######## lsu_mem_port_flat ########
### src/rtl/lsu_pkg.sv
// Shared types for the load/store memory port: size codes, FSM states,
// registered request fields and the alignment rule.
package lsu_pkg;
  localparam logic [1:0] SZ_BYTE = 2'b00;
  localparam logic [1:0] SZ_HALF = 2'b01;
  localparam logic [1:0] SZ_WORD = 2'b10;

  typedef enum logic [2:0] {S_IDLE, S_READ, S_CAPT, S_WRITE, S_RESP} lsu_state_e;

  // Byte offset is kept apart from the word address so the lane logic
  // never depends on ADDR_WIDTH.
  typedef struct packed {
    logic        we;
    logic [1:0]  size;
    logic        uns;
    logic [1:0]  off;
    logic [31:0] wdata;
  } lsu_req_t;

  function automatic logic misaligned(input logic [1:0] size, input logic [1:0] off);
    case (size)
      SZ_BYTE: misaligned = 1'b0;
      SZ_HALF: misaligned = off[0];
      SZ_WORD: misaligned = |off;
      default: misaligned = 1'b1;
    endcase
  endfunction
endpackage

### src/rtl/lsu_mem_port_if.sv
// CPU-side request/response bundle of the load/store memory port.
interface lsu_mem_port_if #(parameter int ADDR_WIDTH = 10);
  logic                  req_valid;
  logic                  req_ready;
  logic                  req_we;
  logic [1:0]            req_size;
  logic                  req_unsigned;
  logic [ADDR_WIDTH+1:0] req_addr;
  logic [31:0]           req_wdata;
  logic                  resp_valid;
  logic [31:0]           resp_rdata;
  logic                  resp_err;

  modport master (
    output req_valid, req_we, req_size, req_unsigned, req_addr, req_wdata,
    input  req_ready, resp_valid, resp_rdata, resp_err
  );
  modport slave (
    input  req_valid, req_we, req_size, req_unsigned, req_addr, req_wdata,
    output req_ready, resp_valid, resp_rdata, resp_err
  );
endinterface

### src/rtl/lsu_lane_align.sv
// Lane extraction/extension for loads and byte/half merge for sub-word stores.
module lsu_lane_align
  import lsu_pkg::*;
(
  input  logic [31:0] word,
  input  logic [1:0]  off,
  input  logic [1:0]  size,
  input  logic        uns,
  input  logic [31:0] wdata,
  output logic [31:0] ld_data,
  output logic [31:0] st_data
);
  logic [7:0]  lb;
  logic [15:0] lh;

  always_comb begin
    lb      = word[{off, 3'b000} +: 8];
    lh      = word[{off[1], 4'b0000} +: 16];
    ld_data = word;
    st_data = wdata;
    case (size)
      SZ_BYTE: begin
        ld_data = {{24{lb[7] & ~uns}}, lb};
        st_data = word;
        st_data[{off, 3'b000} +: 8] = wdata[7:0];
      end
      SZ_HALF: begin
        ld_data = {{16{lh[15] & ~uns}}, lh};
        st_data = word;
        st_data[{off[1], 4'b0000} +: 16] = wdata[15:0];
      end
      default: ;
    endcase
  end
endmodule

### src/rtl/lsu_mem_port.sv
// Load/store initiator: byte/half/word requests onto a word-wide memory with
// one-cycle read latency; sub-word stores are done as read-modify-write.
module lsu_mem_port
  import lsu_pkg::*;
#(
  parameter int ADDR_WIDTH = 10,
  parameter int DATA_WIDTH = 32
) (
  input  logic                  clk,
  input  logic                  rst_n,
  lsu_mem_port_if.slave         bus,
  output logic [ADDR_WIDTH-1:0] mem_addr,
  output logic                  mem_wr_n,
  output logic                  mem_rd_n,
  output logic [DATA_WIDTH-1:0] mem_wdata,
  input  logic [DATA_WIDTH-1:0] mem_rdata
);
  lsu_state_e            state, state_nx;
  lsu_req_t              rq;
  logic [ADDR_WIDTH-1:0] waddr;
  logic [31:0]           rdata_q;
  logic                  err_q;
  logic                  accept, bad;
  logic [31:0]           ld_val, st_val;

  assign accept = bus.req_valid & (state == S_IDLE);
  assign bad    = misaligned(bus.req_size, bus.req_addr[1:0]);

  lsu_lane_align u_align (
    .word    (mem_rdata),
    .off     (rq.off),
    .size    (rq.size),
    .uns     (rq.uns),
    .wdata   (rq.wdata),
    .ld_data (ld_val),
    .st_data (st_val)
  );

  always_comb begin
    state_nx = state;
    case (state)
      S_IDLE:
        if (bus.req_valid) begin
          if (bad)                                    state_nx = S_RESP;
          else if (bus.req_we && bus.req_size == SZ_WORD) state_nx = S_WRITE;
          else                                        state_nx = S_READ;
        end
      S_READ:  state_nx = S_CAPT;
      S_CAPT:  state_nx = rq.we ? S_WRITE : S_RESP;
      S_WRITE: state_nx = S_RESP;
      S_RESP:  state_nx = S_IDLE;
      default: state_nx = S_IDLE;
    endcase
  end

  always_ff @(posedge clk) begin
    if (!rst_n) begin
      state   <= S_IDLE;
      rq      <= '0;
      waddr   <= '0;
      rdata_q <= '0;
      err_q   <= 1'b0;
    end else begin
      state <= state_nx;
      if (accept) begin
        rq    <= '{we: bus.req_we, size: bus.req_size, uns: bus.req_unsigned,
                   off: bus.req_addr[1:0], wdata: bus.req_wdata};
        waddr <= bus.req_addr[ADDR_WIDTH+1:2];
        if (bad) begin
          err_q   <= 1'b1;
          rdata_q <= '0;
        end else if (bus.req_we) begin
          err_q   <= 1'b0;
          rdata_q <= '0;
        end
      end
      // The store-data field doubles as the merged word so WRITE has one source.
      if (state == S_CAPT) begin
        if (rq.we) rq.wdata <= st_val;
        else begin
          rdata_q <= ld_val;
          err_q   <= 1'b0;
        end
      end
    end
  end

  assign bus.req_ready  = (state == S_IDLE);
  assign bus.resp_valid = (state == S_RESP);
  assign bus.resp_rdata = rdata_q;
  assign bus.resp_err   = err_q;

  // Strobes are gated by rst_n so a reset edge can never commit a write.
  assign mem_rd_n  = rst_n & (state == S_READ);
  assign mem_wr_n  = rst_n & (state == S_WRITE);
  assign mem_addr  = (state == S_IDLE) ? '0 : waddr;
  assign mem_wdata = (state == S_WRITE) ? rq.wdata : '0;
endmodule

### src/flat_wrapper.sv
// flat-port wrapper written by rule: the top's interface ports become plain ports
module lsu_mem_port_flat import lsu_pkg::*;
#(
  parameter int ADDR_WIDTH = 10,
  parameter int DATA_WIDTH = 32
)
  (clk, rst_n, mem_addr, mem_wr_n, mem_rd_n, mem_wdata, mem_rdata, bus_req_valid, bus_req_we, bus_req_size, bus_req_unsigned, bus_req_addr, bus_req_wdata, bus_req_ready, bus_resp_valid, bus_resp_rdata, bus_resp_err);
  lsu_mem_port_if #(.ADDR_WIDTH(ADDR_WIDTH)) bus_i ();
  input  logic clk;
  input  logic rst_n;
  output logic [ADDR_WIDTH-1:0] mem_addr;
  output logic mem_wr_n;
  output logic mem_rd_n;
  output logic [DATA_WIDTH-1:0] mem_wdata;
  input  logic [DATA_WIDTH-1:0] mem_rdata;
  input wire logic [$bits(bus_i.req_valid)-1:0] bus_req_valid;
  input wire logic [$bits(bus_i.req_we)-1:0] bus_req_we;
  input wire logic [$bits(bus_i.req_size)-1:0] bus_req_size;
  input wire logic [$bits(bus_i.req_unsigned)-1:0] bus_req_unsigned;
  input wire logic [$bits(bus_i.req_addr)-1:0] bus_req_addr;
  input wire logic [$bits(bus_i.req_wdata)-1:0] bus_req_wdata;
  output wire logic [$bits(bus_i.req_ready)-1:0] bus_req_ready;
  output wire logic [$bits(bus_i.resp_valid)-1:0] bus_resp_valid;
  output wire logic [$bits(bus_i.resp_rdata)-1:0] bus_resp_rdata;
  output wire logic [$bits(bus_i.resp_err)-1:0] bus_resp_err;
  assign bus_i.req_valid = bus_req_valid;
  assign bus_i.req_we = bus_req_we;
  assign bus_i.req_size = bus_req_size;
  assign bus_i.req_unsigned = bus_req_unsigned;
  assign bus_i.req_addr = bus_req_addr;
  assign bus_i.req_wdata = bus_req_wdata;
  assign bus_req_ready = bus_i.req_ready;
  assign bus_resp_valid = bus_i.resp_valid;
  assign bus_resp_rdata = bus_i.resp_rdata;
  assign bus_resp_err = bus_i.resp_err;
  lsu_mem_port #(.ADDR_WIDTH(ADDR_WIDTH), .DATA_WIDTH(DATA_WIDTH)) u_core (.clk(clk), .rst_n(rst_n), .bus(bus_i), .mem_addr(mem_addr), .mem_wr_n(mem_wr_n), .mem_rd_n(mem_rd_n), .mem_wdata(mem_wdata), .mem_rdata(mem_rdata));
endmodule
### config.mk
export PLATFORM = sky130hd
export DESIGN_NAME = lsu_mem_port_flat
export DESIGN_NICKNAME = d
export VERILOG_FILES = /design/src/rtl/lsu_pkg.sv /design/src/rtl/lsu_mem_port_if.sv /design/src/rtl/lsu_lane_align.sv /design/src/rtl/lsu_mem_port.sv /design/src/flat_wrapper.sv
export SDC_FILE = /design/constraint.sdc
export NUM_CORES = 1
export LEC_CHECK = 0
export ABC_AREA = 1
export ABC_CLOCK_PERIOD_IN_PS = 1980
export CORE_UTILIZATION = 40
export CTS_CLUSTER_DIAMETER = 120
export CTS_CLUSTER_SIZE = 8
export DETAILED_ROUTE_END_ITERATION = 10
export GPL_TIMING_DRIVEN = 0
export MAX_ROUTING_LAYER = met4
export PLACE_DENSITY_LB_ADDON = 0.1
export REMOVE_ABC_BUFFERS = 1
export SLEW_MARGIN = 10
export SYNTH_ARGS = -nofsm -noshare
export SYNTH_HDL_FRONTEND = slang
export SYNTH_SLANG_ARGS = --single-unit
export TNS_END_PERCENT = 10
### constraint.sdc
create_clock -name clk -period 1.98 [get_ports clk]
set_input_delay 0.198 -clock clk [delete_from_list [all_inputs] [get_ports clk]]
set_output_delay 0.198 -clock clk [all_outputs]
set_load 0.005 [all_outputs]
==> Slide: Implementation Results <==
Synthesis and Place & Route Summary

Status
  • Status: finished with violations
  • Failing checks: design-rule violations, negative setup slack

Synth
  • Top logic family: simple AND/OR/NAND/NOR gates
  • Average cell area after synthesis: 5.74 µm²
  • Synth top cell by count: nand2_1
  • Cells after Synth: 1062
  • Area leader share: 0.276
  • XOR/XNOR Area Share: 0
  • Cell Area, Synth: 0.00610 mm²
  • Basic Gates by Area: 0.409
  • Synth cell types: 33

Clocking
  • Sink Count: 84
  • CTS Buf Count: 9
  • Hold_buf cts: 0

Worst hold path
  • Hold Path Class: in2reg
  • Hold Path Sink: u_core.rq[10]$_SDFFE_PN0P_

Finish
  • Layout non-clock buf frac: 0.216
  • Flop share of the area: 0.204
  • Final #Nets: 1284
  • Fin util: 0.568
  • Fraction of layout cells with a size suffix above 1: 0.0874
  • Largest class: multi-input combinational cells
  • Comb area: 0.00369 mm²
  • Reg area: 0.00171 mm²
  • N_diodes: 0

STA
  • Sum of negative setup slack: -0.265 ns
  • Worst Tran Pin Value: 0.702 ns
  • Final hold violations: 0
  • Final tally of setup violations: 9
  • Worst setup margin: -0.0362 ns
  • Min Tclk post-route: 2.02 ns

Floorplanning
  • Die Height: 125 µm
  • Die Size: 0.0157 mm²
  • Row count: 44

Place
  • Placed cells: 1341
  • Placed cell areas: 0.00760 mm²
  • DP HPWL: 14400 µm

Global routing
  • Vias in the first global route: 6355
  • Grt total ovfl: 0

Worst setup path
  • Worst setup EP type: primary output
  • Type of the worst setup path: reg2out
  • Buffers & Inverters on Critical Path: 3
  • Largest stage delay on the critical path: 0.51 ns
  • Setup crit start: u_core.state[2]$_SDFFE_PN0P_
  • CP most frequent cell: clkinvlp_4

Power and ir drop
  • Pwr dens: 629 mW/mm²
  • Peak supply drop: 500 µV

Route
  • DR pass1 iterations: 9
  • DRC violations left: 12
[per-layer routing]
layer  vias up  wire (µm)  global-route usage  part of all wire
met3        36       1770              0.0556             0.077
li1       3652          -                   -                 -
met5         -          0                   -                 0
met4         0        459              0.0782             0.020
met1      3333      10300               0.397              0.45
met2       318      10500               0.458              0.46
[per-stage QoR]
| stage | hold WS [ns] | setup WS (ns) |
|---|---|---|
| final | 0.306 | -0.0362 |
| after global placement | 0.431 | -2.46 |
| after detailed placement | 0.437 | -1.93 |
| after floorplan | 0.296 | -1.13 |
| after CTS | 0.305 | -0.0577 |
| after global routing | 0.346 | -0.138 |
[flip-flops by register name (all words and copies together), names as in the netlist]
signal / cells
u_core.rq: 38
u_core.bus.resp_rdata: 32
u_core.waddr: 10
u_core.state: 3
u_core.bus.resp_err: 1
[power breakdown]
part           leakage, nW  internal, mW  total [mW]  switching (mW)
clock network        0.149          1.04        1.77           0.727
registers            0.692          1.81        1.92           0.111
logic                 3.24         0.588        1.56           0.976
total                 4.08          3.44        5.25            1.81
[timing repair]
action / CTS / global route
resized: 69 / 28
cloned: 8 / 1
setup endpoints to repair: 127 / 95
pin swaps: 4 / 9
setup buffers: 15 / 4
hold endpoints to repair: 0 / 0
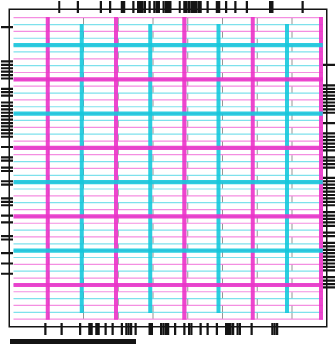
**Above:** lsu_mem_port_flat (power grid).
Scale bar: 50 µm. Pins as bars on the die edge. Tap cells in grey.
[VDD] cyan
[VSS] magenta
met1 rails: 45
tap cells: 184
rows: 44


######## sub_clk_sampler ########
**sub_clk_sampler: power grid**

Scale bar: 20 µm. Pins as bars on the die edge. Tap cells in grey.
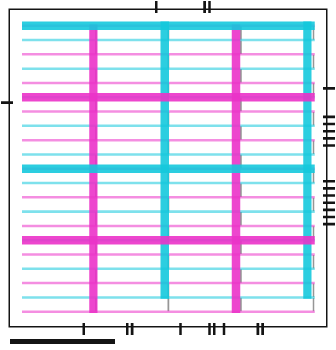
==> config.mk <==
export PLATFORM = sky130hd
export DESIGN_NAME = sub_clk_sampler
export DESIGN_NICKNAME = d
export VERILOG_FILES = /design/src/rtl/sub_clk_sampler.sv
export SDC_FILE = /design/constraint.sdc
export NUM_CORES = 1
export LEC_CHECK = 0
export CORE_MARGIN = 2
export CORE_UTILIZATION = 35
export CTS_BUF_LIST = sky130_fd_sc_hd__clkbuf_4
export DETAILED_ROUTE_END_ITERATION = 8
export PLACE_DENSITY = 0.63
export REMOVE_ABC_BUFFERS = 1
export SLEW_MARGIN = 20
export SYNTH_ARGS = -nofsm -noshare
export SYNTH_HDL_FRONTEND = slang
export SYNTH_SLANG_ARGS = --single-unit
==> constraint.sdc <==
create_clock -name clk -period 1.7 [get_ports clk]
set_clock_uncertainty 0.05 [all_clocks]
set_input_delay 0.34 -clock clk [delete_from_list [all_inputs] [get_ports clk]]
set_output_delay 0.34 -clock clk [all_outputs]
set_load 0.01 [all_outputs]
==> src/rtl/sub_clk_sampler.sv <==
// rtl/sub_clk_sampler.sv - samples sub_data on rising edges of a clk-domain divided clock, with stall detection
// Optional sequence checker enabled by defining SUB_CLK_SAMPLER_SEQCHK_EN.
module sub_clk_sampler #(
  parameter int WIDTH   = 2,
  parameter int CNT_W   = 8,
  parameter int TIMEOUT = 8,
  parameter int DSTEP   = 2
) (
  input  logic             clk,
  input  logic             reset,
  input  logic             sub_clk,
  input  logic [WIDTH-1:0] sub_data,
  output logic [WIDTH-1:0] res,
  output logic             res_valid,
  output logic [CNT_W-1:0] edge_cnt,
  output logic             stall,
  output logic             seq_err,
  output logic [CNT_W-1:0] err_cnt
);

  typedef enum logic [1:0] {IDLE, RUN, STALL} state_t;

  localparam logic [7:0] TO_FULL = 8'(TIMEOUT);
  localparam logic [7:0] TO_LAST = 8'(TIMEOUT - 1);

  state_t     state;
  logic       sc_q;
  logic [7:0] idle_cnt;
  logic       rise;

  // sub_clk is plain data here; a rise is a 0->1 step across one clk cycle
  assign rise = sub_clk & ~sc_q;

  always_ff @(posedge clk) begin
    if (reset) begin
      state     <= IDLE;
      sc_q      <= 1'b0;
      idle_cnt  <= 8'd0;
      res       <= '0;
      res_valid <= 1'b0;
      edge_cnt  <= '0;
      stall     <= 1'b0;
    end else begin
      sc_q      <= sub_clk;
      res_valid <= rise;
      if (rise) begin
        res      <= sub_data;
        edge_cnt <= edge_cnt + CNT_W'(1);
      end
      case (state)
        IDLE: begin
          idle_cnt <= 8'd0;
          if (rise) state <= RUN;
        end
        RUN: begin
          // a rise on the timeout cycle wins and keeps the block running
          if (rise) begin
            idle_cnt <= 8'd0;
          end else if (idle_cnt == TO_LAST) begin
            idle_cnt <= TO_FULL;
            state    <= STALL;
            stall    <= 1'b1;
          end else begin
            idle_cnt <= idle_cnt + 8'd1;
          end
        end
        STALL: begin
          if (rise) begin
            idle_cnt <= 8'd0;
            state    <= RUN;
            stall    <= 1'b0;
          end
        end
        default: begin
          state    <= IDLE;
          idle_cnt <= 8'd0;
          stall    <= 1'b0;
        end
      endcase
    end
  end

`ifdef SUB_CLK_SAMPLER_SEQCHK_EN
  logic [WIDTH-1:0] expect_data;

  assign expect_data = res + WIDTH'(DSTEP);

  // only RUN implies a prior capture; rises in IDLE or STALL just seed res
  always_ff @(posedge clk) begin
    if (reset) begin
      seq_err <= 1'b0;
      err_cnt <= '0;
    end else begin
      seq_err <= 1'b0;
      if (rise && state == RUN && sub_data != expect_data) begin
        seq_err <= 1'b1;
        if (err_cnt != {CNT_W{1'b1}}) err_cnt <= err_cnt + CNT_W'(1);
      end
    end
  end
`else
  assign seq_err = 1'b0;
  assign err_cnt = '0;
`endif

endmodule

==> Slide: Implementation Results <==
Synthesis and Place & Route Summary

Status
  • Status: completed

Synth
  • Primary FF master, synth: dfxtp_1
  • Synth warn: 0
  • Cell Area, Synth: 0.00110 mm²

Route
  • Metal3 WL: 103 µm
  • DR pass1 iterations: 4

Job
  • Max_cap viols: 0

Worst setup path
  • CP arrival: 1.25 ns
  • Setup crit start: edge_cnt[6]$_SDFFE_PP0P_
  • Worst setup EP type: primary output
  • Buffers & Inverters on Critical Path: 1

STA
  • Worst setup margin: 0.0568 ns

Power and ir drop
  • Pwr dens: 689 mW/mm²

Floorplanning
  • Row count: 20
  • # IOs: 26

Finish
  • Comb area: 569 µm²
  • Final #Nets: 156
  • Logic inverters: 1

Place
  • GPL Wtd Cong: 0.808
About 'power grid' of sub_clk_sampler:
[VSS] magenta
[VDD] cyan
signal pins: 26
met1 rails: 21
rows: 20

## worst register-to-register path, delay by kind of cell, from the launching register on
family | cells | cell delay, ns
AOI/OAI and AO/OA | 2 | 0.34
adders and majority gates | 1 | 0.21
DFF | 1 | 0.41
and+or+nand+nor | 2 | 0.32
## what timing repair did
item                                    in CTS  in global routing
setup buffers                                0                  0
gates cloned                                 0                  0
endpoints found under the setup margin       3                  5
gates resized                                3                  5
## where the power goes
group	switching [mW]	internal, mW
logic	0.0553	0.0542
clock network	0.172	0.0880
registers	0.0126	0.551
## stage by stage
step | power [mW] | TNS, ns | hold WS, ns
CTS | 0.951 | 0 | 0.434
finish | 0.933 | 0 | 0.432
global route | 0.980 | 0 | 0.459
global placement | 0.682 | 0 | 0.402
floorplan | 0.623 | 0 | 0.359
detailed placement | 0.686 | -0.0174 | 0.415
## cells in the mapped netlist, drive strengths merged (4+ instances only)
| cell type | number |
|---|---|
| dfxtp | 23 |
| nor2 | 19 |
| buf | 13 |
| nand2 | 12 |
| a21oi | 10 |
| xor2 | 7 |
| xnor2 | 6 |
| and3 | 4 |
| nor2b | 4 |
| o21ai | 4 |

######## shifter_arbiter ########
### src/rtl/shifter_arbiter.sv
// Round-robin arbiter that shares one combinational shifter between the execute
// stage (A) and an auxiliary unit (B), with operand capture and a registered result.

module Shifter #(
    parameter int WIDTH = 32,
    parameter int AMT_W = 5
) (
    input  logic [1:0]       op,
    input  logic [AMT_W-1:0] amt,
    input  logic [WIDTH-1:0] data,
    output logic [WIDTH-1:0] y
);
    always_comb begin
        y = '0;
        case (op)
            2'b00:   y = data >> amt;
            2'b01:   y = WIDTH'($signed(data) >>> amt);
            2'b10:   y = data << amt;
            default: y = '0;
        endcase
    end
endmodule

module shifter_arbiter #(
    parameter int WIDTH      = 32,
    parameter int AMT_W      = 5,
    parameter int FIRST_PRIO = 0
) (
    input  logic             clock,
    input  logic             reset,
    input  logic             a_req,
    input  logic [1:0]       a_op,
    input  logic [AMT_W-1:0] a_amt,
    input  logic [WIDTH-1:0] a_data,
    output logic             a_gnt,
    output logic             a_done,
    input  logic             b_req,
    input  logic [1:0]       b_op,
    input  logic [AMT_W-1:0] b_amt,
    input  logic [WIDTH-1:0] b_data,
    output logic             b_gnt,
    output logic             b_done,
    output logic [WIDTH-1:0] result,
    output logic             err,
    output logic             busy
);
    typedef enum logic [1:0] {IDLE, EXEC, DONE} state_t;

    state_t           state;
    logic [1:0]       op_q;
    logic [AMT_W-1:0] amt_q;
    logic [WIDTH-1:0] data_q;
    logic             owner_b;
    logic             last_b;
    logic             pick_b;
    logic [WIDTH-1:0] shift_y;

    // On a tie, the requester that was not served last wins.
    assign pick_b = b_req && (!a_req || !last_b);

    Shifter #(.WIDTH(WIDTH), .AMT_W(AMT_W)) u_shifter (
        .op   (op_q),
        .amt  (amt_q),
        .data (data_q),
        .y    (shift_y)
    );

    always_ff @(posedge clock or posedge reset) begin
        if (reset) begin
            state   <= IDLE;
            op_q    <= '0;
            amt_q   <= '0;
            data_q  <= '0;
            owner_b <= 1'b0;
            last_b  <= (FIRST_PRIO == 0);
            result  <= '0;
            err     <= 1'b0;
            busy    <= 1'b0;
            a_gnt   <= 1'b0;
            b_gnt   <= 1'b0;
            a_done  <= 1'b0;
            b_done  <= 1'b0;
        end else begin
            a_gnt  <= 1'b0;
            b_gnt  <= 1'b0;
            a_done <= 1'b0;
            b_done <= 1'b0;
            case (state)
                IDLE: begin
                    if (a_req || b_req) begin
                        op_q    <= pick_b ? b_op : a_op;
                        amt_q   <= pick_b ? b_amt : a_amt;
                        data_q  <= pick_b ? b_data : a_data;
                        owner_b <= pick_b;
                        last_b  <= pick_b;
                        a_gnt   <= !pick_b;
                        b_gnt   <= pick_b;
                        busy    <= 1'b1;
                        state   <= EXEC;
                    end
                end
                EXEC: begin
                    // The shifter already yields zero for the illegal opcode.
                    result <= shift_y;
                    err    <= (op_q == 2'b11);
                    a_done <= !owner_b;
                    b_done <= owner_b;
                    state  <= DONE;
                end
                DONE: begin
                    busy  <= 1'b0;
                    state <= IDLE;
                end
                default: begin
                    busy  <= 1'b0;
                    state <= IDLE;
                end
            endcase
        end
    end
endmodule
### config.mk
export PLATFORM = sky130hd
export DESIGN_NAME = shifter_arbiter
export DESIGN_NICKNAME = d
export VERILOG_FILES = /design/src/rtl/shifter_arbiter.sv
export SDC_FILE = /design/constraint.sdc
export NUM_CORES = 1
export LEC_CHECK = 0
export CAP_MARGIN = 0
export CORE_MARGIN = 2
export CORE_UTILIZATION = 30
export DETAILED_ROUTE_END_ITERATION = 10
export SKIP_LAST_GASP = 1
export SYNTH_ARGS = -nofsm -noshare
export SYNTH_HDL_FRONTEND = slang
export SYNTH_SLANG_ARGS = --single-unit
### constraint.sdc
create_clock -name clock -period 4.85 [get_ports clock]
set_input_delay 1.455 -clock clock [delete_from_list [all_inputs] [get_ports clock]]
set_output_delay 1.455 -clock clock [all_outputs]
set_load 0.005 [all_outputs]
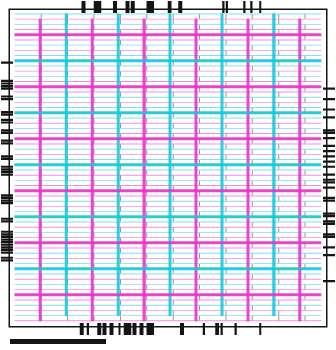
**Above:** shifter_arbiter (power grid).
Scale bar: 50 µm. Pins as bars on the die edge. Tap cells in grey.
[VSS] magenta
[VDD] cyan
signal pins: 120
rows: 59
met5 straps: 11

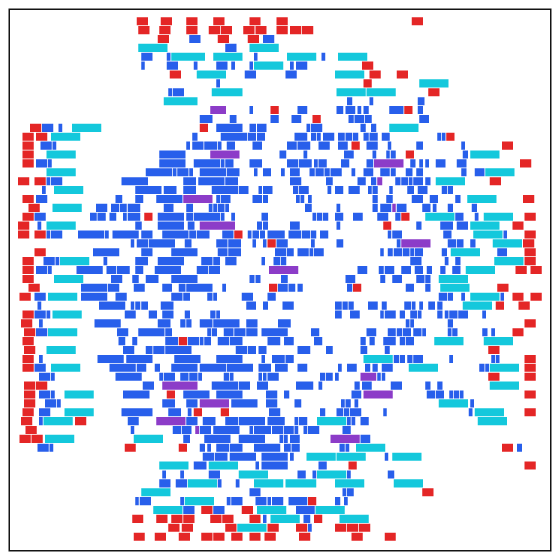
**Above:** shifter_arbiter (cell classes on the final placement).
[flops] cyan | cells: 81
[combinational and other logic] blue | cells: 634
[clock drivers and dummy loads] purple | cells: 16
[other buffers and delay cells] red | cells: 143

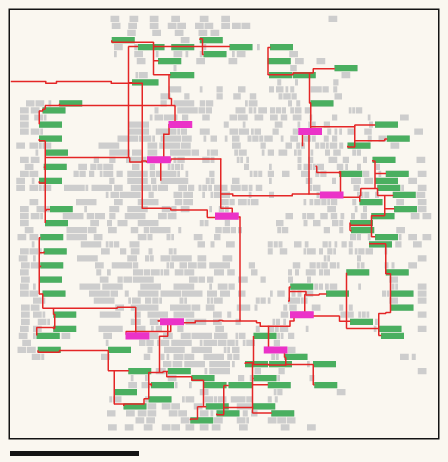
**Above:** shifter_arbiter (clock wires, drivers and flops).
Scale bar: 50 µm.
[clock drivers] magenta | count: 9
[flip-flops] green | count: 81
[clock wires] red | length: 1440 µm
flops lie: all over the die
routed clock nets: 10

==> Slide: Implementation Results <==
Synthesis and Place & Route Summary

Status
  • Status: completed

Synth
  • Chip area in the Yosys report: 0.00780 mm²
  • Register share after synthesis: 0.260
  • Basic Gates by Area: 0.117
  • Synthesized flop and latch total: 81
  • MUX area fraction: 0.282
  • Yosys Instances: 818
  • Number of enable flip-flop cells: 0
  • Yosys adder share: 0
  • Cells after Synth: 818
  • XOR/XNOR Area Share: 0
  • Cell Area, Synth: 0.00780 mm²

Place
  • GPL Wtd Cong: 1.01
  • Pre-CTS setup slack: 1.46 ns
  • Placed cell areas: 0.00907 mm²

Worst setup path
  • R2r endpoint: result[6]$_DFFE_PP0N_
  • WP depth: 6
  • Buffers & Inverters on Critical Path: 1
  • CP arrival: 3.40 ns
  • CP startpoint kind: flop
  • Crit path max-delay family: AND-OR/OR-AND gates
  • Worst setup EP type: flop
  • Type of the worst setup path: reg2reg

Clocking
  • CTS Buffer Depth: 2
  • Setup Fix Bufs, Post-CTS: 0
  • Sink Count: 81
  • CTS tree: yes
  • Hold_buf cts: 0
  • CTS Buf Count: 9

STA
  • WHS: 0.471 ns
  • Layout Skew: 0.0114 ns
  • Final hold violations: 0
  • Tcrit/Tclk final: 0.649
  • Sum of negative setup slack: 0 ns
  • FMAX: 318 MHz
  • Worst setup margin: 1.70 ns

Finish
  • Largest class: multi-input combinational cells
  • Fraction of layout cells with a size suffix above 1: 0.172
  • Layout non-clock buf frac: 0.146
  • Layout clock area frac: 0.0346
  • Fin util: 0.365
  • Logic inverters: 50
  • N_diodes: 0
  • Fin cells: 1209

Power and ir drop
  • Sequential power: 1.86 mW
  • Combinational Power Share: 0.684
  • P_int: 3.98 mW
  • Dominant power group: combinational logic
  • Clk pwr share: 0.094
  • Net Switching: 4.39 mW

Worst hold path
  • Hold Crit Depth: 1
  • Hold Path Class: reg2reg

Route
  • DRC violations left: 0
  • DRT Wirelength: 31500 µm
  • Wl on met1: 13900 µm

Global routing
  • GRT Total Usage: 0.233
  • First-pass GRT wire length: 47400 µm
  • Met3 usage: 0.0509
  • Met1 GRT Util: 0.347
  • Initial antenna violation count: 0
  • Met2 usage: 0.340

Floorplanning
  • Die Height: 165 µm
  • TAP cells: 335
[cell families after synthesis]
logic type / after synthesis
multiplexers: 142
flip-flops: 81
AND-OR/OR-AND: 253
AND/OR/NAND/NOR: 189
buffers and inverters: 153
[state kept, by name, summed over array words and instances, names as in the netlist]
register / count
a_done: 1
a_gnt: 1
amt_q: 5
b_done: 1
b_gnt: 1
busy: 1
data_q: 32
err: 1
last_b: 1
op_q: 2
owner_b: 1
result: 32
state: 2
[cells in the mapped netlist, drive strengths merged (4+ instances only)]
master    n  area (µm²)
o221ai    7        61.3
nand2b    8        50.1
a22oi    10        75.1
o21ai    32         160
inv      49         184
a22o      5        43.8
a32o      5        50.1
a32oi     5        43.8
a221o     4        40.0
nand3     9        45.0
a221oi   12         118
nor2     43         161
mux2     42         480
a21o      6        45.0
a31oi    10        62.6
a222oi   45         450
nor3     18        90.1
nand2    64         240
o211a     4        40.0
a2bb2oi   4        35.0
o22ai     8        50.1
mux4     57        1290
clkbuf   58         218
o211ai   16         120
and2      7        43.8
buf      45         334
nor2b    13        81.3
a21oi    40         200
and3      5        31.3
a211oi   12        90.1
dfrtp    80        2000
mux2i    43         430

######## bcw_burst_mgr ########
## src/rtl/bcw_burst_mgr.sv

```systemverilog
// bcw_burst_mgr: multi-channel BCW burst manager.
// Accepts BCW words framed into bursts (wr_last) and tagged with a channel.
// It buffers them in a FIFO and issues them to the CA distributor over a
// valid/ready handshake. A programmable idle gap is enforced after every
// burst. It also reports sticky errors and counts completed bursts.
//
// Optional feature macro: BCW_BURST_MGR_PARITY_EN adds wr_par / bcw_par /
// err_parity. wr_par is even parity over wr_data and is carried with the word.
//
// Ports:
//   clk, rst_n            clock, synchronous active-low reset
//   wr_valid/ready/data/ch/last    input word stream
//   bcw_valid/ready/data/ch/last   output word stream to CA distributor
//   gap_cfg               minimum idle cycles between bursts (0 = none)
//   busy                  FIFO non-empty or FSM not idle
//   fifo_level            entries currently held
//   burst_done_cnt        bursts fully issued (wrapping)
//   err_burst_len, err_ch sticky error flags, cleared by err_clr
module bcw_burst_mgr #(
  parameter int unsigned BCW_WIDTH  = 32,
  parameter int unsigned NUM_CH     = 2,
  parameter int unsigned FIFO_DEPTH = 8,
  parameter int unsigned BURST_MAX  = 4,
  parameter int unsigned GAP_W      = 4,
  localparam int unsigned CH_W      = (NUM_CH > 1) ? $clog2(NUM_CH) : 1,
  localparam int unsigned LVL_W     = $clog2(FIFO_DEPTH) + 1
) (
  input  logic                 clk,
  input  logic                 rst_n,
  input  logic                 wr_valid,
  output logic                 wr_ready,
  input  logic [BCW_WIDTH-1:0] wr_data,
  input  logic [CH_W-1:0]      wr_ch,
  input  logic                 wr_last,
  output logic                 bcw_valid,
  input  logic                 bcw_ready,
  output logic [BCW_WIDTH-1:0] bcw_data,
  output logic [CH_W-1:0]      bcw_ch,
  output logic                 bcw_last,
  input  logic [GAP_W-1:0]     gap_cfg,
  output logic                 busy,
  output logic [LVL_W-1:0]     fifo_level,
  output logic [15:0]          burst_done_cnt,
  output logic                 err_burst_len,
  output logic                 err_ch,
  input  logic                 err_clr
`ifdef BCW_BURST_MGR_PARITY_EN
  ,
  input  logic                 wr_par,
  output logic                 bcw_par,
  output logic                 err_parity
`endif
);

  localparam int unsigned AW    = $clog2(FIFO_DEPTH);
  localparam int unsigned CNT_W = $clog2(BURST_MAX + 1);
`ifdef BCW_BURST_MGR_PARITY_EN
  localparam int unsigned ENT_W = BCW_WIDTH + CH_W + 2;
`else
  localparam int unsigned ENT_W = BCW_WIDTH + CH_W + 1;
`endif

  typedef enum logic [1:0] {
    ST_IDLE  = 2'd0,
    ST_ISSUE = 2'd1,
    ST_GAP   = 2'd2
  } state_t;

  state_t             state;
  logic [GAP_W-1:0]   gap_cnt;
  logic [CNT_W-1:0]   word_cnt;
  logic [AW-1:0]      wr_ptr;
  logic [AW-1:0]      rd_ptr;
  logic [ENT_W-1:0]   mem [FIFO_DEPTH];

  logic               full;
  logic               empty;
  logic               accept;
  logic               ch_bad;
  logic               drop;
  logic               push;
  logic               pop;
  logic               last_in;
  logic [ENT_W-1:0]   entry;
  logic [ENT_W-1:0]   head;

  // Handshake and storage decisions for the incoming word.
  always_comb begin
    full    = (fifo_level == LVL_W'(FIFO_DEPTH));
    empty   = (fifo_level == '0);
    accept  = wr_valid & wr_ready;
    ch_bad  = (32'(wr_ch) >= NUM_CH);
    // Counter at BURST_MAX: the burst already ended with a forced last, so
    // everything up to and including the real wr_last is discarded.
    drop    = (word_cnt == CNT_W'(BURST_MAX));
    push    = accept & !ch_bad & !drop;
    last_in = wr_last | (word_cnt == CNT_W'(BURST_MAX - 1));
    pop     = bcw_valid & bcw_ready;
`ifdef BCW_BURST_MGR_PARITY_EN
    entry   = {wr_par, last_in, wr_ch, wr_data};
`else
    entry   = {last_in, wr_ch, wr_data};
`endif
    // Zero the head view while empty so the outputs read 0 after reset.
    head    = empty ? '0 : mem[rd_ptr];
  end

  assign wr_ready  = !full;
  assign bcw_valid = !empty & (state != ST_GAP);
  assign bcw_data  = head[BCW_WIDTH-1:0];
  assign bcw_ch    = head[BCW_WIDTH +: CH_W];
  assign bcw_last  = head[BCW_WIDTH + CH_W];
  assign busy      = !empty | (state != ST_IDLE);
`ifdef BCW_BURST_MGR_PARITY_EN
  assign bcw_par   = head[BCW_WIDTH + CH_W + 1];
`endif

  // FIFO storage; contents need no reset because level gates the head view.
  always_ff @(posedge clk) begin
    if (push) begin
      mem[wr_ptr] <= entry;
    end
  end

  // Pointers, level, word counter, FSM, burst counter and sticky errors.
  always_ff @(posedge clk) begin
    if (!rst_n) begin
      state          <= ST_IDLE;
      gap_cnt        <= '0;
      word_cnt       <= '0;
      wr_ptr         <= '0;
      rd_ptr         <= '0;
      fifo_level     <= '0;
      burst_done_cnt <= '0;
      err_burst_len  <= 1'b0;
      err_ch         <= 1'b0;
`ifdef BCW_BURST_MGR_PARITY_EN
      err_parity     <= 1'b0;
`endif
    end else begin
      if (push) wr_ptr <= wr_ptr + AW'(1);
      if (pop)  rd_ptr <= rd_ptr + AW'(1);

      case ({push, pop})
        2'b10:   fifo_level <= fifo_level + LVL_W'(1);
        2'b01:   fifo_level <= fifo_level - LVL_W'(1);
        default: fifo_level <= fifo_level;
      endcase

      // Burst framing follows wr_last even for dropped or bad-channel words.
      if (accept) begin
        if (wr_last)   word_cnt <= '0;
        else if (push) word_cnt <= word_cnt + CNT_W'(1);
      end

      case (state)
        ST_IDLE, ST_ISSUE: begin
          if (pop) begin
            if (!bcw_last) begin
              state <= ST_ISSUE;
            end else if (gap_cfg != '0) begin
              state   <= ST_GAP;
              gap_cnt <= gap_cfg;
            end else begin
              state <= ST_IDLE;
            end
          end
        end
        ST_GAP: begin
          gap_cnt <= gap_cnt - GAP_W'(1);
          if (gap_cnt == GAP_W'(1)) state <= ST_IDLE;
        end
        default: state <= ST_IDLE;
      endcase

      if (pop & bcw_last) burst_done_cnt <= burst_done_cnt + 16'd1;

      // err_clr wins over a same-cycle error event.
      if (err_clr)              err_burst_len <= 1'b0;
      else if (accept & drop)   err_burst_len <= 1'b1;

      if (err_clr)              err_ch <= 1'b0;
      else if (accept & ch_bad) err_ch <= 1'b1;

`ifdef BCW_BURST_MGR_PARITY_EN
      if (err_clr)                             err_parity <= 1'b0;
      else if (accept & (^{wr_data, wr_par}))  err_parity <= 1'b1;
`endif
    end
  end

endmodule

```

## config.mk

```make
export PLATFORM = sky130hd
export DESIGN_NAME = bcw_burst_mgr
export DESIGN_NICKNAME = d
export VERILOG_FILES = /design/src/rtl/bcw_burst_mgr.sv
export SDC_FILE = /design/constraint.sdc
export NUM_CORES = 1
export LEC_CHECK = 0
export CAP_MARGIN = 0
export CORE_ASPECT_RATIO = 1.1
export CORE_MARGIN = 10
export CORE_UTILIZATION = 45
export CTS_CLUSTER_SIZE = 28
export DETAILED_ROUTE_END_ITERATION = 8
export GPL_TIMING_DRIVEN = 0
export HOLD_SLACK_MARGIN = 0.1
export PLACE_DENSITY = 0.74
export SLEW_MARGIN = 20
export SYNTH_ARGS = -nofsm -noshare
export SYNTH_HDL_FRONTEND = slang
export SYNTH_SLANG_ARGS = --single-unit
```

## constraint.sdc

```tcl
create_clock -name clk -period 10.45 [get_ports clk]
set_input_delay 1.5675 -clock clk [delete_from_list [all_inputs] [get_ports clk]]
set_output_delay 1.5675 -clock clk [all_outputs]
set_load 0.02 [all_outputs]
```

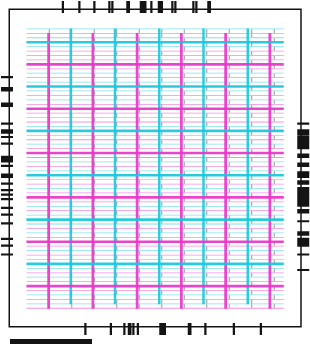
**Above:** bcw_burst_mgr (power grid).
Scale bar: 50 µm. Pins as bars on the die edge. Tap cells in grey.
[VDD] cyan
[VSS] magenta
met1 rails: 64
met5 straps: 12
met4 straps: 11

==> Slide: Implementation Results <==
Synthesis and Place & Route Summary

Synth
  • Synth top cell by count: edfxtp_1
  • Synth warn: 0
  • Async set-reset flop share out of synthesis: 0
  • Syn_nets: 734
  • Leading area contributor after synthesis: edfxtp_1

Global routing
  • Grt total ovfl: 0
  • GRT Total Usage: 0.152

Floorplanning
  • Die Size: 0.0345 mm²
  • Die extent in x: 178 µm

Finish
  • Flop share of the area: 0.589
  • Flop count: 311

Clocking
  • Worst-path clk slew: 0.06 ns
  • CTS tree: yes

STA
  • Worst setup margin: 5.23 ns
  • Final hold violations: 0
  • Rel. slew slack: 0.349
  • WHS: 0.485 ns

Place
  • DP HPWL: 17800 µm

Worst setup path
  • CP max stage cell: clkdlybuf4s50_1

Status
  • Status: completed

Route
  • DR pass1 iterations: 5
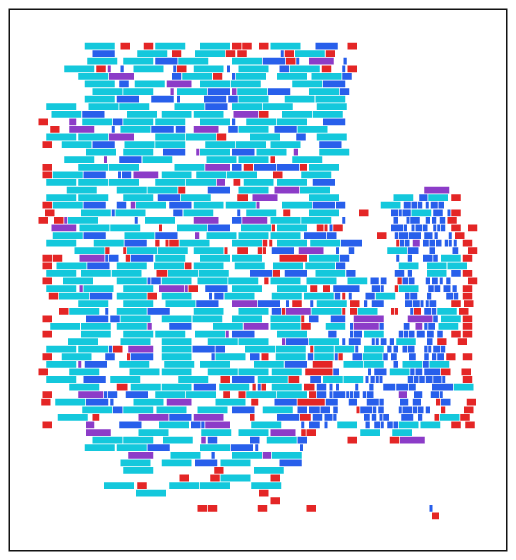
**Above:** bcw_burst_mgr (cell classes on the final placement).
[other buffers and delay cells] red | cells: 164
[flops] cyan | cells: 311
[clock drivers and dummy loads] purple | cells: 58
[combinational and other logic] blue | cells: 336

## power by group
part,switching [mW],internal (mW)
Sequential,0.0421,1.45
Combinational,0.675,0.546
Clock,0.449,0.620
Total,1.17,2.62
## placed cells by master (no fill, tap or decap), types with 8 or more instances in the layout
master,instances
a21oi_1,21
buf_1,9
buf_2,14
buf_4,18
clkbuf_1,16
clkbuf_16,31
clkdlybuf4s50_1,100
dfxtp_1,39
edfxtp_1,272
ha_1,11
inv_1,8
mux2i_1,40
mux4_2,66
nand2_1,21
nor2_1,55
o21ai_0,11
or3_1,8
## worst paths after layout
check	startpoint	to	slack (ns)	depth (start not counted)
setup / recovery	flop	bcw_data[15]	5.23	7
setup reg to reg	fifo_level[0]$_SDFFE_PN0P_	mem[0][26]$_DFFE_PP_	7.32	9
hold / removal	burst_done_cnt[15]$_SDFFE_PN0P_	burst_done_cnt[15]$_SDFFE_PN0P_	0.49	2
hold reg to reg	burst_done_cnt[15]$_SDFFE_PN0P_	burst_done_cnt[15]$_SDFFE_PN0P_	0.49	2
## routing by layer
metal,part of all wire,GRT usage,vias up
met5,0.00050,0,-
li1,-,-,3047
met2,0.49,0.249,189
met1,0.43,0.201,3470
met4,0.020,0.0412,2
met3,0.060,0.0316,38

######## sitcp_xg_tx_packer ########
$ cat config.mk
export PLATFORM = sky130hd
export DESIGN_NAME = sitcp_xg_tx_packer
export DESIGN_NICKNAME = d
export VERILOG_FILES = /design/src/rtl/sitcp_xg_pkg.sv /design/src/rtl/sitcp_xg_tx_packer.sv
export SDC_FILE = /design/constraint.sdc
export NUM_CORES = 1
export LEC_CHECK = 0
export ABC_CLOCK_PERIOD_IN_PS = 5130
export CAP_MARGIN = 15
export CORE_UTILIZATION = 45
export DETAILED_ROUTE_END_ITERATION = 12
export GPL_TIMING_DRIVEN = 1
export HOLD_SLACK_MARGIN = 0.06
export PLACE_DENSITY = 0.79
export SLEW_MARGIN = 15
export SYNTH_ARGS = -nofsm -noshare
export SYNTH_HDL_FRONTEND = slang
export SYNTH_SLANG_ARGS = --single-unit
$ cat constraint.sdc
create_clock -name BUS_CLK -period 5.13 [get_ports BUS_CLK]
set_input_delay 1.539 -clock BUS_CLK [delete_from_list [all_inputs] [get_ports BUS_CLK]]
set_output_delay 1.539 -clock BUS_CLK [all_outputs]
set_load 0.005 [all_outputs]
$ cat src/rtl/sitcp_xg_pkg.sv
// Shared definitions for the SiTCP-XG transmit-side data path.
package sitcp_xg_pkg;

    // Byte counts presented on USER_TX_B
    localparam logic [3:0] TX_B_NONE = 4'd0;
    localparam logic [3:0] TX_B_HALF = 4'd4;
    localparam logic [3:0] TX_B_FULL = 4'd8;

    // Packer state: whether a first word is currently held
    typedef enum logic {
        EMPTY = 1'b0,
        HALF  = 1'b1
    } tx_state_e;

    // Reorder a 32-bit word so its least significant byte is placed in the
    // most significant lane, which SiTCP-XG transmits first.
    function automatic logic [31:0] bswap32_le(input logic [31:0] w);
        return {w[7:0], w[15:8], w[23:16], w[31:24]};
    endfunction

endpackage

$ cat src/rtl/sitcp_xg_tx_packer.sv
// Packs pairs of 32-bit FWFT FIFO words into 64-bit SiTCP-XG transmit beats,
// little-endian on the wire, with a timeout flush for a lone trailing word.
module sitcp_xg_tx_packer
    import sitcp_xg_pkg::*;
#(
    parameter int FLUSH_TIMEOUT = 256,
    parameter int CNT_WIDTH     = 16
) (
    input  logic        BUS_CLK,
    input  logic        BUS_RST,
    input  logic        ENABLE,
    input  logic        FIFO_EMPTY_IN,
    input  logic [31:0] FIFO_DATA,
    output logic        FIFO_READ_NEXT_OUT,
    input  logic        TX_ESTABLISHED,
    input  logic        TX_AFULL,
    output logic [63:0] TX_D,
    output logic [3:0]  TX_B,
    output logic [63:0] SENT_BYTES
);

    localparam logic [CNT_WIDTH-1:0] CNT_LAST = CNT_WIDTH'(FLUSH_TIMEOUT - 1);
    localparam logic [CNT_WIDTH-1:0] CNT_ONE  = CNT_WIDTH'(1);

    tx_state_e             state_q, state_d;
    logic [31:0]           w0_q, w0_d;
    logic [CNT_WIDTH-1:0]  cnt_q, cnt_d;
    logic [63:0]           tx_d_q, tx_d_d;
    logic [3:0]            tx_b_q, tx_b_d;
    logic [63:0]           sent_bytes_q, sent_bytes_d;

    logic                  go;
    logic                  pop;

    // Pop gating is purely combinational so AFULL stops popping in the same cycle
    assign go  = ENABLE & TX_ESTABLISHED & ~TX_AFULL;
    assign pop = go & ~FIFO_EMPTY_IN & ~BUS_RST;

    assign FIFO_READ_NEXT_OUT = pop;
    assign TX_D               = tx_d_q;
    assign TX_B               = tx_b_q;
    assign SENT_BYTES         = sent_bytes_q;

    // Next-state: word pairing, timeout flush, and session/enable discard
    always_comb begin
        state_d = state_q;
        w0_d    = w0_q;
        cnt_d   = cnt_q;
        tx_d_d  = tx_d_q;
        tx_b_d  = TX_B_NONE;

        if (!(ENABLE && TX_ESTABLISHED)) begin
            // Session closed or disabled: drop any held word, never flush it
            state_d = EMPTY;
            w0_d    = '0;
            cnt_d   = '0;
        end else begin
            case (state_q)
                EMPTY: begin
                    cnt_d = '0;
                    if (pop) begin
                        w0_d    = FIFO_DATA;
                        state_d = HALF;
                    end
                end
                HALF: begin
                    if (pop) begin
                        // A pop always wins over a coincident timeout
                        tx_d_d  = {bswap32_le(w0_q), bswap32_le(FIFO_DATA)};
                        tx_b_d  = TX_B_FULL;
                        w0_d    = '0;
                        cnt_d   = '0;
                        state_d = EMPTY;
                    end else if (go) begin
                        if (cnt_q == CNT_LAST) begin
                            tx_d_d  = {bswap32_le(w0_q), 32'h0};
                            tx_b_d  = TX_B_HALF;
                            w0_d    = '0;
                            cnt_d   = '0;
                            state_d = EMPTY;
                        end else begin
                            cnt_d = cnt_q + CNT_ONE;
                        end
                    end
                    // go=0 here means AFULL: counter and held word both hold
                end
                default: begin
                    state_d = EMPTY;
                    w0_d    = '0;
                    cnt_d   = '0;
                end
            endcase
        end
    end

    // Byte counter tracks exactly what is handed over this edge; wraps at 2^64
    assign sent_bytes_d = sent_bytes_q + {60'd0, tx_b_d};

    // State and output registers with synchronous reset
    always_ff @(posedge BUS_CLK) begin
        if (BUS_RST) begin
            state_q      <= EMPTY;
            w0_q         <= '0;
            cnt_q        <= '0;
            tx_d_q       <= '0;
            tx_b_q       <= TX_B_NONE;
            sent_bytes_q <= '0;
        end else begin
            state_q      <= state_d;
            w0_q         <= w0_d;
            cnt_q        <= cnt_d;
            tx_d_q       <= tx_d_d;
            tx_b_q       <= tx_b_d;
            sent_bytes_q <= sent_bytes_d;
        end
    end

endmodule

==> Slide: Implementation Results <==
Synthesis and Place & Route Summary

Worst setup path
  • Setup crit start: ENABLE
  • RR Startpoint: cnt_q[0]$_SDFFE_PP0P_
  • Type of the worst setup path: in2out

STA
  • Tcrit/Tclk final: 0.943

Global routing
  • Grt total ovfl: 0

Finish
  • Area Growth Syn to Fin: 33.1%
  • Clock buffer count: 18
  • Layout clock area frac: 0.0572
  • Layout non-clock buf frac: 0.182
  • Fill cells: 1328

Power and ir drop
  • Combinational Power Share: 0.029
  • P_int: 2.05 mW

Clocking
  • CTS Root Buffer Type: clkbuf_16
  • CTS Buffer Depth: 2

Floorplanning
  • TAP cells: 216
  • # IOs: 171

Route
  • Vias after detailed routing: 6402
  • Wire length per cell: 16.4 µm
  • DRT Wirelength: 18900 µm

Place
  • DP HPWL: 12800 µm

Synth
  • Async set-reset flop share out of synthesis: 0

Status
  • Status: completed
## worst max-delay path, cell delays in order
cell and delay, ns:
clkdlybuf4s50_1 0.51, nand3b_1 0.10, or3_1 0.49, inv_1 0.15, clkdlybuf4s50_1 0.51
## layer usage
layer | vias to the layer above | wire length [µm] | GRT usage
met4 | 0 | 364 | 0.0775
met1 | 3062 | 8440 | 0.294
met5 | - | 0 | 0
met3 | 27 | 1330 | 0.0772
li1 | 3113 | - | -
met2 | 200 | 8770 | 0.369
## per-stage QoR
stage | setup slack (ns) | hold slack, ns | instance area [µm²]
detailed placement | 0.205 | 0.455 | 9120
floorplan | 0.255 | 0.438 | 7280
finish | 0.293 | 0.473 | 9670
CTS | 0.286 | 0.475 | 9670
global placement | 0.321 | 0.456 | 9110
global route | 0.212 | 0.490 | 9670
## final timing paths
| check | cells past startpoint | to | slack, ns |
|---|---|---|---|
| setup reg to reg | 13 | SENT_BYTES[36]$_SDFF_PP0_ | 1.47 |
| setup / recovery | 5 | FIFO_READ_NEXT_OUT | 0.29 |
| hold reg to reg | 2 | TX_D[42]$_SDFFE_PP0P_ | 0.47 |
| hold / removal | 2 | TX_D[42]$_SDFFE_PP0P_ | 0.47 |
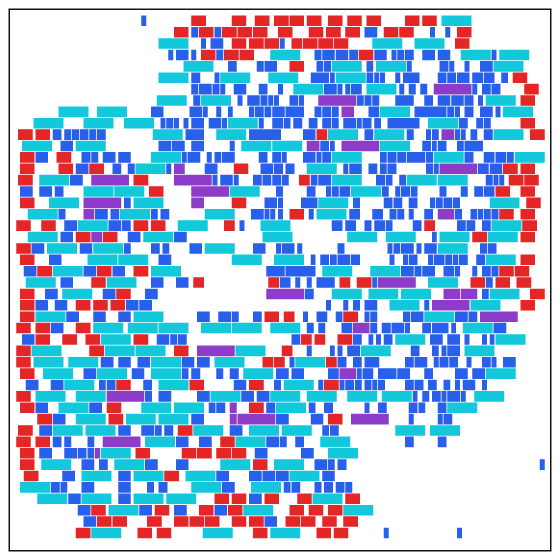
**Above:** sitcp_xg_tx_packer (cell classes on the final placement).
[flops] cyan | cells: 177
[other buffers and delay cells] red | cells: 180
[clock drivers and dummy loads] purple | cells: 32
[combinational and other logic] blue | cells: 547

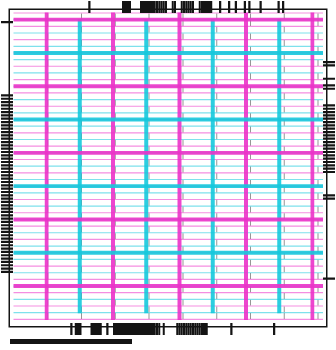
**Above:** sitcp_xg_tx_packer (power grid).
Scale bar: 50 µm. Pins as bars on the die edge. Tap cells in grey.
[VDD] cyan
[VSS] magenta
rows: 46
met5 straps: 9
tap cells: 216

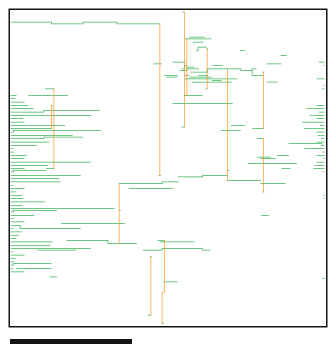
**Above:** sitcp_xg_tx_packer (routed metal, one colour a layer).
Scale bar: 50 µm. Two of the layers only.
[metal 3] green | wire length: 1330 µm
[metal 4] orange | wire length: 364 µm


######## edulent_mem ########
==> src/rtl/edulent_mem.sv <==
// Single-port 256x8 memory with boot-time zero-fill and a host program loader.
// Latency: 0-cycle combinational read; writes land at the sampling edge; loader takes 1 byte/cycle.
// Backpressure: o_load_ready is high only while loading; the CPU is held in reset until an image is loaded.
module edulent_mem #(
    parameter int DEPTH = 256
) (
    input  logic       i_clk,
    input  logic       i_rstn,
    input  logic [7:0] i_mem_addr,
    input  logic       i_mem_write_enable,
    input  logic [7:0] i_mem_data_write,
    output logic [7:0] o_mem_data_read,
    input  logic       i_load_start,
    input  logic [7:0] i_load_len,
    input  logic       i_load_valid,
    input  logic [7:0] i_load_data,
    output logic       o_load_ready,
    output logic       o_load_done,
    output logic       o_cpu_rstn,
    output logic       o_busy
);

    typedef enum logic [1:0] {
        S_CLEAR = 2'd0,
        S_HOLD  = 2'd1,
        S_LOAD  = 2'd2,
        S_RUN   = 2'd3
    } state_t;

    state_t     state;
    logic [7:0] clr_ptr;
    logic [7:0] load_ptr;
    logic [8:0] count;
    logic [7:0] mem [DEPTH];

    logic       load_fire;
    logic [8:0] len_ext;
    logic       wr_en;
    logic [7:0] wr_addr;
    logic [7:0] wr_dat;

    // A length field of zero stands for a full 256-byte image.
    assign len_ext      = (i_load_len == 8'd0) ? 9'd256 : {1'b0, i_load_len};
    assign o_load_ready = (state == S_LOAD);
    assign load_fire    = o_load_ready && i_load_valid;
    assign o_busy       = (state != S_RUN);
    assign o_mem_data_read = (state == S_RUN) ? mem[i_mem_addr] : 8'h00;

    // Select the single write source for this cycle from the current state.
    always_comb begin
        wr_en   = 1'b0;
        wr_addr = i_mem_addr;
        wr_dat  = i_mem_data_write;
        case (state)
            S_CLEAR: begin
                wr_en   = 1'b1;
                wr_addr = clr_ptr;
                wr_dat  = 8'h00;
            end
            S_LOAD: begin
                wr_en   = load_fire;
                wr_addr = load_ptr;
                wr_dat  = i_load_data;
            end
            S_RUN: begin
                wr_en   = i_mem_write_enable;
            end
            default: begin
                wr_en   = 1'b0;
            end
        endcase
    end

    // Storage array; contents are initialised by the CLEAR sweep, not by reset.
    always_ff @(posedge i_clk) begin
        if (wr_en) begin
            mem[wr_addr] <= wr_dat;
        end
    end

    // Control FSM with registered done pulse and CPU reset.
    always_ff @(posedge i_clk or negedge i_rstn) begin
        if (!i_rstn) begin
            state       <= S_CLEAR;
            clr_ptr     <= 8'd0;
            load_ptr    <= 8'd0;
            count       <= 9'd0;
            o_load_done <= 1'b0;
            o_cpu_rstn  <= 1'b0;
        end else begin
            o_load_done <= 1'b0;
            o_cpu_rstn  <= (state == S_RUN);
            case (state)
                S_CLEAR: begin
                    clr_ptr <= clr_ptr + 8'd1;
                    if (clr_ptr == 8'hFF) begin
                        state <= S_HOLD;
                    end
                end
                S_HOLD: begin
                    if (i_load_start) begin
                        count    <= len_ext;
                        load_ptr <= 8'd0;
                        state    <= S_LOAD;
                    end
                end
                S_LOAD: begin
                    if (load_fire) begin
                        load_ptr <= load_ptr + 8'd1;
                        count    <= count - 9'd1;
                        if (count == 9'd1) begin
                            state       <= S_RUN;
                            o_load_done <= 1'b1;
                        end
                    end
                end
                S_RUN: begin
                    // A CPU write on this same edge still lands via the array block.
                    if (i_load_start) begin
                        count    <= len_ext;
                        load_ptr <= 8'd0;
                        state    <= S_LOAD;
                    end
                end
                default: begin
                    state <= S_CLEAR;
                end
            endcase
        end
    end

endmodule

==> config.mk <==
export PLATFORM = sky130hd
export DESIGN_NAME = edulent_mem
export DESIGN_NICKNAME = d
export VERILOG_FILES = /design/src/rtl/edulent_mem.sv
export SDC_FILE = /design/constraint.sdc
export NUM_CORES = 2
export LEC_CHECK = 0
export CAP_MARGIN = 20
export CORE_MARGIN = 5
export CORE_UTILIZATION = 63
export DETAILED_ROUTE_END_ITERATION = 10
export PLACE_DENSITY = 0.79
export SYNTH_ARGS = -nofsm -noshare
export SYNTH_HDL_FRONTEND = slang
export SYNTH_SLANG_ARGS = --single-unit
==> constraint.sdc <==
create_clock -name i_clk -period 6.28 [get_ports i_clk]
set_input_delay 1.884 -clock i_clk [delete_from_list [all_inputs] [get_ports i_clk]]
set_output_delay 1.884 -clock i_clk [all_outputs]
set_load 0.005 [all_outputs]
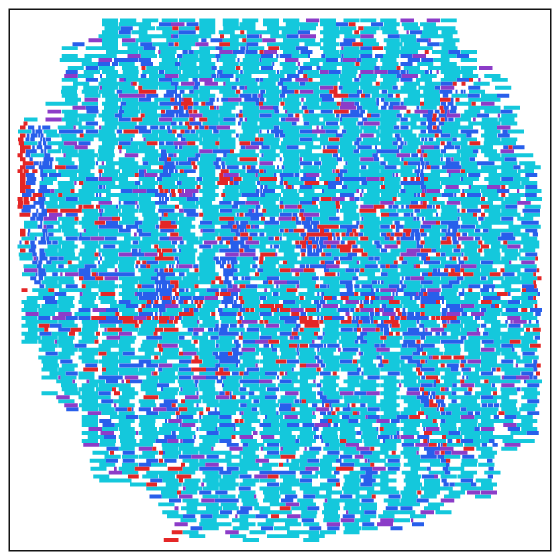
**Above:** edulent_mem (cell classes on the final placement).
[clock drivers and dummy loads] purple | cells: 351
[flops] cyan | cells: 2077
[combinational and other logic] blue | cells: 1747
[other buffers and delay cells] red | cells: 610

==> Slide: Implementation Results <==
Synthesis and Place & Route Summary

Clocking
  • Late-Pin Clk Latency: 0.84 ns
  • Sink Count: 2077

Synth
  • Leading area contributor after synthesis: edfxtp_1
  • Primary FF master, synth: edfxtp_1
  • Syn_nets: 4112
  • Number of enable flip-flop cells: 2048
  • Cells after Synth: 4071
  • Average cell area after synthesis: 20.1 µm²
  • Register share after synthesis: 0.761
  • Cell Area, Synth: 0.0818 mm²

Finish
  • Commonest Layout Cell: edfxtp_1
  • Fraction of layout cells with a size suffix above 1: 0.290
  • Comb area: 0.0190 mm²
  • #MultiIn Comb: 1739
  • Registers with the most flip-flops: mem (2048), count (9)
  • Buffers excl. clock: 610
  • Flop share of the area: 0.649

Route
  • Vias after detailed routing: 45800
  • DR pass1 iterations: 9
  • DRT Wirelength: 224000 µm
  • Routed vias/inst: 7.02

Worst setup path
  • Worst setup EP type: primary output
  • Setup crit start: i_mem_addr[0]
  • Largest stage delay on the critical path: 0.54 ns
  • CP startpoint kind: input port
  • CP most frequent cell: buf_12
  • Crit path max-delay family: buffers and inverters

Global routing
  • Grt total ovfl: 0
  • Vias in the first global route: 45800

Status
  • Failing checks: negative setup slack
  • Status: finished with violations

Place
  • Placed cell areas: 0.0873 mm²
  • Placed cells: 6082

STA
  • Final Max Slew Viols: 0
  • Sum of negative setup slack: -0.840 ns
  • Worst Tran Pin Value: 1.06 ns
  • WHS: 0.485 ns
  • Worst setup margin: -0.182 ns
  • Rel. slew slack: 0.271
  • Final tally of setup violations: 8

Power and ir drop
  • Peak supply drop: 429 µV
  • Net Switching: 8.18 mW
  • P_int: 23.8 mW
  • Tot Pwr: 32.0 mW

Floorplanning
  • Die Height: 370 µm

Job
  • Total tool warning count: 51
## layer usage
layer	vias up	share of wire	track usage
met5	-	0.00010	0
met3	811	0.13	0.0882
met4	4	0.063	0.165
li1	18000	-	-
met2	3905	0.47	0.508
met1	23100	0.33	0.436
## logic make-up (layout without fill, tap and decap cells)
family | after synthesis | count (layout) | synth area share
buffers and inverters | 257 | 969 | 0.0189
other | 0 | 7 | 0
multiplexers | 730 | 730 | 0.152
AND-OR/OR-AND | 448 | 448 | 0.0374
XOR/XNOR | 10 | 10 | 0.00107
flip-flops | 2077 | 2077 | 0.761
AND/OR/NAND/NOR | 545 | 547 | 0.0288
adder cells (fa/ha/maj) | 4 | 4 | 0.000612
## power groups by stage
| stage | Clock [mW] | Sequential, mW | Combinational, mW |
|---|---|---|---|
| after CTS | 11.4 | 16.5 | 3.90 |
| final | 11.4 | 16.5 | 4.12 |
| after global placement | 0 | 16.8 | 3.57 |
| after floorplan | 0 | 17.0 | 1.86 |
| after detailed placement | 0 | 16.8 | 3.70 |
| after global routing | 12.0 | 16.5 | 4.23 |

######## sram_async_ctrl ########
===== config.mk =====
export PLATFORM = sky130hd
export DESIGN_NAME = sram_async_ctrl
export DESIGN_NICKNAME = d
export VERILOG_FILES = /design/src/rtl/sram_async_ctrl.sv
export SDC_FILE = /design/constraint.sdc
export NUM_CORES = 1
export LEC_CHECK = 0
export CAP_MARGIN = 10
export CORE_ASPECT_RATIO = 0.75
export CORE_UTILIZATION = 47
export DETAILED_ROUTE_END_ITERATION = 16
export MAX_ROUTING_LAYER = met4
export PLACE_DENSITY = 0.83
export SYNTH_ARGS = -nofsm -noshare
export SYNTH_HDL_FRONTEND = slang
export SYNTH_SLANG_ARGS = --single-unit

===== constraint.sdc =====
create_clock -name clk -period 2.5 [get_ports clk]
set_clock_uncertainty 0.05 [all_clocks]
set_input_delay 0.375 -clock clk [delete_from_list [all_inputs] [get_ports clk]]
set_output_delay 0.375 -clock clk [all_outputs]
set_load 0.01 [all_outputs]

===== src/rtl/sram_async_ctrl.sv =====
// Single-outstanding request/response controller for asynchronous CMOS SRAMs.
// Strobe timing is counted in clock cycles; all SRAM-side outputs come straight from flops.
module sram_async_ctrl #(
  parameter int ADDR_W = 11,
  parameter int DATA_W = 8,
  parameter int T_AS   = 1,
  parameter int T_RD   = 5,
  parameter int T_WP   = 3,
  parameter int T_DH   = 1,
  parameter int T_TURN = 3
) (
  input  logic              clk,
  input  logic              rst_n,
  input  logic              req_valid,
  output logic              req_ready,
  input  logic              req_we,
  input  logic [ADDR_W-1:0] req_addr,
  input  logic [DATA_W-1:0] req_wdata,
  output logic              rsp_valid,
  output logic [DATA_W-1:0] rsp_rdata,
  output logic              busy,
  output logic [ADDR_W-1:0] sram_addr,
  output logic              sram_e_n,
  output logic              sram_g_n,
  output logic              sram_w_n,
  output logic [DATA_W-1:0] sram_dq_o,
  output logic              sram_dq_oe,
  input  logic [DATA_W-1:0] sram_dq_i
);

  if (T_AS < 1 || T_RD < 1 || T_WP < 1 || T_DH < 1 || T_TURN < 1) begin : g_param_check
    $fatal(1, "sram_async_ctrl: all timing parameters must be >= 1");
  end

  localparam int T_M0  = (T_AS > T_RD) ? T_AS : T_RD;
  localparam int T_M1  = (T_M0 > T_WP) ? T_M0 : T_WP;
  localparam int T_M2  = (T_M1 > T_DH) ? T_M1 : T_DH;
  localparam int T_MAX = (T_M2 > T_TURN) ? T_M2 : T_TURN;
  localparam int CNT_W = $clog2(T_MAX) + 1;

  // Counter is loaded with (T - 1) on state entry; the state ends on the edge where it reads zero.
  localparam logic [CNT_W-1:0] LD_AS   = CNT_W'(T_AS - 1);
  localparam logic [CNT_W-1:0] LD_RD   = CNT_W'(T_RD - 1);
  localparam logic [CNT_W-1:0] LD_WP   = CNT_W'(T_WP - 1);
  localparam logic [CNT_W-1:0] LD_DH   = CNT_W'(T_DH - 1);
  localparam logic [CNT_W-1:0] LD_TURN = CNT_W'(T_TURN - 1);

  typedef enum logic [2:0] {
    S_IDLE,
    S_RD_SETUP,
    S_RD_ACC,
    S_WR_SETUP,
    S_WR_PULSE,
    S_WR_HOLD,
    S_RECOVER
  } state_t;

  state_t            state_q;
  logic [CNT_W-1:0]  cnt_q;
  logic              req_ready_q;
  logic              rsp_valid_q;
  logic              busy_q;
  logic              e_n_q;
  logic              g_n_q;
  logic              w_n_q;
  logic              dq_oe_q;
  logic [ADDR_W-1:0] addr_q;
  logic [DATA_W-1:0] dq_o_q;
  logic [DATA_W-1:0] rdata_q;
  logic              last;

  assign last = (cnt_q == '0);

  always_ff @(posedge clk or negedge rst_n) begin
    if (!rst_n) begin
      state_q     <= S_IDLE;
      cnt_q       <= '0;
      req_ready_q <= 1'b0;
      rsp_valid_q <= 1'b0;
      busy_q      <= 1'b0;
      e_n_q       <= 1'b1;
      g_n_q       <= 1'b1;
      w_n_q       <= 1'b1;
      dq_oe_q     <= 1'b0;
      addr_q      <= '0;
      dq_o_q      <= '0;
      rdata_q     <= '0;
    end else begin
      rsp_valid_q <= 1'b0;
      cnt_q       <= cnt_q - CNT_W'(1);
      case (state_q)
        S_IDLE: begin
          if (req_valid && req_ready_q) begin
            addr_q      <= req_addr;
            e_n_q       <= 1'b0;
            req_ready_q <= 1'b0;
            busy_q      <= 1'b1;
            cnt_q       <= LD_AS;
            if (req_we) begin
              dq_o_q  <= req_wdata;
              dq_oe_q <= 1'b1;
              state_q <= S_WR_SETUP;
            end else begin
              state_q <= S_RD_SETUP;
            end
          end else begin
            req_ready_q <= 1'b1;
          end
        end
        S_RD_SETUP: begin
          if (last) begin
            g_n_q   <= 1'b0;
            cnt_q   <= LD_RD;
            state_q <= S_RD_ACC;
          end
        end
        S_RD_ACC: begin
          if (last) begin
            rdata_q     <= sram_dq_i;
            rsp_valid_q <= 1'b1;
            g_n_q       <= 1'b1;
            e_n_q       <= 1'b1;
            cnt_q       <= LD_TURN;
            state_q     <= S_RECOVER;
          end
        end
        S_WR_SETUP: begin
          if (last) begin
            w_n_q   <= 1'b0;
            cnt_q   <= LD_WP;
            state_q <= S_WR_PULSE;
          end
        end
        S_WR_PULSE: begin
          if (last) begin
            w_n_q   <= 1'b1;
            cnt_q   <= LD_DH;
            state_q <= S_WR_HOLD;
          end
        end
        S_WR_HOLD: begin
          // Address and data stay put through the hold window; the bus is released only at its end.
          if (last) begin
            dq_oe_q     <= 1'b0;
            e_n_q       <= 1'b1;
            rsp_valid_q <= 1'b1;
            cnt_q       <= LD_TURN;
            state_q     <= S_RECOVER;
          end
        end
        S_RECOVER: begin
          if (last) begin
            req_ready_q <= 1'b1;
            busy_q      <= 1'b0;
            state_q     <= S_IDLE;
          end
        end
        default: begin
          state_q <= S_IDLE;
        end
      endcase
    end
  end

  assign req_ready  = req_ready_q;
  assign rsp_valid  = rsp_valid_q;
  assign rsp_rdata  = rdata_q;
  assign busy       = busy_q;
  assign sram_addr  = addr_q;
  assign sram_e_n   = e_n_q;
  assign sram_g_n   = g_n_q;
  assign sram_w_n   = w_n_q;
  assign sram_dq_o  = dq_o_q;
  assign sram_dq_oe = dq_oe_q;

endmodule


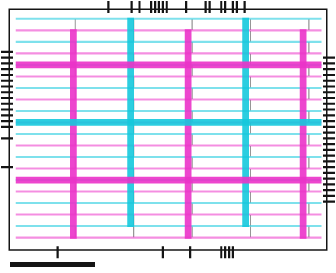
**Above:** sram_async_ctrl (power grid).
Scale bar: 20 µm. Pins as bars on the die edge. Tap cells in grey.
[VDD] cyan
[VSS] magenta
rows: 19
met1 rails: 20
signal pins: 65

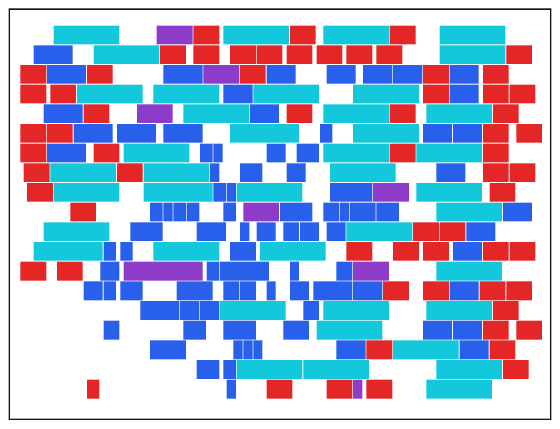
**Above:** sram_async_ctrl (cell classes on the final placement).
[flops] cyan | cells: 41
[combinational and other logic] blue | cells: 88
[other buffers and delay cells] red | cells: 64
[clock drivers and dummy loads] purple | cells: 8

==> Slide: Implementation Results <==
Synthesis and Place & Route Summary

Route
  • DRT Wirelength: 3790 µm
  • Wire length per cell: 15.0 µm

Finish
  • Fraction of layout cells with a size suffix above 1: 0.149
  • Final #Nets: 232
  • Final instance area: 0.00264 mm²
  • Fin util: 0.707

Worst setup path
  • Setup crit end: rsp_rdata[6]$_DFFE_PN0P_
  • Setup crit start: cnt_q[0]$_DFF_PN0_
  • Crit path max-delay family: simple AND/OR/NAND/NOR gates

Clocking
  • CTS Root Buffer Type: clkbuf_8
  • Sink Count: 41

Synth
  • Synthesized flop and latch total: 41
  • XOR/XNOR Area Share: 0.00941
  • Yosys adder share: 0.0121
  • Basic Gates by Area: 0.116
  • Syn_nets: 166
  • Cells after Synth: 134
  • Top logic family: multiplexers

Floorplanning
  • Die Size: 0.00422 mm²

STA
  • WHS: 0.155 ns
  • Final tally of setup violations: 0

Status
  • Status: completed

Global routing
  • Vias in the first global route: 1313

Power and ir drop
  • P_int: 2.23 mW
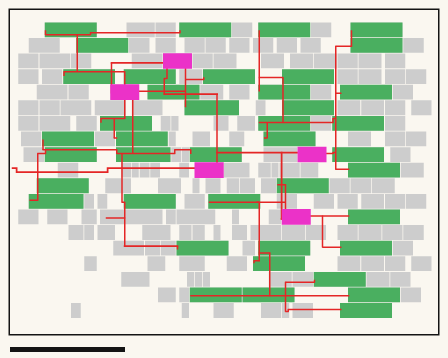
**Above:** sram_async_ctrl (clock wires, drivers and flops).
Scale bar: 20 µm.
[clock wires] red | length: 449 µm
[flip-flops] green | count: 41
[clock drivers] magenta | count: 5
flops lie: all over the die
routed clock nets: 6

==> per-layer routing <==
layer  vias up  share of wire  global-route usage
met2        66           0.45               0.296
met5         -              0                   -
met3         2          0.077              0.0646
met4         0         0.0029              0.0431
met1       630           0.47               0.270
li1        623              -                   -
==> final cells by class <==
| class | count | area [µm²] |
|---|---|---|
| sequential | 41 | 1030 |
| fill | 267 | 1090 |
| clock inverter | 1 | 30.0 |
| inverter | 5 | 18.8 |
| timing repair buffer | 64 | 636 |
| multi-input combinational | 83 | 774 |
| tap | 52 | 65.1 |
| clock buffer | 7 | 86.3 |
==> cell usage after synthesis, types with 2 or more instances <==
cell      count
a21o_1        2
a21oi_1       6
a31oi_1       2
buf_2         3
buf_6         2
dfrtp_1      38
dfstp_2       3
inv_1         4
mux2_1       19
mux2_4        8
nand2_1       4
nor2_1        3
o211ai_1      2
o21a_1        3
o21ai_1       3
o22ai_1       2
or4b_4        2
==> flip-flops by register name, indices dropped and copies added (netlist names), 3 cells and up <==
name       cells
rsp_rdata      8
cnt_q          4
sram_dq_o      8
sram_addr     11
state_q        3

######## rotor_stage ########
**rotor_stage: power grid**

Scale bar: 100 µm. Pins as bars on the die edge. Tap cells in grey.
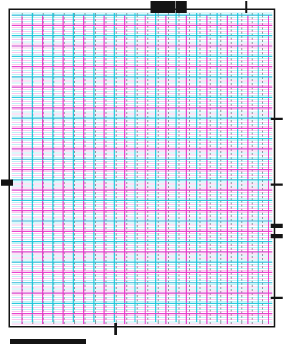
**rotor_stage: cell classes on the final placement**

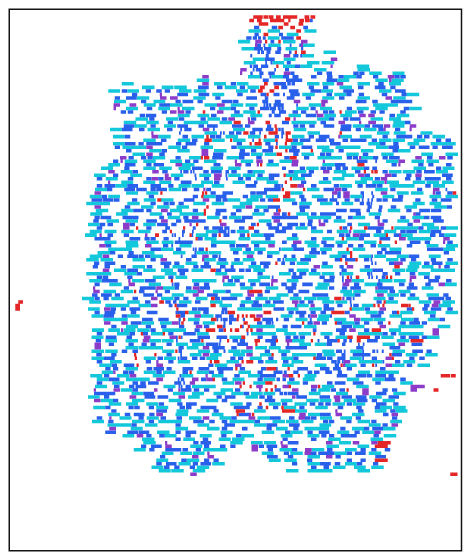
### src/rtl/enigma_pkg.sv
// enigma_pkg: shared defaults, direction encodings and symbol type for rotor stages
package enigma_pkg;
    localparam int DEF_SYM_W = 6;
    localparam int DEF_ALPHA_N = 64;
    localparam logic DIR_FWD = 1'b0;
    localparam logic DIR_BWD = 1'b1;
    typedef logic [DEF_SYM_W-1:0] sym_t;
endpackage

### src/rtl/rotor_mod_addsub.sv
// rotor_mod_addsub: (a + b) or (a - b) modulo ALPHA_N for operands already below ALPHA_N
module rotor_mod_addsub import enigma_pkg::*; #(
    parameter int SYM_W = DEF_SYM_W,
    parameter int ALPHA_N = DEF_ALPHA_N
) (
    input  logic [SYM_W-1:0] a,
    input  logic [SYM_W-1:0] b,
    input  logic             sub,
    output logic [SYM_W-1:0] y
);
    localparam logic [SYM_W:0] MOD = (SYM_W+1)'(ALPHA_N);
    logic [SYM_W:0] raw;
    // the extra bit is the borrow on subtract and the overflow headroom on add
    always_comb begin
        raw = sub ? {1'b0, a} - {1'b0, b} : {1'b0, a} + {1'b0, b};
        y = sub ? (raw[SYM_W] ? SYM_W'(raw + MOD) : raw[SYM_W-1:0])
                : (raw >= MOD ? SYM_W'(raw - MOD) : raw[SYM_W-1:0]);
    end
endmodule

### src/rtl/rotor_stage.sv
// rotor_stage: loadable Enigma rotor with position offset, stepping/carry and a one-deep output register
module rotor_stage import enigma_pkg::*; #(
    parameter int SYM_W = DEF_SYM_W,
    parameter int ALPHA_N = DEF_ALPHA_N
) (
    input  logic             clk,
    input  logic             rst_n,
    input  logic             cfg_wire_we,
    input  logic [SYM_W-1:0] cfg_addr,
    input  logic [SYM_W-1:0] cfg_data,
    input  logic             cfg_pos_we,
    input  logic             cfg_notch_we,
    input  logic [SYM_W-1:0] cfg_val,
    input  logic             step_in,
    input  logic             in_valid,
    output logic             in_ready,
    input  logic             in_dir,
    input  logic [SYM_W-1:0] in_sym,
    output logic             out_valid,
    input  logic             out_ready,
    output logic [SYM_W-1:0] out_sym,
    output logic             out_err,
    output logic             carry_out,
    output logic [SYM_W-1:0] pos
);
    localparam logic [SYM_W:0] MOD = (SYM_W+1)'(ALPHA_N);
    localparam logic [SYM_W-1:0] LAST = SYM_W'(ALPHA_N - 1);
    logic [SYM_W-1:0] fwd [ALPHA_N];
    logic [SYM_W-1:0] inv [ALPHA_N];
    logic [SYM_W-1:0] notch, entry, tabVal, exitSym;
    logic symOk, wireOk, valOk, accept, posLoad;
    always_comb begin
        symOk = {1'b0, in_sym} < MOD;
        wireOk = cfg_wire_we && ({1'b0, cfg_addr} < MOD) && ({1'b0, cfg_data} < MOD);
        valOk = {1'b0, cfg_val} < MOD;
        posLoad = cfg_pos_we && valOk;
        in_ready = !out_valid || out_ready;
        accept = in_valid && in_ready;
        // an out-of-range symbol never indexes the tables
        tabVal = !symOk ? '0 : (in_dir == DIR_FWD ? fwd[entry] : inv[entry]);
    end
    rotor_mod_addsub #(.SYM_W(SYM_W), .ALPHA_N(ALPHA_N)) uEntry (
        .a(in_sym), .b(pos), .sub(1'b0), .y(entry)
    );
    rotor_mod_addsub #(.SYM_W(SYM_W), .ALPHA_N(ALPHA_N)) uExit (
        .a(tabVal), .b(pos), .sub(1'b1), .y(exitSym)
    );
    always_ff @(posedge clk or negedge rst_n) begin
        if (!rst_n) begin
            for (int i = 0; i < ALPHA_N; i++) begin
                fwd[i] <= SYM_W'(i);
                inv[i] <= SYM_W'(i);
            end
            pos <= '0;
            notch <= LAST;
            out_valid <= 1'b0;
            out_sym <= '0;
            out_err <= 1'b0;
            carry_out <= 1'b0;
        end else begin
            if (wireOk) begin
                fwd[cfg_addr] <= cfg_data;
                inv[cfg_data] <= cfg_addr;
            end
            if (posLoad) pos <= cfg_val;
            else if (step_in) pos <= pos == LAST ? '0 : pos + SYM_W'(1);
            if (cfg_notch_we && valOk) notch <= cfg_val;
            // a position load swallows the step, so it cannot carry either
            carry_out <= step_in && !posLoad && pos == notch;
            if (accept) begin
                out_valid <= 1'b1;
                out_sym <= symOk ? exitSym : '0;
                out_err <= !symOk;
            end else if (out_ready) out_valid <= 1'b0;
        end
    end
endmodule

### config.mk
export PLATFORM = sky130hd
export DESIGN_NAME = rotor_stage
export DESIGN_NICKNAME = d
export VERILOG_FILES = /design/src/rtl/enigma_pkg.sv /design/src/rtl/rotor_mod_addsub.sv /design/src/rtl/rotor_stage.sv
export SDC_FILE = /design/constraint.sdc
export NUM_CORES = 1
export LEC_CHECK = 0
export CAP_MARGIN = 40
export CORE_ASPECT_RATIO = 1.2
export CORE_MARGIN = 2
export CORE_UTILIZATION = 26
export CTS_BUF_LIST = sky130_fd_sc_hd__clkbuf_8
export DETAILED_ROUTE_END_ITERATION = 10
export GPL_TIMING_DRIVEN = 0
export PLACE_DENSITY = 0.51
export SYNTH_ARGS = -nofsm -noshare
export SYNTH_HDL_FRONTEND = slang
export SYNTH_SLANG_ARGS = --single-unit
### constraint.sdc
create_clock -name clk -period 9.2 [get_ports clk]
set_input_delay 1.84 -clock clk [delete_from_list [all_inputs] [get_ports clk]]
set_output_delay 1.84 -clock clk [all_outputs]
set_load 0.005 [all_outputs]
==> Slide: Implementation Results <==
Synthesis and Place & Route Summary

STA
  • Rel. slew slack: 0.409
  • Final Max Slew Viols: 0
  • Final hold violations: 0
  • WHS: 0.499 ns
  • Tcrit/Tclk final: 0.807
  • RSZ-0062 raised after global routing: no

Synth
  • Number of enable flip-flop cells: 0
  • Synth cell count leaders: 776 x mux2_2, 398 x dfrtp_1, 390 x dfstp_2
  • Synthesized flop and latch total: 788
  • Leading area contributor after synthesis: dfstp_2
  • Cells after Synth: 2324
  • Synth top cell by count: mux2_2
  • Primary FF master, synth: dfrtp_1
  • Syn_nets: 2370
  • Yosys Instances: 2324

Clocking
  • Late-Pin Clk Latency: 0.81 ns
  • Worst-path clk slew: 0.06 ns
  • H-tree depth: 4
  • CTS tree: yes
  • CTS Buffer Depth: 3

Route
  • DRT Wirelength: 119000 µm
  • DR pass1 iterations: 5
  • Wl on met1: 50500 µm
  • DRC violations left: 0
  • Vias after detailed routing: 21800
  • Routed vias/inst: 4.83
  • Wire length per cell: 26.4 µm

Power and ir drop
  • P_int: 7.03 mW
  • Clk pwr share: 0.335
  • Pwr dens: 231 mW/mm²
  • Peak supply drop: 139 µV
  • Combinational Power Share: 0.233

Worst setup path
  • Buffers & Inverters on Critical Path: 7
  • CP arrival: 8.17 ns
  • Crit-path cells: clkdlybuf4s50_1 -> ha_1 -> inv_1 -> fa_1 -> buf_2 -> buf_2 -> buf_1 -> buf_8 -> mux4_2 -> mux4_2 -> mux2i_1 -> mux4_2 -> ha_1 -> inv_1 -> a21o_1 -> a21o_1 -> a21o_1 -> a21oi_1 -> xnor2_1 -> nor4_1 -> o31a_1
  • Register-to-Register Path Depth: 20
  • CP max stage cell: buf_2
  • Crit path max-delay family: buffers and inverters
  • R2R Setup Slk: 2.66 ns
  • Crit path max fanout: 10

Worst hold path
  • Hold Path Class: reg2reg

Global routing
  • Met1 GRT Util: 0.208
  • Vias in the first global route: 23300
  • Grt total ovfl: 0
  • Initial antenna violation count: 6
  • First-pass GRT wire length: 174000 µm

Floorplanning
  • Die Height: 417 µm
  • Core area: 0.141 mm²

Finish
  • Fin cells: 4523
  • Commonest Layout Cell: mux2_2
  • Final instance area: 0.0435 mm²
  • Area Growth Syn to Fin: 17.3%

Job
  • Max_cap viols: 0

Status
  • Status: completed

Place
  • Placed cells: 4256
  • Placed cell areas: 0.0405 mm²
## Picture notes: 'power grid' of rotor_stage
[VDD] cyan
[VSS] magenta
rows: 151
tap cells: 1836
met1 rails: 152
met5 straps: 30

## Picture notes: 'cell classes on the final placement' of rotor_stage
[combinational and other logic] blue | cells: 1374
[other buffers and delay cells] red | cells: 258
[flops] cyan | cells: 788
[clock drivers and dummy loads] purple | cells: 261

## cells by family (layout without fill, tap and decap cells)
| family | Yosys count | in the layout | share of synthesized area |
|---|---|---|---|
| simple gates | 253 | 253 | 0.0314 |
| xor+xnor | 16 | 16 | 0.00399 |
| fa+ha+maj | 13 | 13 | 0.00480 |
| flops | 788 | 788 | 0.545 |
| mux | 1038 | 1038 | 0.388 |
| other cells | 1 | 7 | 0.000101 |
| compound gates | 40 | 40 | 0.00733 |
| buf+inv | 175 | 532 | 0.0191 |
## power groups by stage
stage	sequential [mW]	clock [mW]	combinational [mW]
after floorplan	4.30	0	1.41
after global placement	4.39	0	2.27
after detailed placement	4.38	0	2.37
after CTS	4.33	3.47	2.38
after global routing	4.39	3.63	2.47
final	4.33	3.37	2.34
## layout make-up
class / instances / area [µm²]
Clock inverter: 80 / 433
Fill cell: 14100 / 97800
Tap cell: 1836 / 2300
Multi-Input combinational cell: 1361 / 16200
Clock buffer: 181 / 2490
Buffer: 162 / 661
Timing Repair Buffer: 96 / 1160
Antenna cell: 6 / 15.0
Sequential cell: 788 / 20200
Inverter: 13 / 48.8

######## ctrl_stack_flat ########
**ctrl_stack_flat: power grid**

Scale bar: 50 µm. Pins as bars on the die edge. Tap cells in grey.
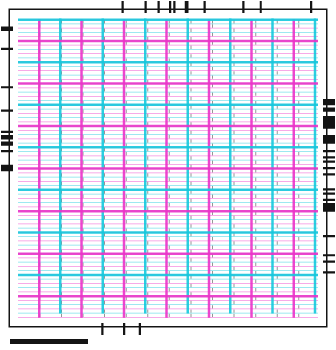
**ctrl_stack_flat: cell classes on the final placement**

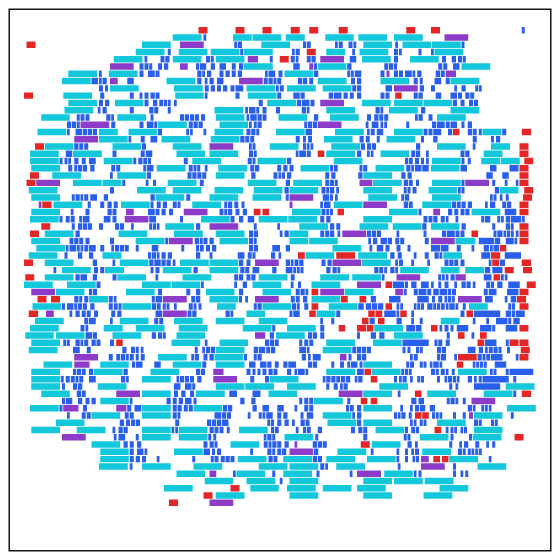
**src/rtl/ctrl_stack_if.sv**
```systemverilog
// ctrl_stack_if: request/response bus between the decode stage and ctrl_stack.
//   master (decode): drives op_valid, op, push_*, br_depth; sees op_ready, out_*.
//   slave  (stack) : the reverse.
// Signals:
//   op_valid/op_ready  request handshake (ready drops permanently on a trap)
//   op                 0 NOP, 1 PUSH, 2 END, 3 BR, 5 ELSE
//   push_kind/type/empty/cont/sp  frame contents for PUSH
//   br_depth           relative label index for BR
//   out_valid          one-cycle pulse with resolved jump in out_target/sp/type/empty
interface ctrl_stack_if #(
  parameter int DEPTH  = 16,
  parameter int ADDR_W = 6,
  parameter int SP_W   = 8
);
  localparam int BD_W = $clog2(DEPTH);

  logic              op_valid;
  logic              op_ready;
  logic [2:0]        op;
  logic [1:0]        push_kind;
  logic [1:0]        push_type;
  logic              push_empty;
  logic [ADDR_W-1:0] push_cont;
  logic [SP_W-1:0]   push_sp;
  logic [BD_W-1:0]   br_depth;

  logic              out_valid;
  logic [ADDR_W-1:0] out_target;
  logic [SP_W-1:0]   out_sp;
  logic [1:0]        out_type;
  logic              out_empty;

  modport master (
    output op_valid, op, push_kind, push_type, push_empty, push_cont, push_sp, br_depth,
    input  op_ready, out_valid, out_target, out_sp, out_type, out_empty
  );

  modport slave (
    input  op_valid, op, push_kind, push_type, push_empty, push_cont, push_sp, br_depth,
    output op_ready, out_valid, out_target, out_sp, out_type, out_empty
  );
endinterface

```
**src/rtl/ctrl_stack.sv**
```systemverilog
// ctrl_stack: WebAssembly control-frame stack. One frame per open
// block/loop/if; END, BR N and ELSE resolve to a continuation address,
// operand-stack height and result signature, reported one cycle later.
//
// Ports:
//   clk, reset    single clock, synchronous active-high reset
//   bus (slave)   request/response handshake, see ctrl_stack_if
//   count         number of open frames
//   empty, full   count==0 / count==DEPTH
//   trap          0 none, 1 overflow, 2 underflow, 3 bad depth,
//                 4 else-without-if, 5 illegal op (sticky until reset)
//
// Build option: define CTRL_STACK_ELSE_EN to support ELSE. Without it, ELSE
// is an illegal op and if-frames behave exactly like block frames.
module ctrl_stack #(
  parameter  int DEPTH  = 16,
  parameter  int ADDR_W = 6,
  parameter  int SP_W   = 8,
  localparam int IDX_W  = $clog2(DEPTH),
  localparam int CNT_W  = $clog2(DEPTH + 1)
) (
  input  logic             clk,
  input  logic             reset,
  ctrl_stack_if.slave      bus,
  output logic [CNT_W-1:0] count,
  output logic             empty,
  output logic             full,
  output logic [3:0]       trap
);

  localparam logic [2:0] OP_NOP  = 3'd0;
  localparam logic [2:0] OP_PUSH = 3'd1;
  localparam logic [2:0] OP_END  = 3'd2;
  localparam logic [2:0] OP_BR   = 3'd3;
  localparam logic [2:0] OP_ELSE = 3'd5;

  localparam logic [1:0] K_LOOP = 2'd1;
  localparam logic [1:0] K_IF   = 2'd2;
  localparam logic [1:0] K_ELSE = 2'd3; // if-frame already in its else-part

  localparam logic [3:0] T_NONE  = 4'd0;
  localparam logic [3:0] T_OVF   = 4'd1;
  localparam logic [3:0] T_UNF   = 4'd2;
  localparam logic [3:0] T_DEPTH = 4'd3;
  localparam logic [3:0] T_ELSE  = 4'd4;
  localparam logic [3:0] T_ILL   = 4'd5;

  // frame storage
  logic [1:0]        kind_q  [DEPTH];
  logic [1:0]        type_q  [DEPTH];
  logic              fempty_q[DEPTH];
  logic [ADDR_W-1:0] cont_q  [DEPTH];
  logic [SP_W-1:0]   sp_q    [DEPTH];

  logic [CNT_W-1:0]  count_q, count_d;
  logic [3:0]        trap_q, trap_d;
  logic              vld_q, vld_d;
  logic [ADDR_W-1:0] tgt_q, tgt_d;
  logic [SP_W-1:0]   osp_q, osp_d;
  logic [1:0]        otype_q, otype_d;
  logic              oempty_q, oempty_d;

  logic              acc;
  logic              wr_en;
  logic              else_set;
  logic              is_full;
  logic              is_empty;
  logic [CNT_W-1:0]  top_w;
  logic [IDX_W-1:0]  top_idx;
  logic [CNT_W-1:0]  br_w;
  logic [IDX_W-1:0]  br_idx;
  logic              br_bad;
  logic              br_loop;

  assign is_full  = (count_q == CNT_W'(DEPTH));
  assign is_empty = (count_q == '0);
  assign acc      = bus.op_valid && (trap_q == T_NONE);

  assign top_w   = count_q - CNT_W'(1);
  assign top_idx = top_w[IDX_W-1:0];

  // Target frame for BR is count-1-N, computed one bit wider than an index
  // so that N >= count is caught by the compare instead of wrapping.
  assign br_w    = count_q - CNT_W'(1) - CNT_W'(bus.br_depth);
  assign br_idx  = br_w[IDX_W-1:0];
  assign br_bad  = (CNT_W'(bus.br_depth) >= count_q);
  assign br_loop = (kind_q[br_idx] == K_LOOP);

  always_comb begin
    count_d  = count_q;
    trap_d   = trap_q;
    vld_d    = 1'b0;
    tgt_d    = tgt_q;
    osp_d    = osp_q;
    otype_d  = otype_q;
    oempty_d = oempty_q;
    wr_en    = 1'b0;
    else_set = 1'b0;
    if (acc) begin
      case (bus.op)
        OP_NOP: ;
        OP_PUSH: begin
          // kind 3 is internal state only; pushing it directly is malformed
          if (is_full)                    trap_d = T_OVF;
          else if (bus.push_kind == K_ELSE) trap_d = T_ILL;
          else begin
            wr_en   = 1'b1;
            count_d = count_q + CNT_W'(1);
          end
        end
        OP_END: begin
          if (is_empty) trap_d = T_UNF;
          else begin
            vld_d    = 1'b1;
            tgt_d    = cont_q[top_idx];
            osp_d    = sp_q[top_idx];
            otype_d  = type_q[top_idx];
            oempty_d = fempty_q[top_idx];
            count_d  = top_w;
          end
        end
        OP_BR: begin
          if (br_bad) trap_d = T_DEPTH;
          else begin
            vld_d   = 1'b1;
            tgt_d   = cont_q[br_idx];
            osp_d   = sp_q[br_idx];
            otype_d = type_q[br_idx];
            // branching to a loop re-enters it: keep the frame, carry no value
            oempty_d = br_loop ? 1'b1 : fempty_q[br_idx];
            count_d  = br_loop ? (br_w + CNT_W'(1)) : br_w;
          end
        end
`ifdef CTRL_STACK_ELSE_EN
        OP_ELSE: begin
          if (!is_empty && kind_q[top_idx] == K_IF) begin
            // then-part finished: jump past the matching end, frame stays open
            vld_d    = 1'b1;
            tgt_d    = cont_q[top_idx];
            osp_d    = sp_q[top_idx];
            otype_d  = type_q[top_idx];
            oempty_d = fempty_q[top_idx];
            else_set = 1'b1;
          end else begin
            trap_d = T_ELSE;
          end
        end
`endif
        default: trap_d = T_ILL;
      endcase
    end
  end

  always_ff @(posedge clk) begin
    if (reset) begin
      count_q  <= '0;
      trap_q   <= T_NONE;
      vld_q    <= 1'b0;
      tgt_q    <= '0;
      osp_q    <= '0;
      otype_q  <= '0;
      oempty_q <= 1'b0;
    end else begin
      count_q  <= count_d;
      trap_q   <= trap_d;
      vld_q    <= vld_d;
      tgt_q    <= tgt_d;
      osp_q    <= osp_d;
      otype_q  <= otype_d;
      oempty_q <= oempty_d;
    end
  end

  // Frame contents need no reset: count alone defines which entries are live.
  always_ff @(posedge clk) begin
    if (!reset && wr_en) begin
      kind_q  [count_q[IDX_W-1:0]] <= bus.push_kind;
      type_q  [count_q[IDX_W-1:0]] <= bus.push_type;
      fempty_q[count_q[IDX_W-1:0]] <= bus.push_empty;
      cont_q  [count_q[IDX_W-1:0]] <= bus.push_cont;
      sp_q    [count_q[IDX_W-1:0]] <= bus.push_sp;
    end
    if (!reset && else_set) kind_q[top_idx] <= K_ELSE;
  end

  assign bus.op_ready   = (trap_q == T_NONE);
  assign bus.out_valid  = vld_q;
  assign bus.out_target = tgt_q;
  assign bus.out_sp     = osp_q;
  assign bus.out_type   = otype_q;
  assign bus.out_empty  = oempty_q;
  assign count          = count_q;
  assign empty          = is_empty;
  assign full           = is_full;
  assign trap           = trap_q;

endmodule

```
**src/flat_wrapper.sv**
```systemverilog
// flat-port wrapper written by rule: the top's interface ports become plain ports
module ctrl_stack_flat 
#(
  parameter  int DEPTH  = 16,
  parameter  int ADDR_W = 6,
  parameter  int SP_W   = 8,
  localparam int IDX_W  = $clog2(DEPTH),
  localparam int CNT_W  = $clog2(DEPTH + 1)
)
  (clk, reset, count, empty, full, trap, bus_op_valid, bus_op, bus_push_kind, bus_push_type, bus_push_empty, bus_push_cont, bus_push_sp, bus_br_depth, bus_op_ready, bus_out_valid, bus_out_target, bus_out_sp, bus_out_type, bus_out_empty);
  ctrl_stack_if #(.DEPTH(DEPTH), .ADDR_W(ADDR_W), .SP_W(SP_W)) bus_i ();
  input  logic clk;
  input  logic reset;
  output logic [CNT_W-1:0] count;
  output logic empty;
  output logic full;
  output logic [3:0] trap;
  input wire logic [$bits(bus_i.op_valid)-1:0] bus_op_valid;
  input wire logic [$bits(bus_i.op)-1:0] bus_op;
  input wire logic [$bits(bus_i.push_kind)-1:0] bus_push_kind;
  input wire logic [$bits(bus_i.push_type)-1:0] bus_push_type;
  input wire logic [$bits(bus_i.push_empty)-1:0] bus_push_empty;
  input wire logic [$bits(bus_i.push_cont)-1:0] bus_push_cont;
  input wire logic [$bits(bus_i.push_sp)-1:0] bus_push_sp;
  input wire logic [$bits(bus_i.br_depth)-1:0] bus_br_depth;
  output wire logic [$bits(bus_i.op_ready)-1:0] bus_op_ready;
  output wire logic [$bits(bus_i.out_valid)-1:0] bus_out_valid;
  output wire logic [$bits(bus_i.out_target)-1:0] bus_out_target;
  output wire logic [$bits(bus_i.out_sp)-1:0] bus_out_sp;
  output wire logic [$bits(bus_i.out_type)-1:0] bus_out_type;
  output wire logic [$bits(bus_i.out_empty)-1:0] bus_out_empty;
  assign bus_i.op_valid = bus_op_valid;
  assign bus_i.op = bus_op;
  assign bus_i.push_kind = bus_push_kind;
  assign bus_i.push_type = bus_push_type;
  assign bus_i.push_empty = bus_push_empty;
  assign bus_i.push_cont = bus_push_cont;
  assign bus_i.push_sp = bus_push_sp;
  assign bus_i.br_depth = bus_br_depth;
  assign bus_op_ready = bus_i.op_ready;
  assign bus_out_valid = bus_i.out_valid;
  assign bus_out_target = bus_i.out_target;
  assign bus_out_sp = bus_i.out_sp;
  assign bus_out_type = bus_i.out_type;
  assign bus_out_empty = bus_i.out_empty;
  ctrl_stack #(.DEPTH(DEPTH), .ADDR_W(ADDR_W), .SP_W(SP_W)) u_core (.clk(clk), .reset(reset), .bus(bus_i), .count(count), .empty(empty), .full(full), .trap(trap));
endmodule
```
**config.mk**
```make
export PLATFORM = sky130hd
export DESIGN_NAME = ctrl_stack_flat
export DESIGN_NICKNAME = d
export VERILOG_FILES = /design/src/rtl/ctrl_stack_if.sv /design/src/rtl/ctrl_stack.sv /design/src/flat_wrapper.sv
export SDC_FILE = /design/constraint.sdc
export NUM_CORES = 1
export LEC_CHECK = 0
export ABC_AREA = 1
export CAP_MARGIN = 20
export CORE_MARGIN = 5
export CORE_UTILIZATION = 45
export CTS_CLUSTER_DIAMETER = 50
export CTS_CLUSTER_SIZE = 25
export DETAILED_ROUTE_END_ITERATION = 16
export HOLD_SLACK_MARGIN = 0.1
export SYNTH_ARGS = -nofsm -noshare
export SYNTH_HDL_FRONTEND = slang
export SYNTH_SLANG_ARGS = --single-unit
```
**constraint.sdc**
```tcl
create_clock -name clk -period 4.6 [get_ports clk]
set_clock_uncertainty 0.15 [all_clocks]
set_input_delay 0.69 -clock clk [delete_from_list [all_inputs] [get_ports clk]]
set_output_delay 0.69 -clock clk [all_outputs]
set_load 0.02 [all_outputs]
```
==> Slide: Implementation Results <==
Synthesis and Place & Route Summary

Synth
  • Synth cell count leaders: 304 x edfxtp_1, 269 x o21ai_0, 218 x nand2_1
  • Average cell area after synthesis: 9.54 µm²
  • Primary FF master, synth: edfxtp_1
  • Synth cell types: 42
  • Area leader share: 0.550
  • Cell area leaders: edfxtp_1 55%, o21ai_0 8.1%, a21oi_1 5.7%

Power and ir drop
  • P_int: 5.64 mW
  • Sequential power share: 0.401
  • Clk pwr share: 0.367
  • Tot Pwr: 8.26 mW

Place
  • Placed cells: 2183
  • Placed cell areas: 0.0176 mm²
  • Count of input and output buffers: 57

Route
  • Met2 WL: 22400 µm
  • DRC violations left: 0
  • Wire length per cell: 21.6 µm
  • Initial drt markers: 1366

STA
  • Final hold violations: 0
  • Min Tclk post-route: 3.83 ns

Clocking
  • Late-Pin Clk Latency: 0.52 ns
  • CTS Buffer Depth: 3
  • # resized after CTS: 0
  • H-tree depth: 2
  • Worst-path clk slew: 0.06 ns
  • Hold_buf cts: 0

Finish
  • Buffers excl. clock: 101
  • Comb area: 0.00576 mm²
  • Logic share of the area: 0.306
  • Flop count: 330
  • Fill cells: 3271
  • Layout clock area frac: 0.0666
  • Final #Nets: 1797
  • Final instance area: 0.0188 mm²

Worst setup path
  • Worst endpoint required time: 4.83 ns
  • CP arrival: 4.06 ns
  • CP startpoint kind: flop
  • Setup crit end: u_core.count[4]$_SDFFE_PP0P_

Job
  • Total tool warning count: 34

Floorplanning
  • Core Util at FP: 0.454
  • # IOs: 59
  • Die Size: 0.0408 mm²
  • Core area: 0.0365 mm²
  • TAP cells: 468

Status
  • Status: completed

Global routing
  • Pin count of the biggest net entering global routing: 147
  • Vias in the first global route: 12700
  • Met1 GRT Util: 0.314
  • Grt total ovfl: 0
## Picture notes: 'power grid' of ctrl_stack_flat
[VSS] magenta
[VDD] cyan
signal pins: 59
tap cells: 468
rows: 70

## Picture notes: 'cell classes on the final placement' of ctrl_stack_flat
[other buffers and delay cells] red | cells: 101
[combinational and other logic] blue | cells: 1284
[flops] cyan | cells: 330
[clock drivers and dummy loads] purple | cells: 65

-- registers in the layout, summed over array words and instances (netlist names) --
name and cells:
u_core.bus.out_valid 1, u_core.trap 3, u_core.type_q 32, u_core.bus.out_empty 1, u_core.cont_q 96, u_core.bus.out_sp 8, u_core.bus.out_type 2, u_core.sp_q 128
u_core.fempty_q 16, u_core.bus.out_target 6, u_core.count 5, u_core.kind_q 32
-- logic make-up (layout without fill, tap and decap cells) --
| kind of cell | count (synthesis) | count (layout) | share of synthesized area |
|---|---|---|---|
| other | 1 | 1 | 0.000226 |
| AND-OR/OR-AND | 603 | 603 | 0.198 |
| flip-flops | 330 | 330 | 0.581 |
| XOR/XNOR | 9 | 9 | 0.00633 |
| buffers and inverters | 299 | 339 | 0.0768 |
| adder cells (fa/ha/maj) | 14 | 14 | 0.0110 |
| AND/OR/NAND/NOR | 484 | 484 | 0.126 |
-- worst max-delay path, cell delays in order, from the launching register on --
cell     delay (ns)
dfxtp_2        0.36
inv_6          0.34
ha_1           0.34
inv_2          0.09
buf_4          0.44
ha_1           0.33
nand3_1        0.12
nand3_1        0.09
nand2_1        0.58
buf_4          0.37
nand3_1        0.12
xnor2_1        0.16
nand2_1        0.06
nand3_1        0.07
a21oi_1        0.06

######## eth_latency_sweep_ctrl ########
[src/rtl/eth_latency_pkg.sv]
// Shared types and widths for the Ethernet latency sweep controller.
package eth_latency_pkg;

    localparam int unsigned PSIZE_W = 16;
    localparam int unsigned TIME_W  = 32;
    localparam int unsigned CNT_W   = 32;
    localparam int unsigned RTT_W   = 33;
    localparam int unsigned SUM_W   = 64;

    localparam logic [TIME_W-1:0] LOST_TIME = 32'hFFFF_FFFF;

    typedef enum logic [1:0] {
        StIdle,
        StRun,
        StReport,
        StFinish
    } sweep_state_e;

endpackage

[src/rtl/eth_latency_stats_acc.sv]
// Per-step round statistics: lost counters, round counter and RTT min/max/sum.
module eth_latency_stats_acc
    import eth_latency_pkg::*;
(
    input  logic              clk,
    input  logic              rst,
    input  logic              clear,
    input  logic              update,
    input  logic [TIME_W-1:0] ping_time,
    input  logic [TIME_W-1:0] pong_time,
    output logic [CNT_W-1:0]  rounds,
    output logic [CNT_W-1:0]  pings_lost,
    output logic [CNT_W-1:0]  pongs_lost,
    output logic [RTT_W-1:0]  rtt_min,
    output logic [RTT_W-1:0]  rtt_max,
    output logic [SUM_W-1:0]  rtt_sum
);

    logic [CNT_W-1:0] rounds_q, pings_lost_q, pongs_lost_q;
    logic [RTT_W-1:0] rtt_min_q, rtt_max_q, rtt;
    logic [SUM_W-1:0] rtt_sum_q;

    // Full 33-bit sum so two near-max 32-bit times never truncate.
    assign rtt = {1'b0, ping_time} + {1'b0, pong_time};

    always_ff @(posedge clk) begin
        if (rst || clear) begin
            rounds_q     <= '0;
            pings_lost_q <= '0;
            pongs_lost_q <= '0;
            rtt_min_q    <= '1;
            rtt_max_q    <= '0;
            rtt_sum_q    <= '0;
        end else if (update) begin
            rounds_q <= rounds_q + 32'd1;
            if (ping_time == LOST_TIME) begin
                pings_lost_q <= pings_lost_q + 32'd1;
            end else if (pong_time == LOST_TIME) begin
                pongs_lost_q <= pongs_lost_q + 32'd1;
            end else begin
                if (rtt < rtt_min_q) rtt_min_q <= rtt;
                if (rtt > rtt_max_q) rtt_max_q <= rtt;
                rtt_sum_q <= rtt_sum_q + {{(SUM_W-RTT_W){1'b0}}, rtt};
            end
        end
    end

    assign rounds     = rounds_q;
    assign pings_lost = pings_lost_q;
    assign pongs_lost = pongs_lost_q;
    assign rtt_min    = rtt_min_q;
    assign rtt_max    = rtt_max_q;
    assign rtt_sum    = rtt_sum_q;

endmodule

[src/rtl/eth_latency_sweep_ctrl.sv]
// Steps a latency coordinator through a packet-size sweep and reports per-size statistics.
module eth_latency_sweep_ctrl
    import eth_latency_pkg::*;
(
    input  logic               clk,
    input  logic               rst,
    input  logic               start,
    input  logic               stop,
    input  logic [PSIZE_W-1:0] psize_min,
    input  logic [PSIZE_W-1:0] psize_max,
    input  logic [PSIZE_W-1:0] psize_step,
    input  logic [CNT_W-1:0]   pings_per_step,
    output logic               coord_enable,
    output logic [PSIZE_W-1:0] coord_psize,
    input  logic               coord_done,
    input  logic [TIME_W-1:0]  coord_ping_time,
    input  logic [TIME_W-1:0]  coord_pong_time,
    output logic               res_valid,
    input  logic               res_ready,
    output logic [PSIZE_W-1:0] res_psize,
    output logic [CNT_W-1:0]   res_rounds,
    output logic [CNT_W-1:0]   res_pings_lost,
    output logic [CNT_W-1:0]   res_pongs_lost,
    output logic [RTT_W-1:0]   res_rtt_min,
    output logic [RTT_W-1:0]   res_rtt_max,
    output logic [SUM_W-1:0]   res_rtt_sum,
    output logic               busy,
    output logic               sweep_done
);

    sweep_state_e       state_q, state_d;
    logic [PSIZE_W-1:0] psize_q, psize_d, max_q, step_q;
    logic [CNT_W-1:0]   pings_q;
    logic               stop_q, stop_d;
    logic               cfg_load, stats_clear, stats_update;
    logic [PSIZE_W:0]   next_psize;

    always_ff @(posedge clk) begin
        if (rst) begin
            state_q <= StIdle;
            psize_q <= '0;
            max_q   <= '0;
            step_q  <= '0;
            pings_q <= '0;
            stop_q  <= 1'b0;
        end else begin
            state_q <= state_d;
            psize_q <= psize_d;
            stop_q  <= stop_d;
            if (cfg_load) begin
                max_q   <= psize_max;
                step_q  <= psize_step;
                pings_q <= (pings_per_step == '0) ? 32'd1 : pings_per_step;
            end
        end
    end

    // Widened so a step past 16'hFFFF ends the sweep instead of wrapping.
    assign next_psize = {1'b0, psize_q} + {1'b0, step_q};

    always_comb begin
        state_d      = state_q;
        psize_d      = psize_q;
        stop_d       = stop_q;
        cfg_load     = 1'b0;
        stats_clear  = 1'b0;
        stats_update = 1'b0;
        unique case (state_q)
            StIdle: begin
                if (start) begin
                    cfg_load    = 1'b1;
                    psize_d     = psize_min;
                    stats_clear = 1'b1;
                    stop_d      = 1'b0;
                    state_d     = StRun;
                end
            end
            StRun: begin
                if (stop) stop_d = 1'b1;
                if (coord_done) begin
                    stats_update = 1'b1;
                    if ((res_rounds + 32'd1 == pings_q) || stop || stop_q) state_d = StReport;
                end
            end
            StReport: begin
                if (res_ready) begin
                    if ((step_q == '0) || (next_psize > {1'b0, max_q}) || stop_q) begin
                        state_d = StFinish;
                    end else begin
                        psize_d     = next_psize[PSIZE_W-1:0];
                        stats_clear = 1'b1;
                        state_d     = StRun;
                    end
                end
            end
            StFinish: begin
                stop_d  = 1'b0;
                state_d = StIdle;
            end
            default: state_d = StIdle;
        endcase
    end

    eth_latency_stats_acc u_stats (
        .clk        (clk),
        .rst        (rst),
        .clear      (stats_clear),
        .update     (stats_update),
        .ping_time  (coord_ping_time),
        .pong_time  (coord_pong_time),
        .rounds     (res_rounds),
        .pings_lost (res_pings_lost),
        .pongs_lost (res_pongs_lost),
        .rtt_min    (res_rtt_min),
        .rtt_max    (res_rtt_max),
        .rtt_sum    (res_rtt_sum)
    );

    assign coord_enable = (state_q == StRun);
    assign coord_psize  = psize_q;
    assign res_valid    = (state_q == StReport);
    assign res_psize    = psize_q;
    assign busy         = (state_q == StRun) || (state_q == StReport);
    assign sweep_done   = (state_q == StFinish);

endmodule

[config.mk]
export PLATFORM = sky130hd
export DESIGN_NAME = eth_latency_sweep_ctrl
export DESIGN_NICKNAME = d
export VERILOG_FILES = /design/src/rtl/eth_latency_pkg.sv /design/src/rtl/eth_latency_stats_acc.sv /design/src/rtl/eth_latency_sweep_ctrl.sv
export SDC_FILE = /design/constraint.sdc
export NUM_CORES = 1
export LEC_CHECK = 0
export CORE_ASPECT_RATIO = 0.9
export CORE_UTILIZATION = 53
export CTS_BUF_LIST = sky130_fd_sc_hd__clkbuf_4 sky130_fd_sc_hd__clkbuf_8
export DETAILED_ROUTE_END_ITERATION = 8
export GPL_TIMING_DRIVEN = 0
export PLACE_DENSITY = 0.83
export SKIP_CTS_REPAIR_TIMING = 1
export SLEW_MARGIN = 10
export SYNTH_ARGS = -nofsm -noshare
export SYNTH_HDL_FRONTEND = slang
export SYNTH_SLANG_ARGS = --single-unit
[constraint.sdc]
create_clock -name clk -period 6.5 [get_ports clk]
set_clock_uncertainty 0.1 [all_clocks]
set_input_delay 0.65 -clock clk [delete_from_list [all_inputs] [get_ports clk]]
set_output_delay 0.65 -clock clk [all_outputs]
set_load 0.03 [all_outputs]
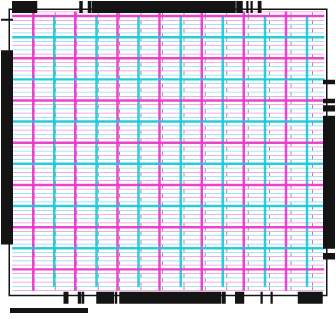
**Above:** eth_latency_sweep_ctrl (power grid).
Scale bar: 50 µm. Pins as bars on the die edge. Tap cells in grey.
[VDD] cyan
[VSS] magenta
met5 straps: 13
met4 straps: 14
rows: 66

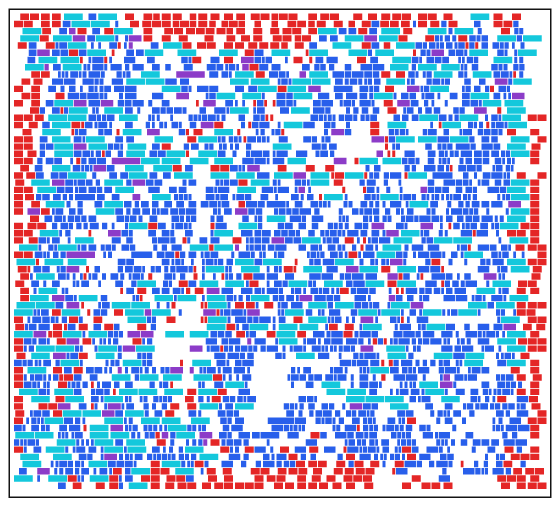
**Above:** eth_latency_sweep_ctrl (cell classes on the final placement).
[clock drivers and dummy loads] purple | cells: 88
[flops] cyan | cells: 309
[combinational and other logic] blue | cells: 1901
[other buffers and delay cells] red | cells: 530

==> Slide: Implementation Results <==
Synthesis and Place & Route Summary

Place
  • Pre-CTS setup slack: -0.321 ns
  • GPL Wtd Cong: 0.981

Synth
  • XOR/XNOR Area Share: 0.0906
  • MUX area fraction: 0.0285
  • Synthesized flop and latch total: 309
  • Cell Area, Synth: 0.0194 mm²
  • AO/OA Area Share: 0.197
  • Number of enable flip-flop cells: 0
  • Basic Gates by Area: 0.198
  • Average cell area after synthesis: 8.32 µm²
  • Synth warn: 0
  • Register share after synthesis: 0.319
  • Synth top cell by count: dfxtp_1

Route
  • Routed vias/inst: 5.90
  • Initial drt markers: 1313
  • Wire length per cell: 19.8 µm

Worst setup path
  • WP depth: 21
  • Register-to-Register Path Depth: 17
  • Largest stage delay on the critical path: 0.81 ns
  • R2r endpoint: u_stats.rounds[3]$_SDFFE_PP0P_

Floorplanning
  • Core area: 0.0361 mm²
  • Die Size: 0.0373 mm²
  • # IOs: 412

STA
  • Worst Tran Pin Value: 1.33 ns
  • Final tally of setup violations: 0

Finish
  • Fin util: 0.700
  • Fraction of layout cells with a size suffix above 1: 0.0562
  • Most instantiated logic cells after routing: 411 x clkdlybuf4s50_1, 309 x dfxtp_1, 232 x nor2_1, 175 x nand2_1, 169 x ha_1

Power and ir drop
  • Combinational Power Share: 0.441
  • Sequential power share: 0.307
  • Pwr dens: 299 mW/mm²
  • Pleak: 9.71 nW

Status
  • Status: completed

Global routing
  • GRT Total Usage: 0.340
  • Initial antenna violation count: 1
  • First-pass GRT wire length: 101000 µm
  • Grt total ovfl: 0
  • Vias in the first global route: 18500

Job
  • Max_cap viols: 0
  • Total tool warning count: 29

Clocking
  • Worst-path clk slew: 0.06 ns
  • H-tree depth: 2

Worst hold path
  • Hold Path Class: reg2reg
==> power groups by stage <==
stage	Clock, mW	Combinational (mW)	Sequential, mW
finish	1.90	3.33	2.32
global route	2.02	3.59	2.33
CTS	1.92	3.26	2.31
detailed placement	0	3.24	2.35
global placement	0	3.17	2.34
floorplan	0	1.95	2.49
==> layout make-up <==
cell class / instances / area share
Sequential cell: 309 / 0.245
Multi-Input combinational cell: 1758 / 0.481
Tap cell: 476 / 0.0236
Timing Repair Buffer: 411 / 0.163
Buffer: 119 / 0.0212
Clock inverter: 13 / 0.00605
Clock buffer: 75 / 0.0387
Inverter: 143 / 0.0213
==> per-layer routing <==
metal,vias to the layer above,share of wire,track usage
met5,-,0.00018,0
met2,835,0.45,0.541
met3,120,0.086,0.0665
li1,9334,-,-
met1,9219,0.43,0.454
met4,2,0.036,0.128
==> registers in the layout, indices dropped and copies added, names as in the netlist <==
name	cells
u_stats.rounds	32
u_stats.rtt_max	33
step_q	16
u_stats.rtt_min	33
u_stats.pongs_lost	32
u_stats.pings_lost	32
max_q	16
coord_psize	16
u_stats.rtt_sum	64
pings_q	32
stop_q	1
state_q	2

######## logical_tile_io_bank_ccff ########
**logical_tile_io_bank_ccff: power grid**

Scale bar: 20 µm. Pins as bars on the die edge. Tap cells in grey.
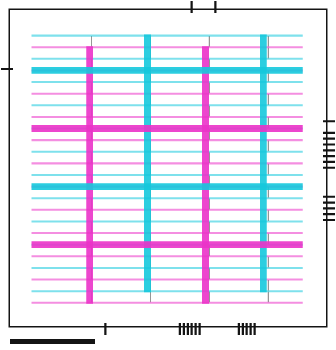
**logical_tile_io_bank_ccff: cell classes on the final placement**

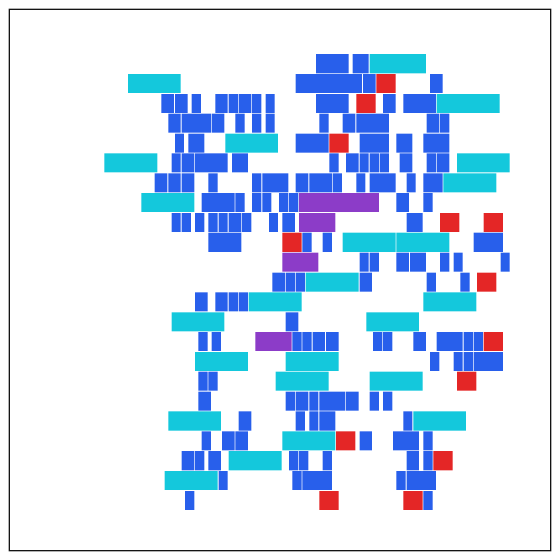
<file path="config.mk">
export PLATFORM = sky130hd
export DESIGN_NAME = logical_tile_io_bank_ccff
export DESIGN_NICKNAME = d
export VERILOG_FILES = /design/src/rtl/logical_tile_io_bank_ccff.sv
export SDC_FILE = /design/constraint.sdc
export NUM_CORES = 1
export LEC_CHECK = 0
export ABC_AREA = 1
export CAP_MARGIN = 10
export CORE_MARGIN = 5
export CORE_UTILIZATION = 30
export DETAILED_ROUTE_END_ITERATION = 8
export DONT_BUFFER_PORTS = 1
export GPL_ROUTABILITY_DRIVEN = 0
export PLACE_DENSITY_LB_ADDON = 0.15
export SLEW_MARGIN = 20
export SYNTH_ARGS = -nofsm -noshare
export SYNTH_HDL_FRONTEND = slang
export SYNTH_SLANG_ARGS = --single-unit
</file>
<file path="constraint.sdc">
create_clock -name prog_clk -period 2.2 [get_ports prog_clk]
set_input_delay 0.66 -clock prog_clk [delete_from_list [all_inputs] [get_ports prog_clk]]
set_output_delay 0.66 -clock prog_clk [all_outputs]
set_load 0.02 [all_outputs]
</file>
<file path="src/rtl/logical_tile_io_bank_ccff.sv">
// logical_tile_io_bank_ccff: NUM_CH-channel IO bank, double-buffered ccff config; IO_BANK_READBACK_EN enables commit readback on the chain
module logical_tile_io_bank_ccff #(
  parameter int NUM_CH = 4
) (
  input  logic              prog_clk,
  input  logic              pReset,
  input  logic              config_enable,
  input  logic              IO_ISOL_N,
  input  logic              ccff_head,
  output logic              ccff_tail,
  input  logic [NUM_CH-1:0] gfpga_pad_sofa_plus_io_SOC_IN,
  output logic [NUM_CH-1:0] gfpga_pad_sofa_plus_io_SOC_OUT,
  output logic [NUM_CH-1:0] gfpga_pad_sofa_plus_io_SOC_DIR,
  input  logic [NUM_CH-1:0] io_outpad,
  output logic [NUM_CH-1:0] io_inpad,
  output logic              cfg_done,
  output logic              cfg_err
);
  localparam int LEN = 2 * NUM_CH;
  localparam int CNT_W = $clog2(LEN + 2);
  localparam logic [CNT_W-1:0] CNT_LEN = CNT_W'(LEN);
  localparam logic [CNT_W-1:0] CNT_MAX = CNT_W'(LEN + 1);
  typedef enum logic [1:0] {IDLE, SHIFT, COMMIT} state_t;
  state_t state, state_nx;
  logic [LEN-1:0] sr, sr_nx, shadow, shadow_nx, sr_sh;
  logic [CNT_W-1:0] cnt, cnt_nx;
  logic done_nx, err_nx, iso;
  assign sr_sh = {sr[LEN-2:0], ccff_head};
  assign ccff_tail = sr[LEN-1];
  always_ff @(posedge prog_clk) begin
    if (pReset) begin
      state <= IDLE;
      sr <= '0;
      shadow <= '0;
      cnt <= '0;
      cfg_done <= 1'b0;
      cfg_err <= 1'b0;
    end else begin
      state <= state_nx;
      sr <= sr_nx;
      shadow <= shadow_nx;
      cnt <= cnt_nx;
      cfg_done <= done_nx;
      cfg_err <= err_nx;
    end
  end
  always_comb begin
    state_nx = state;
    sr_nx = sr;
    shadow_nx = shadow;
    cnt_nx = cnt;
    done_nx = cfg_done;
    err_nx = cfg_err;
    case (state)
      IDLE: if (config_enable) begin
        sr_nx = sr_sh;
        cnt_nx = CNT_W'(1);
        done_nx = 1'b0;
        err_nx = 1'b0;
        state_nx = SHIFT;
      end
      SHIFT: if (config_enable) begin
        sr_nx = sr_sh;
        cnt_nx = (cnt == CNT_MAX) ? cnt : cnt + CNT_W'(1);
      end else state_nx = COMMIT;
      COMMIT: begin
        shadow_nx = (cnt == CNT_LEN) ? sr : shadow;
        done_nx = (cnt == CNT_LEN) ? 1'b1 : cfg_done;
        err_nx = (cnt == CNT_LEN) ? cfg_err : 1'b1;
`ifdef IO_BANK_READBACK_EN
        sr_nx = (cnt == CNT_LEN) ? sr : shadow;
`else
        sr_nx = sr;
`endif
        // a session restarted during COMMIT loses that first cycle's bit
        cnt_nx = config_enable ? '0 : cnt;
        state_nx = config_enable ? SHIFT : IDLE;
      end
      default: state_nx = IDLE;
    endcase
  end
  assign iso = ~IO_ISOL_N | config_enable | (state != IDLE);
  for (genvar k = 0; k < NUM_CH; k++) begin : g_ch
    logic act;
    assign act = ~iso & shadow[2*k];
    assign gfpga_pad_sofa_plus_io_SOC_DIR[k] = ~(act & ~shadow[2*k+1]);
    assign gfpga_pad_sofa_plus_io_SOC_OUT[k] = act & ~shadow[2*k+1] & io_outpad[k];
    assign io_inpad[k] = act & shadow[2*k+1] & gfpga_pad_sofa_plus_io_SOC_IN[k];
  end
endmodule
</file>
==> Slide: Implementation Results <==
Synthesis and Place & Route Summary

Worst hold path
  • Hold Startpoint: pReset
  • Hold Path Sink: state[0]$_SDFFE_PP0P_

Finish
  • Flop share of the area: 0.317
  • Logic inverters: 22
  • Fraction of layout cells with a size suffix above 1: 0.215
  • Layout clock area frac: 0.0466
  • Buffers excl. clock: 13
  • Registers with the most flip-flops: shadow (8), sr (8), cnt (4)
  • Clock buffer count: 3
  • Logic share of the area: 0.473

Route
  • Initial drt markers: 75
  • Vias after detailed routing: 1099
  • Max layer used: met4
  • DRT Wirelength: 2780 µm

Global routing
  • Gr busiest metal: met2
  • Met2 usage: 0.168

Place
  • Pre-CTS setup slack: 0.122 ns
  • Placed cells: 233
  • Placed cell areas: 0.00136 mm²
  • Count of input and output buffers: 0

STA
  • Worst Tran Pin Value: 0.544 ns
  • Rel. slew slack: 0.635
  • Sum of negative setup slack: 0 ns
  • Final tally of setup violations: 0
  • WHS: 0.443 ns

Clocking
  • Late-Pin Clk Latency: 0.26 ns
  • CTS Buffer Depth: 2
  • CTS Buf Count: 3
  • # resized after CTS: 14
  • Setup Fix Bufs, Post-CTS: 2
  • Sink Count: 24

Synth
  • Synth warn: 0
  • Synthesized flop and latch total: 24
  • Yosys adder share: 0.0916
  • Syn_nets: 199
  • Top logic family: simple AND/OR/NAND/NOR gates
  • AO/OA Area Share: 0.144

Floorplanning
  • Die Height: 74.0 µm
  • Die extent in x: 74.0 µm
  • Die Size: 0.00548 mm²

Power and ir drop
  • P_int: 1.04 mW
  • Sw Share: 0.382
  • Sequential power share: 0.364
  • Combinational Power Share: 0.407

Status
  • Status: completed

Worst setup path
  • Worst setup EP type: primary output
Notes on 'power grid' of logical_tile_io_bank_ccff above:
[VSS] magenta
[VDD] cyan
met4 straps: 4
signal pins: 28

Notes on 'cell classes on the final placement' of logical_tile_io_bank_ccff above:
[combinational and other logic] blue | cells: 150
[flops] cyan | cells: 24
[other buffers and delay cells] red | cells: 13
[clock drivers and dummy loads] purple | cells: 4

-- power by group through the flow --
| stage | Combinational, mW | Sequential [mW] | Clock [mW] |
|---|---|---|---|
| floorplan | 0.454 | 0.588 | 0 |
| global placement | 0.556 | 0.604 | 0 |
| detailed placement | 0.565 | 0.608 | 0 |
| CTS | 0.630 | 0.604 | 0.399 |
| global route | 0.778 | 0.627 | 0.414 |
| finish | 0.686 | 0.613 | 0.387 |
-- synth_stat cells --
cell / instances
inv_1: 20
o21ai_2: 1
buf_1: 1
nand2_2: 1
nor3_1: 3
nand2_1: 26
nor2_1: 40
buf_2: 2
o21a_1: 1
o21ai_0: 18
nand3_2: 2
o21ai_1: 2
ha_1: 9
nand3_1: 10
inv_2: 2
nand4_1: 1
or2_2: 1
nor2_4: 1
dfxtp_1: 24
a21oi_1: 12
-- worst max-delay path, stage by stage, from the launching register on --
cell and delay, ns:
dfxtp_2 0.35, inv_2 0.08, ha_4 0.16, nand2_4 0.07, inv_4 0.06, nand2_2 0.06, inv_4 0.11, nand2_2 0.05
nor2_1 0.10, buf_4 0.14


## Gallery

Clock wires, drivers and flops.
picture 1
Scale bar: 20 µm.
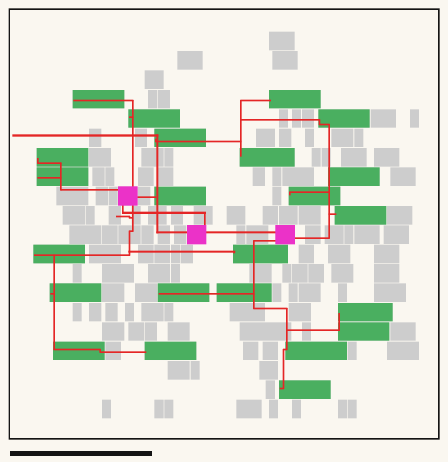
picture 2
Scale bar: 20 µm.
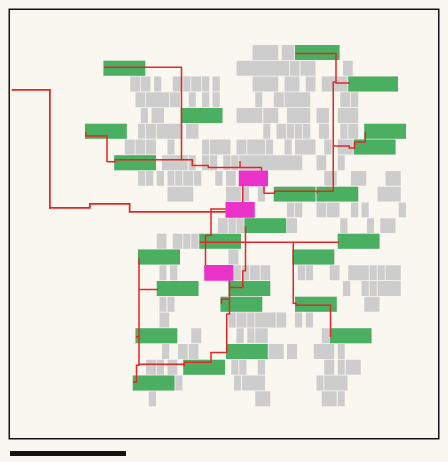
picture 3
Scale bar: 50 µm.
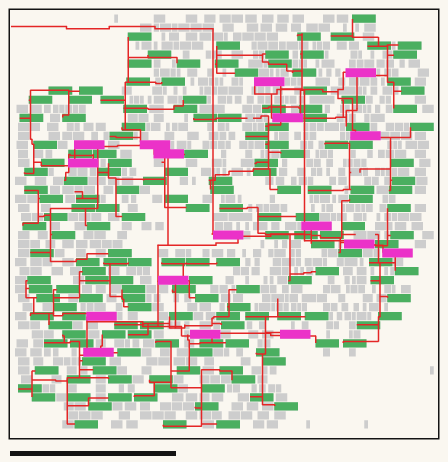
picture 4
Scale bar: 50 µm.
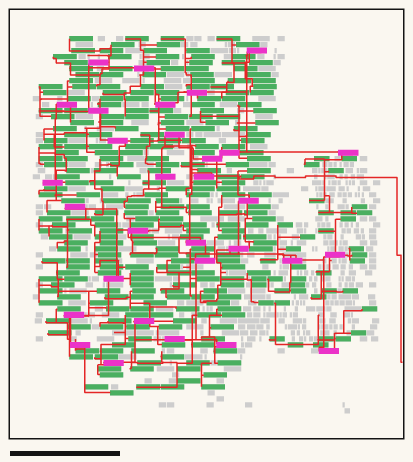
picture 5
Scale bar: 50 µm.
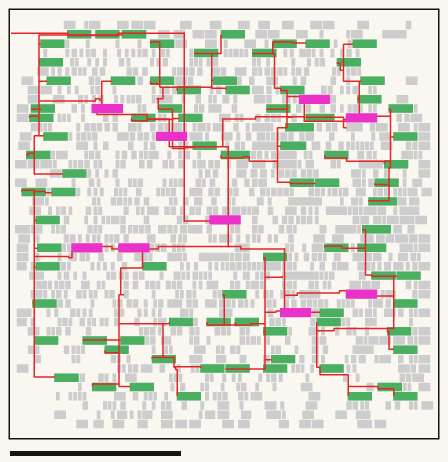
picture 6
Scale bar: 100 µm.
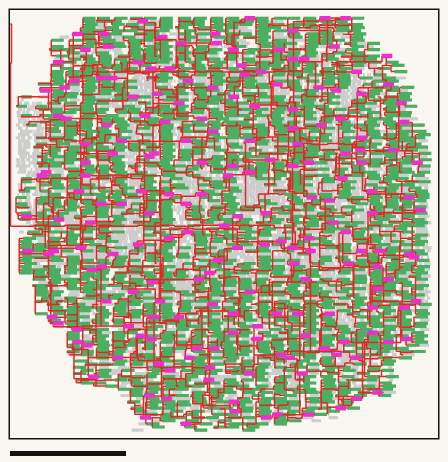
lsu_mem_port_flat is picture 5.
edulent_mem is picture 6.
sitcp_xg_tx_packer is picture 3.
bcw_burst_mgr is picture 4.
logical_tile_io_bank_ccff is picture 2.
sub_clk_sampler is picture 1.
The one with the most sequential cells is picture 6.
The one with the smallest die is picture 1.

Key to picture 4:
[flip-flops] green | count: 311
[clock wires] red | length: 3320 µm
[clock drivers] magenta | count: 31
routed clock nets: 32


==> gallery <==
Routed metal, one colour a layer.
(a)
Scale bar: 50 µm. Two of the layers only.
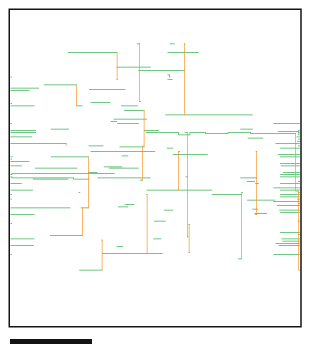
(b)
Scale bar: 50 µm. Two of the layers only.
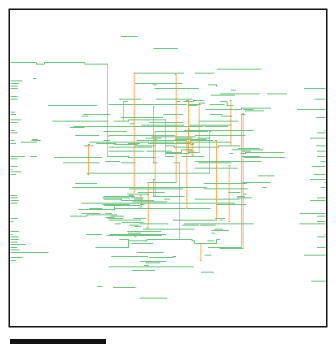
(c)
Scale bar: 100 µm. Two of the layers only.
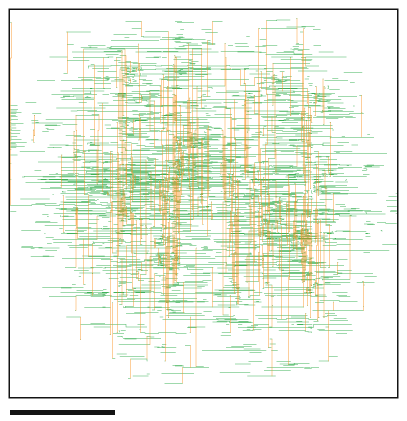
(d)
Scale bar: 20 µm. Two of the layers only.
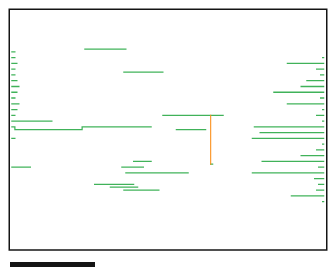
(e)
Scale bar: 50 µm. Two of the layers only.
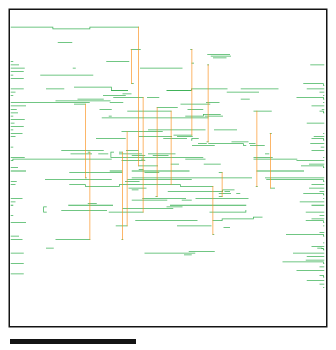
(f)
Scale bar: 50 µm. Two of the layers only.
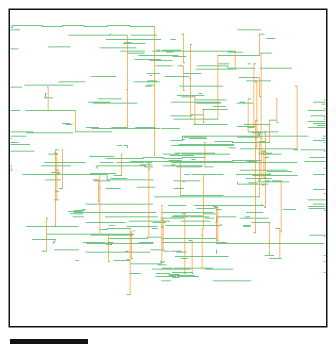
(f) -> ctrl_stack_flat
(b) -> shifter_arbiter
(e) -> lsu_mem_port_flat
(c) -> edulent_mem
(a) -> bcw_burst_mgr
(d) -> sram_async_ctrl

No activity file was given, so power comes from the tool's default toggle rates.
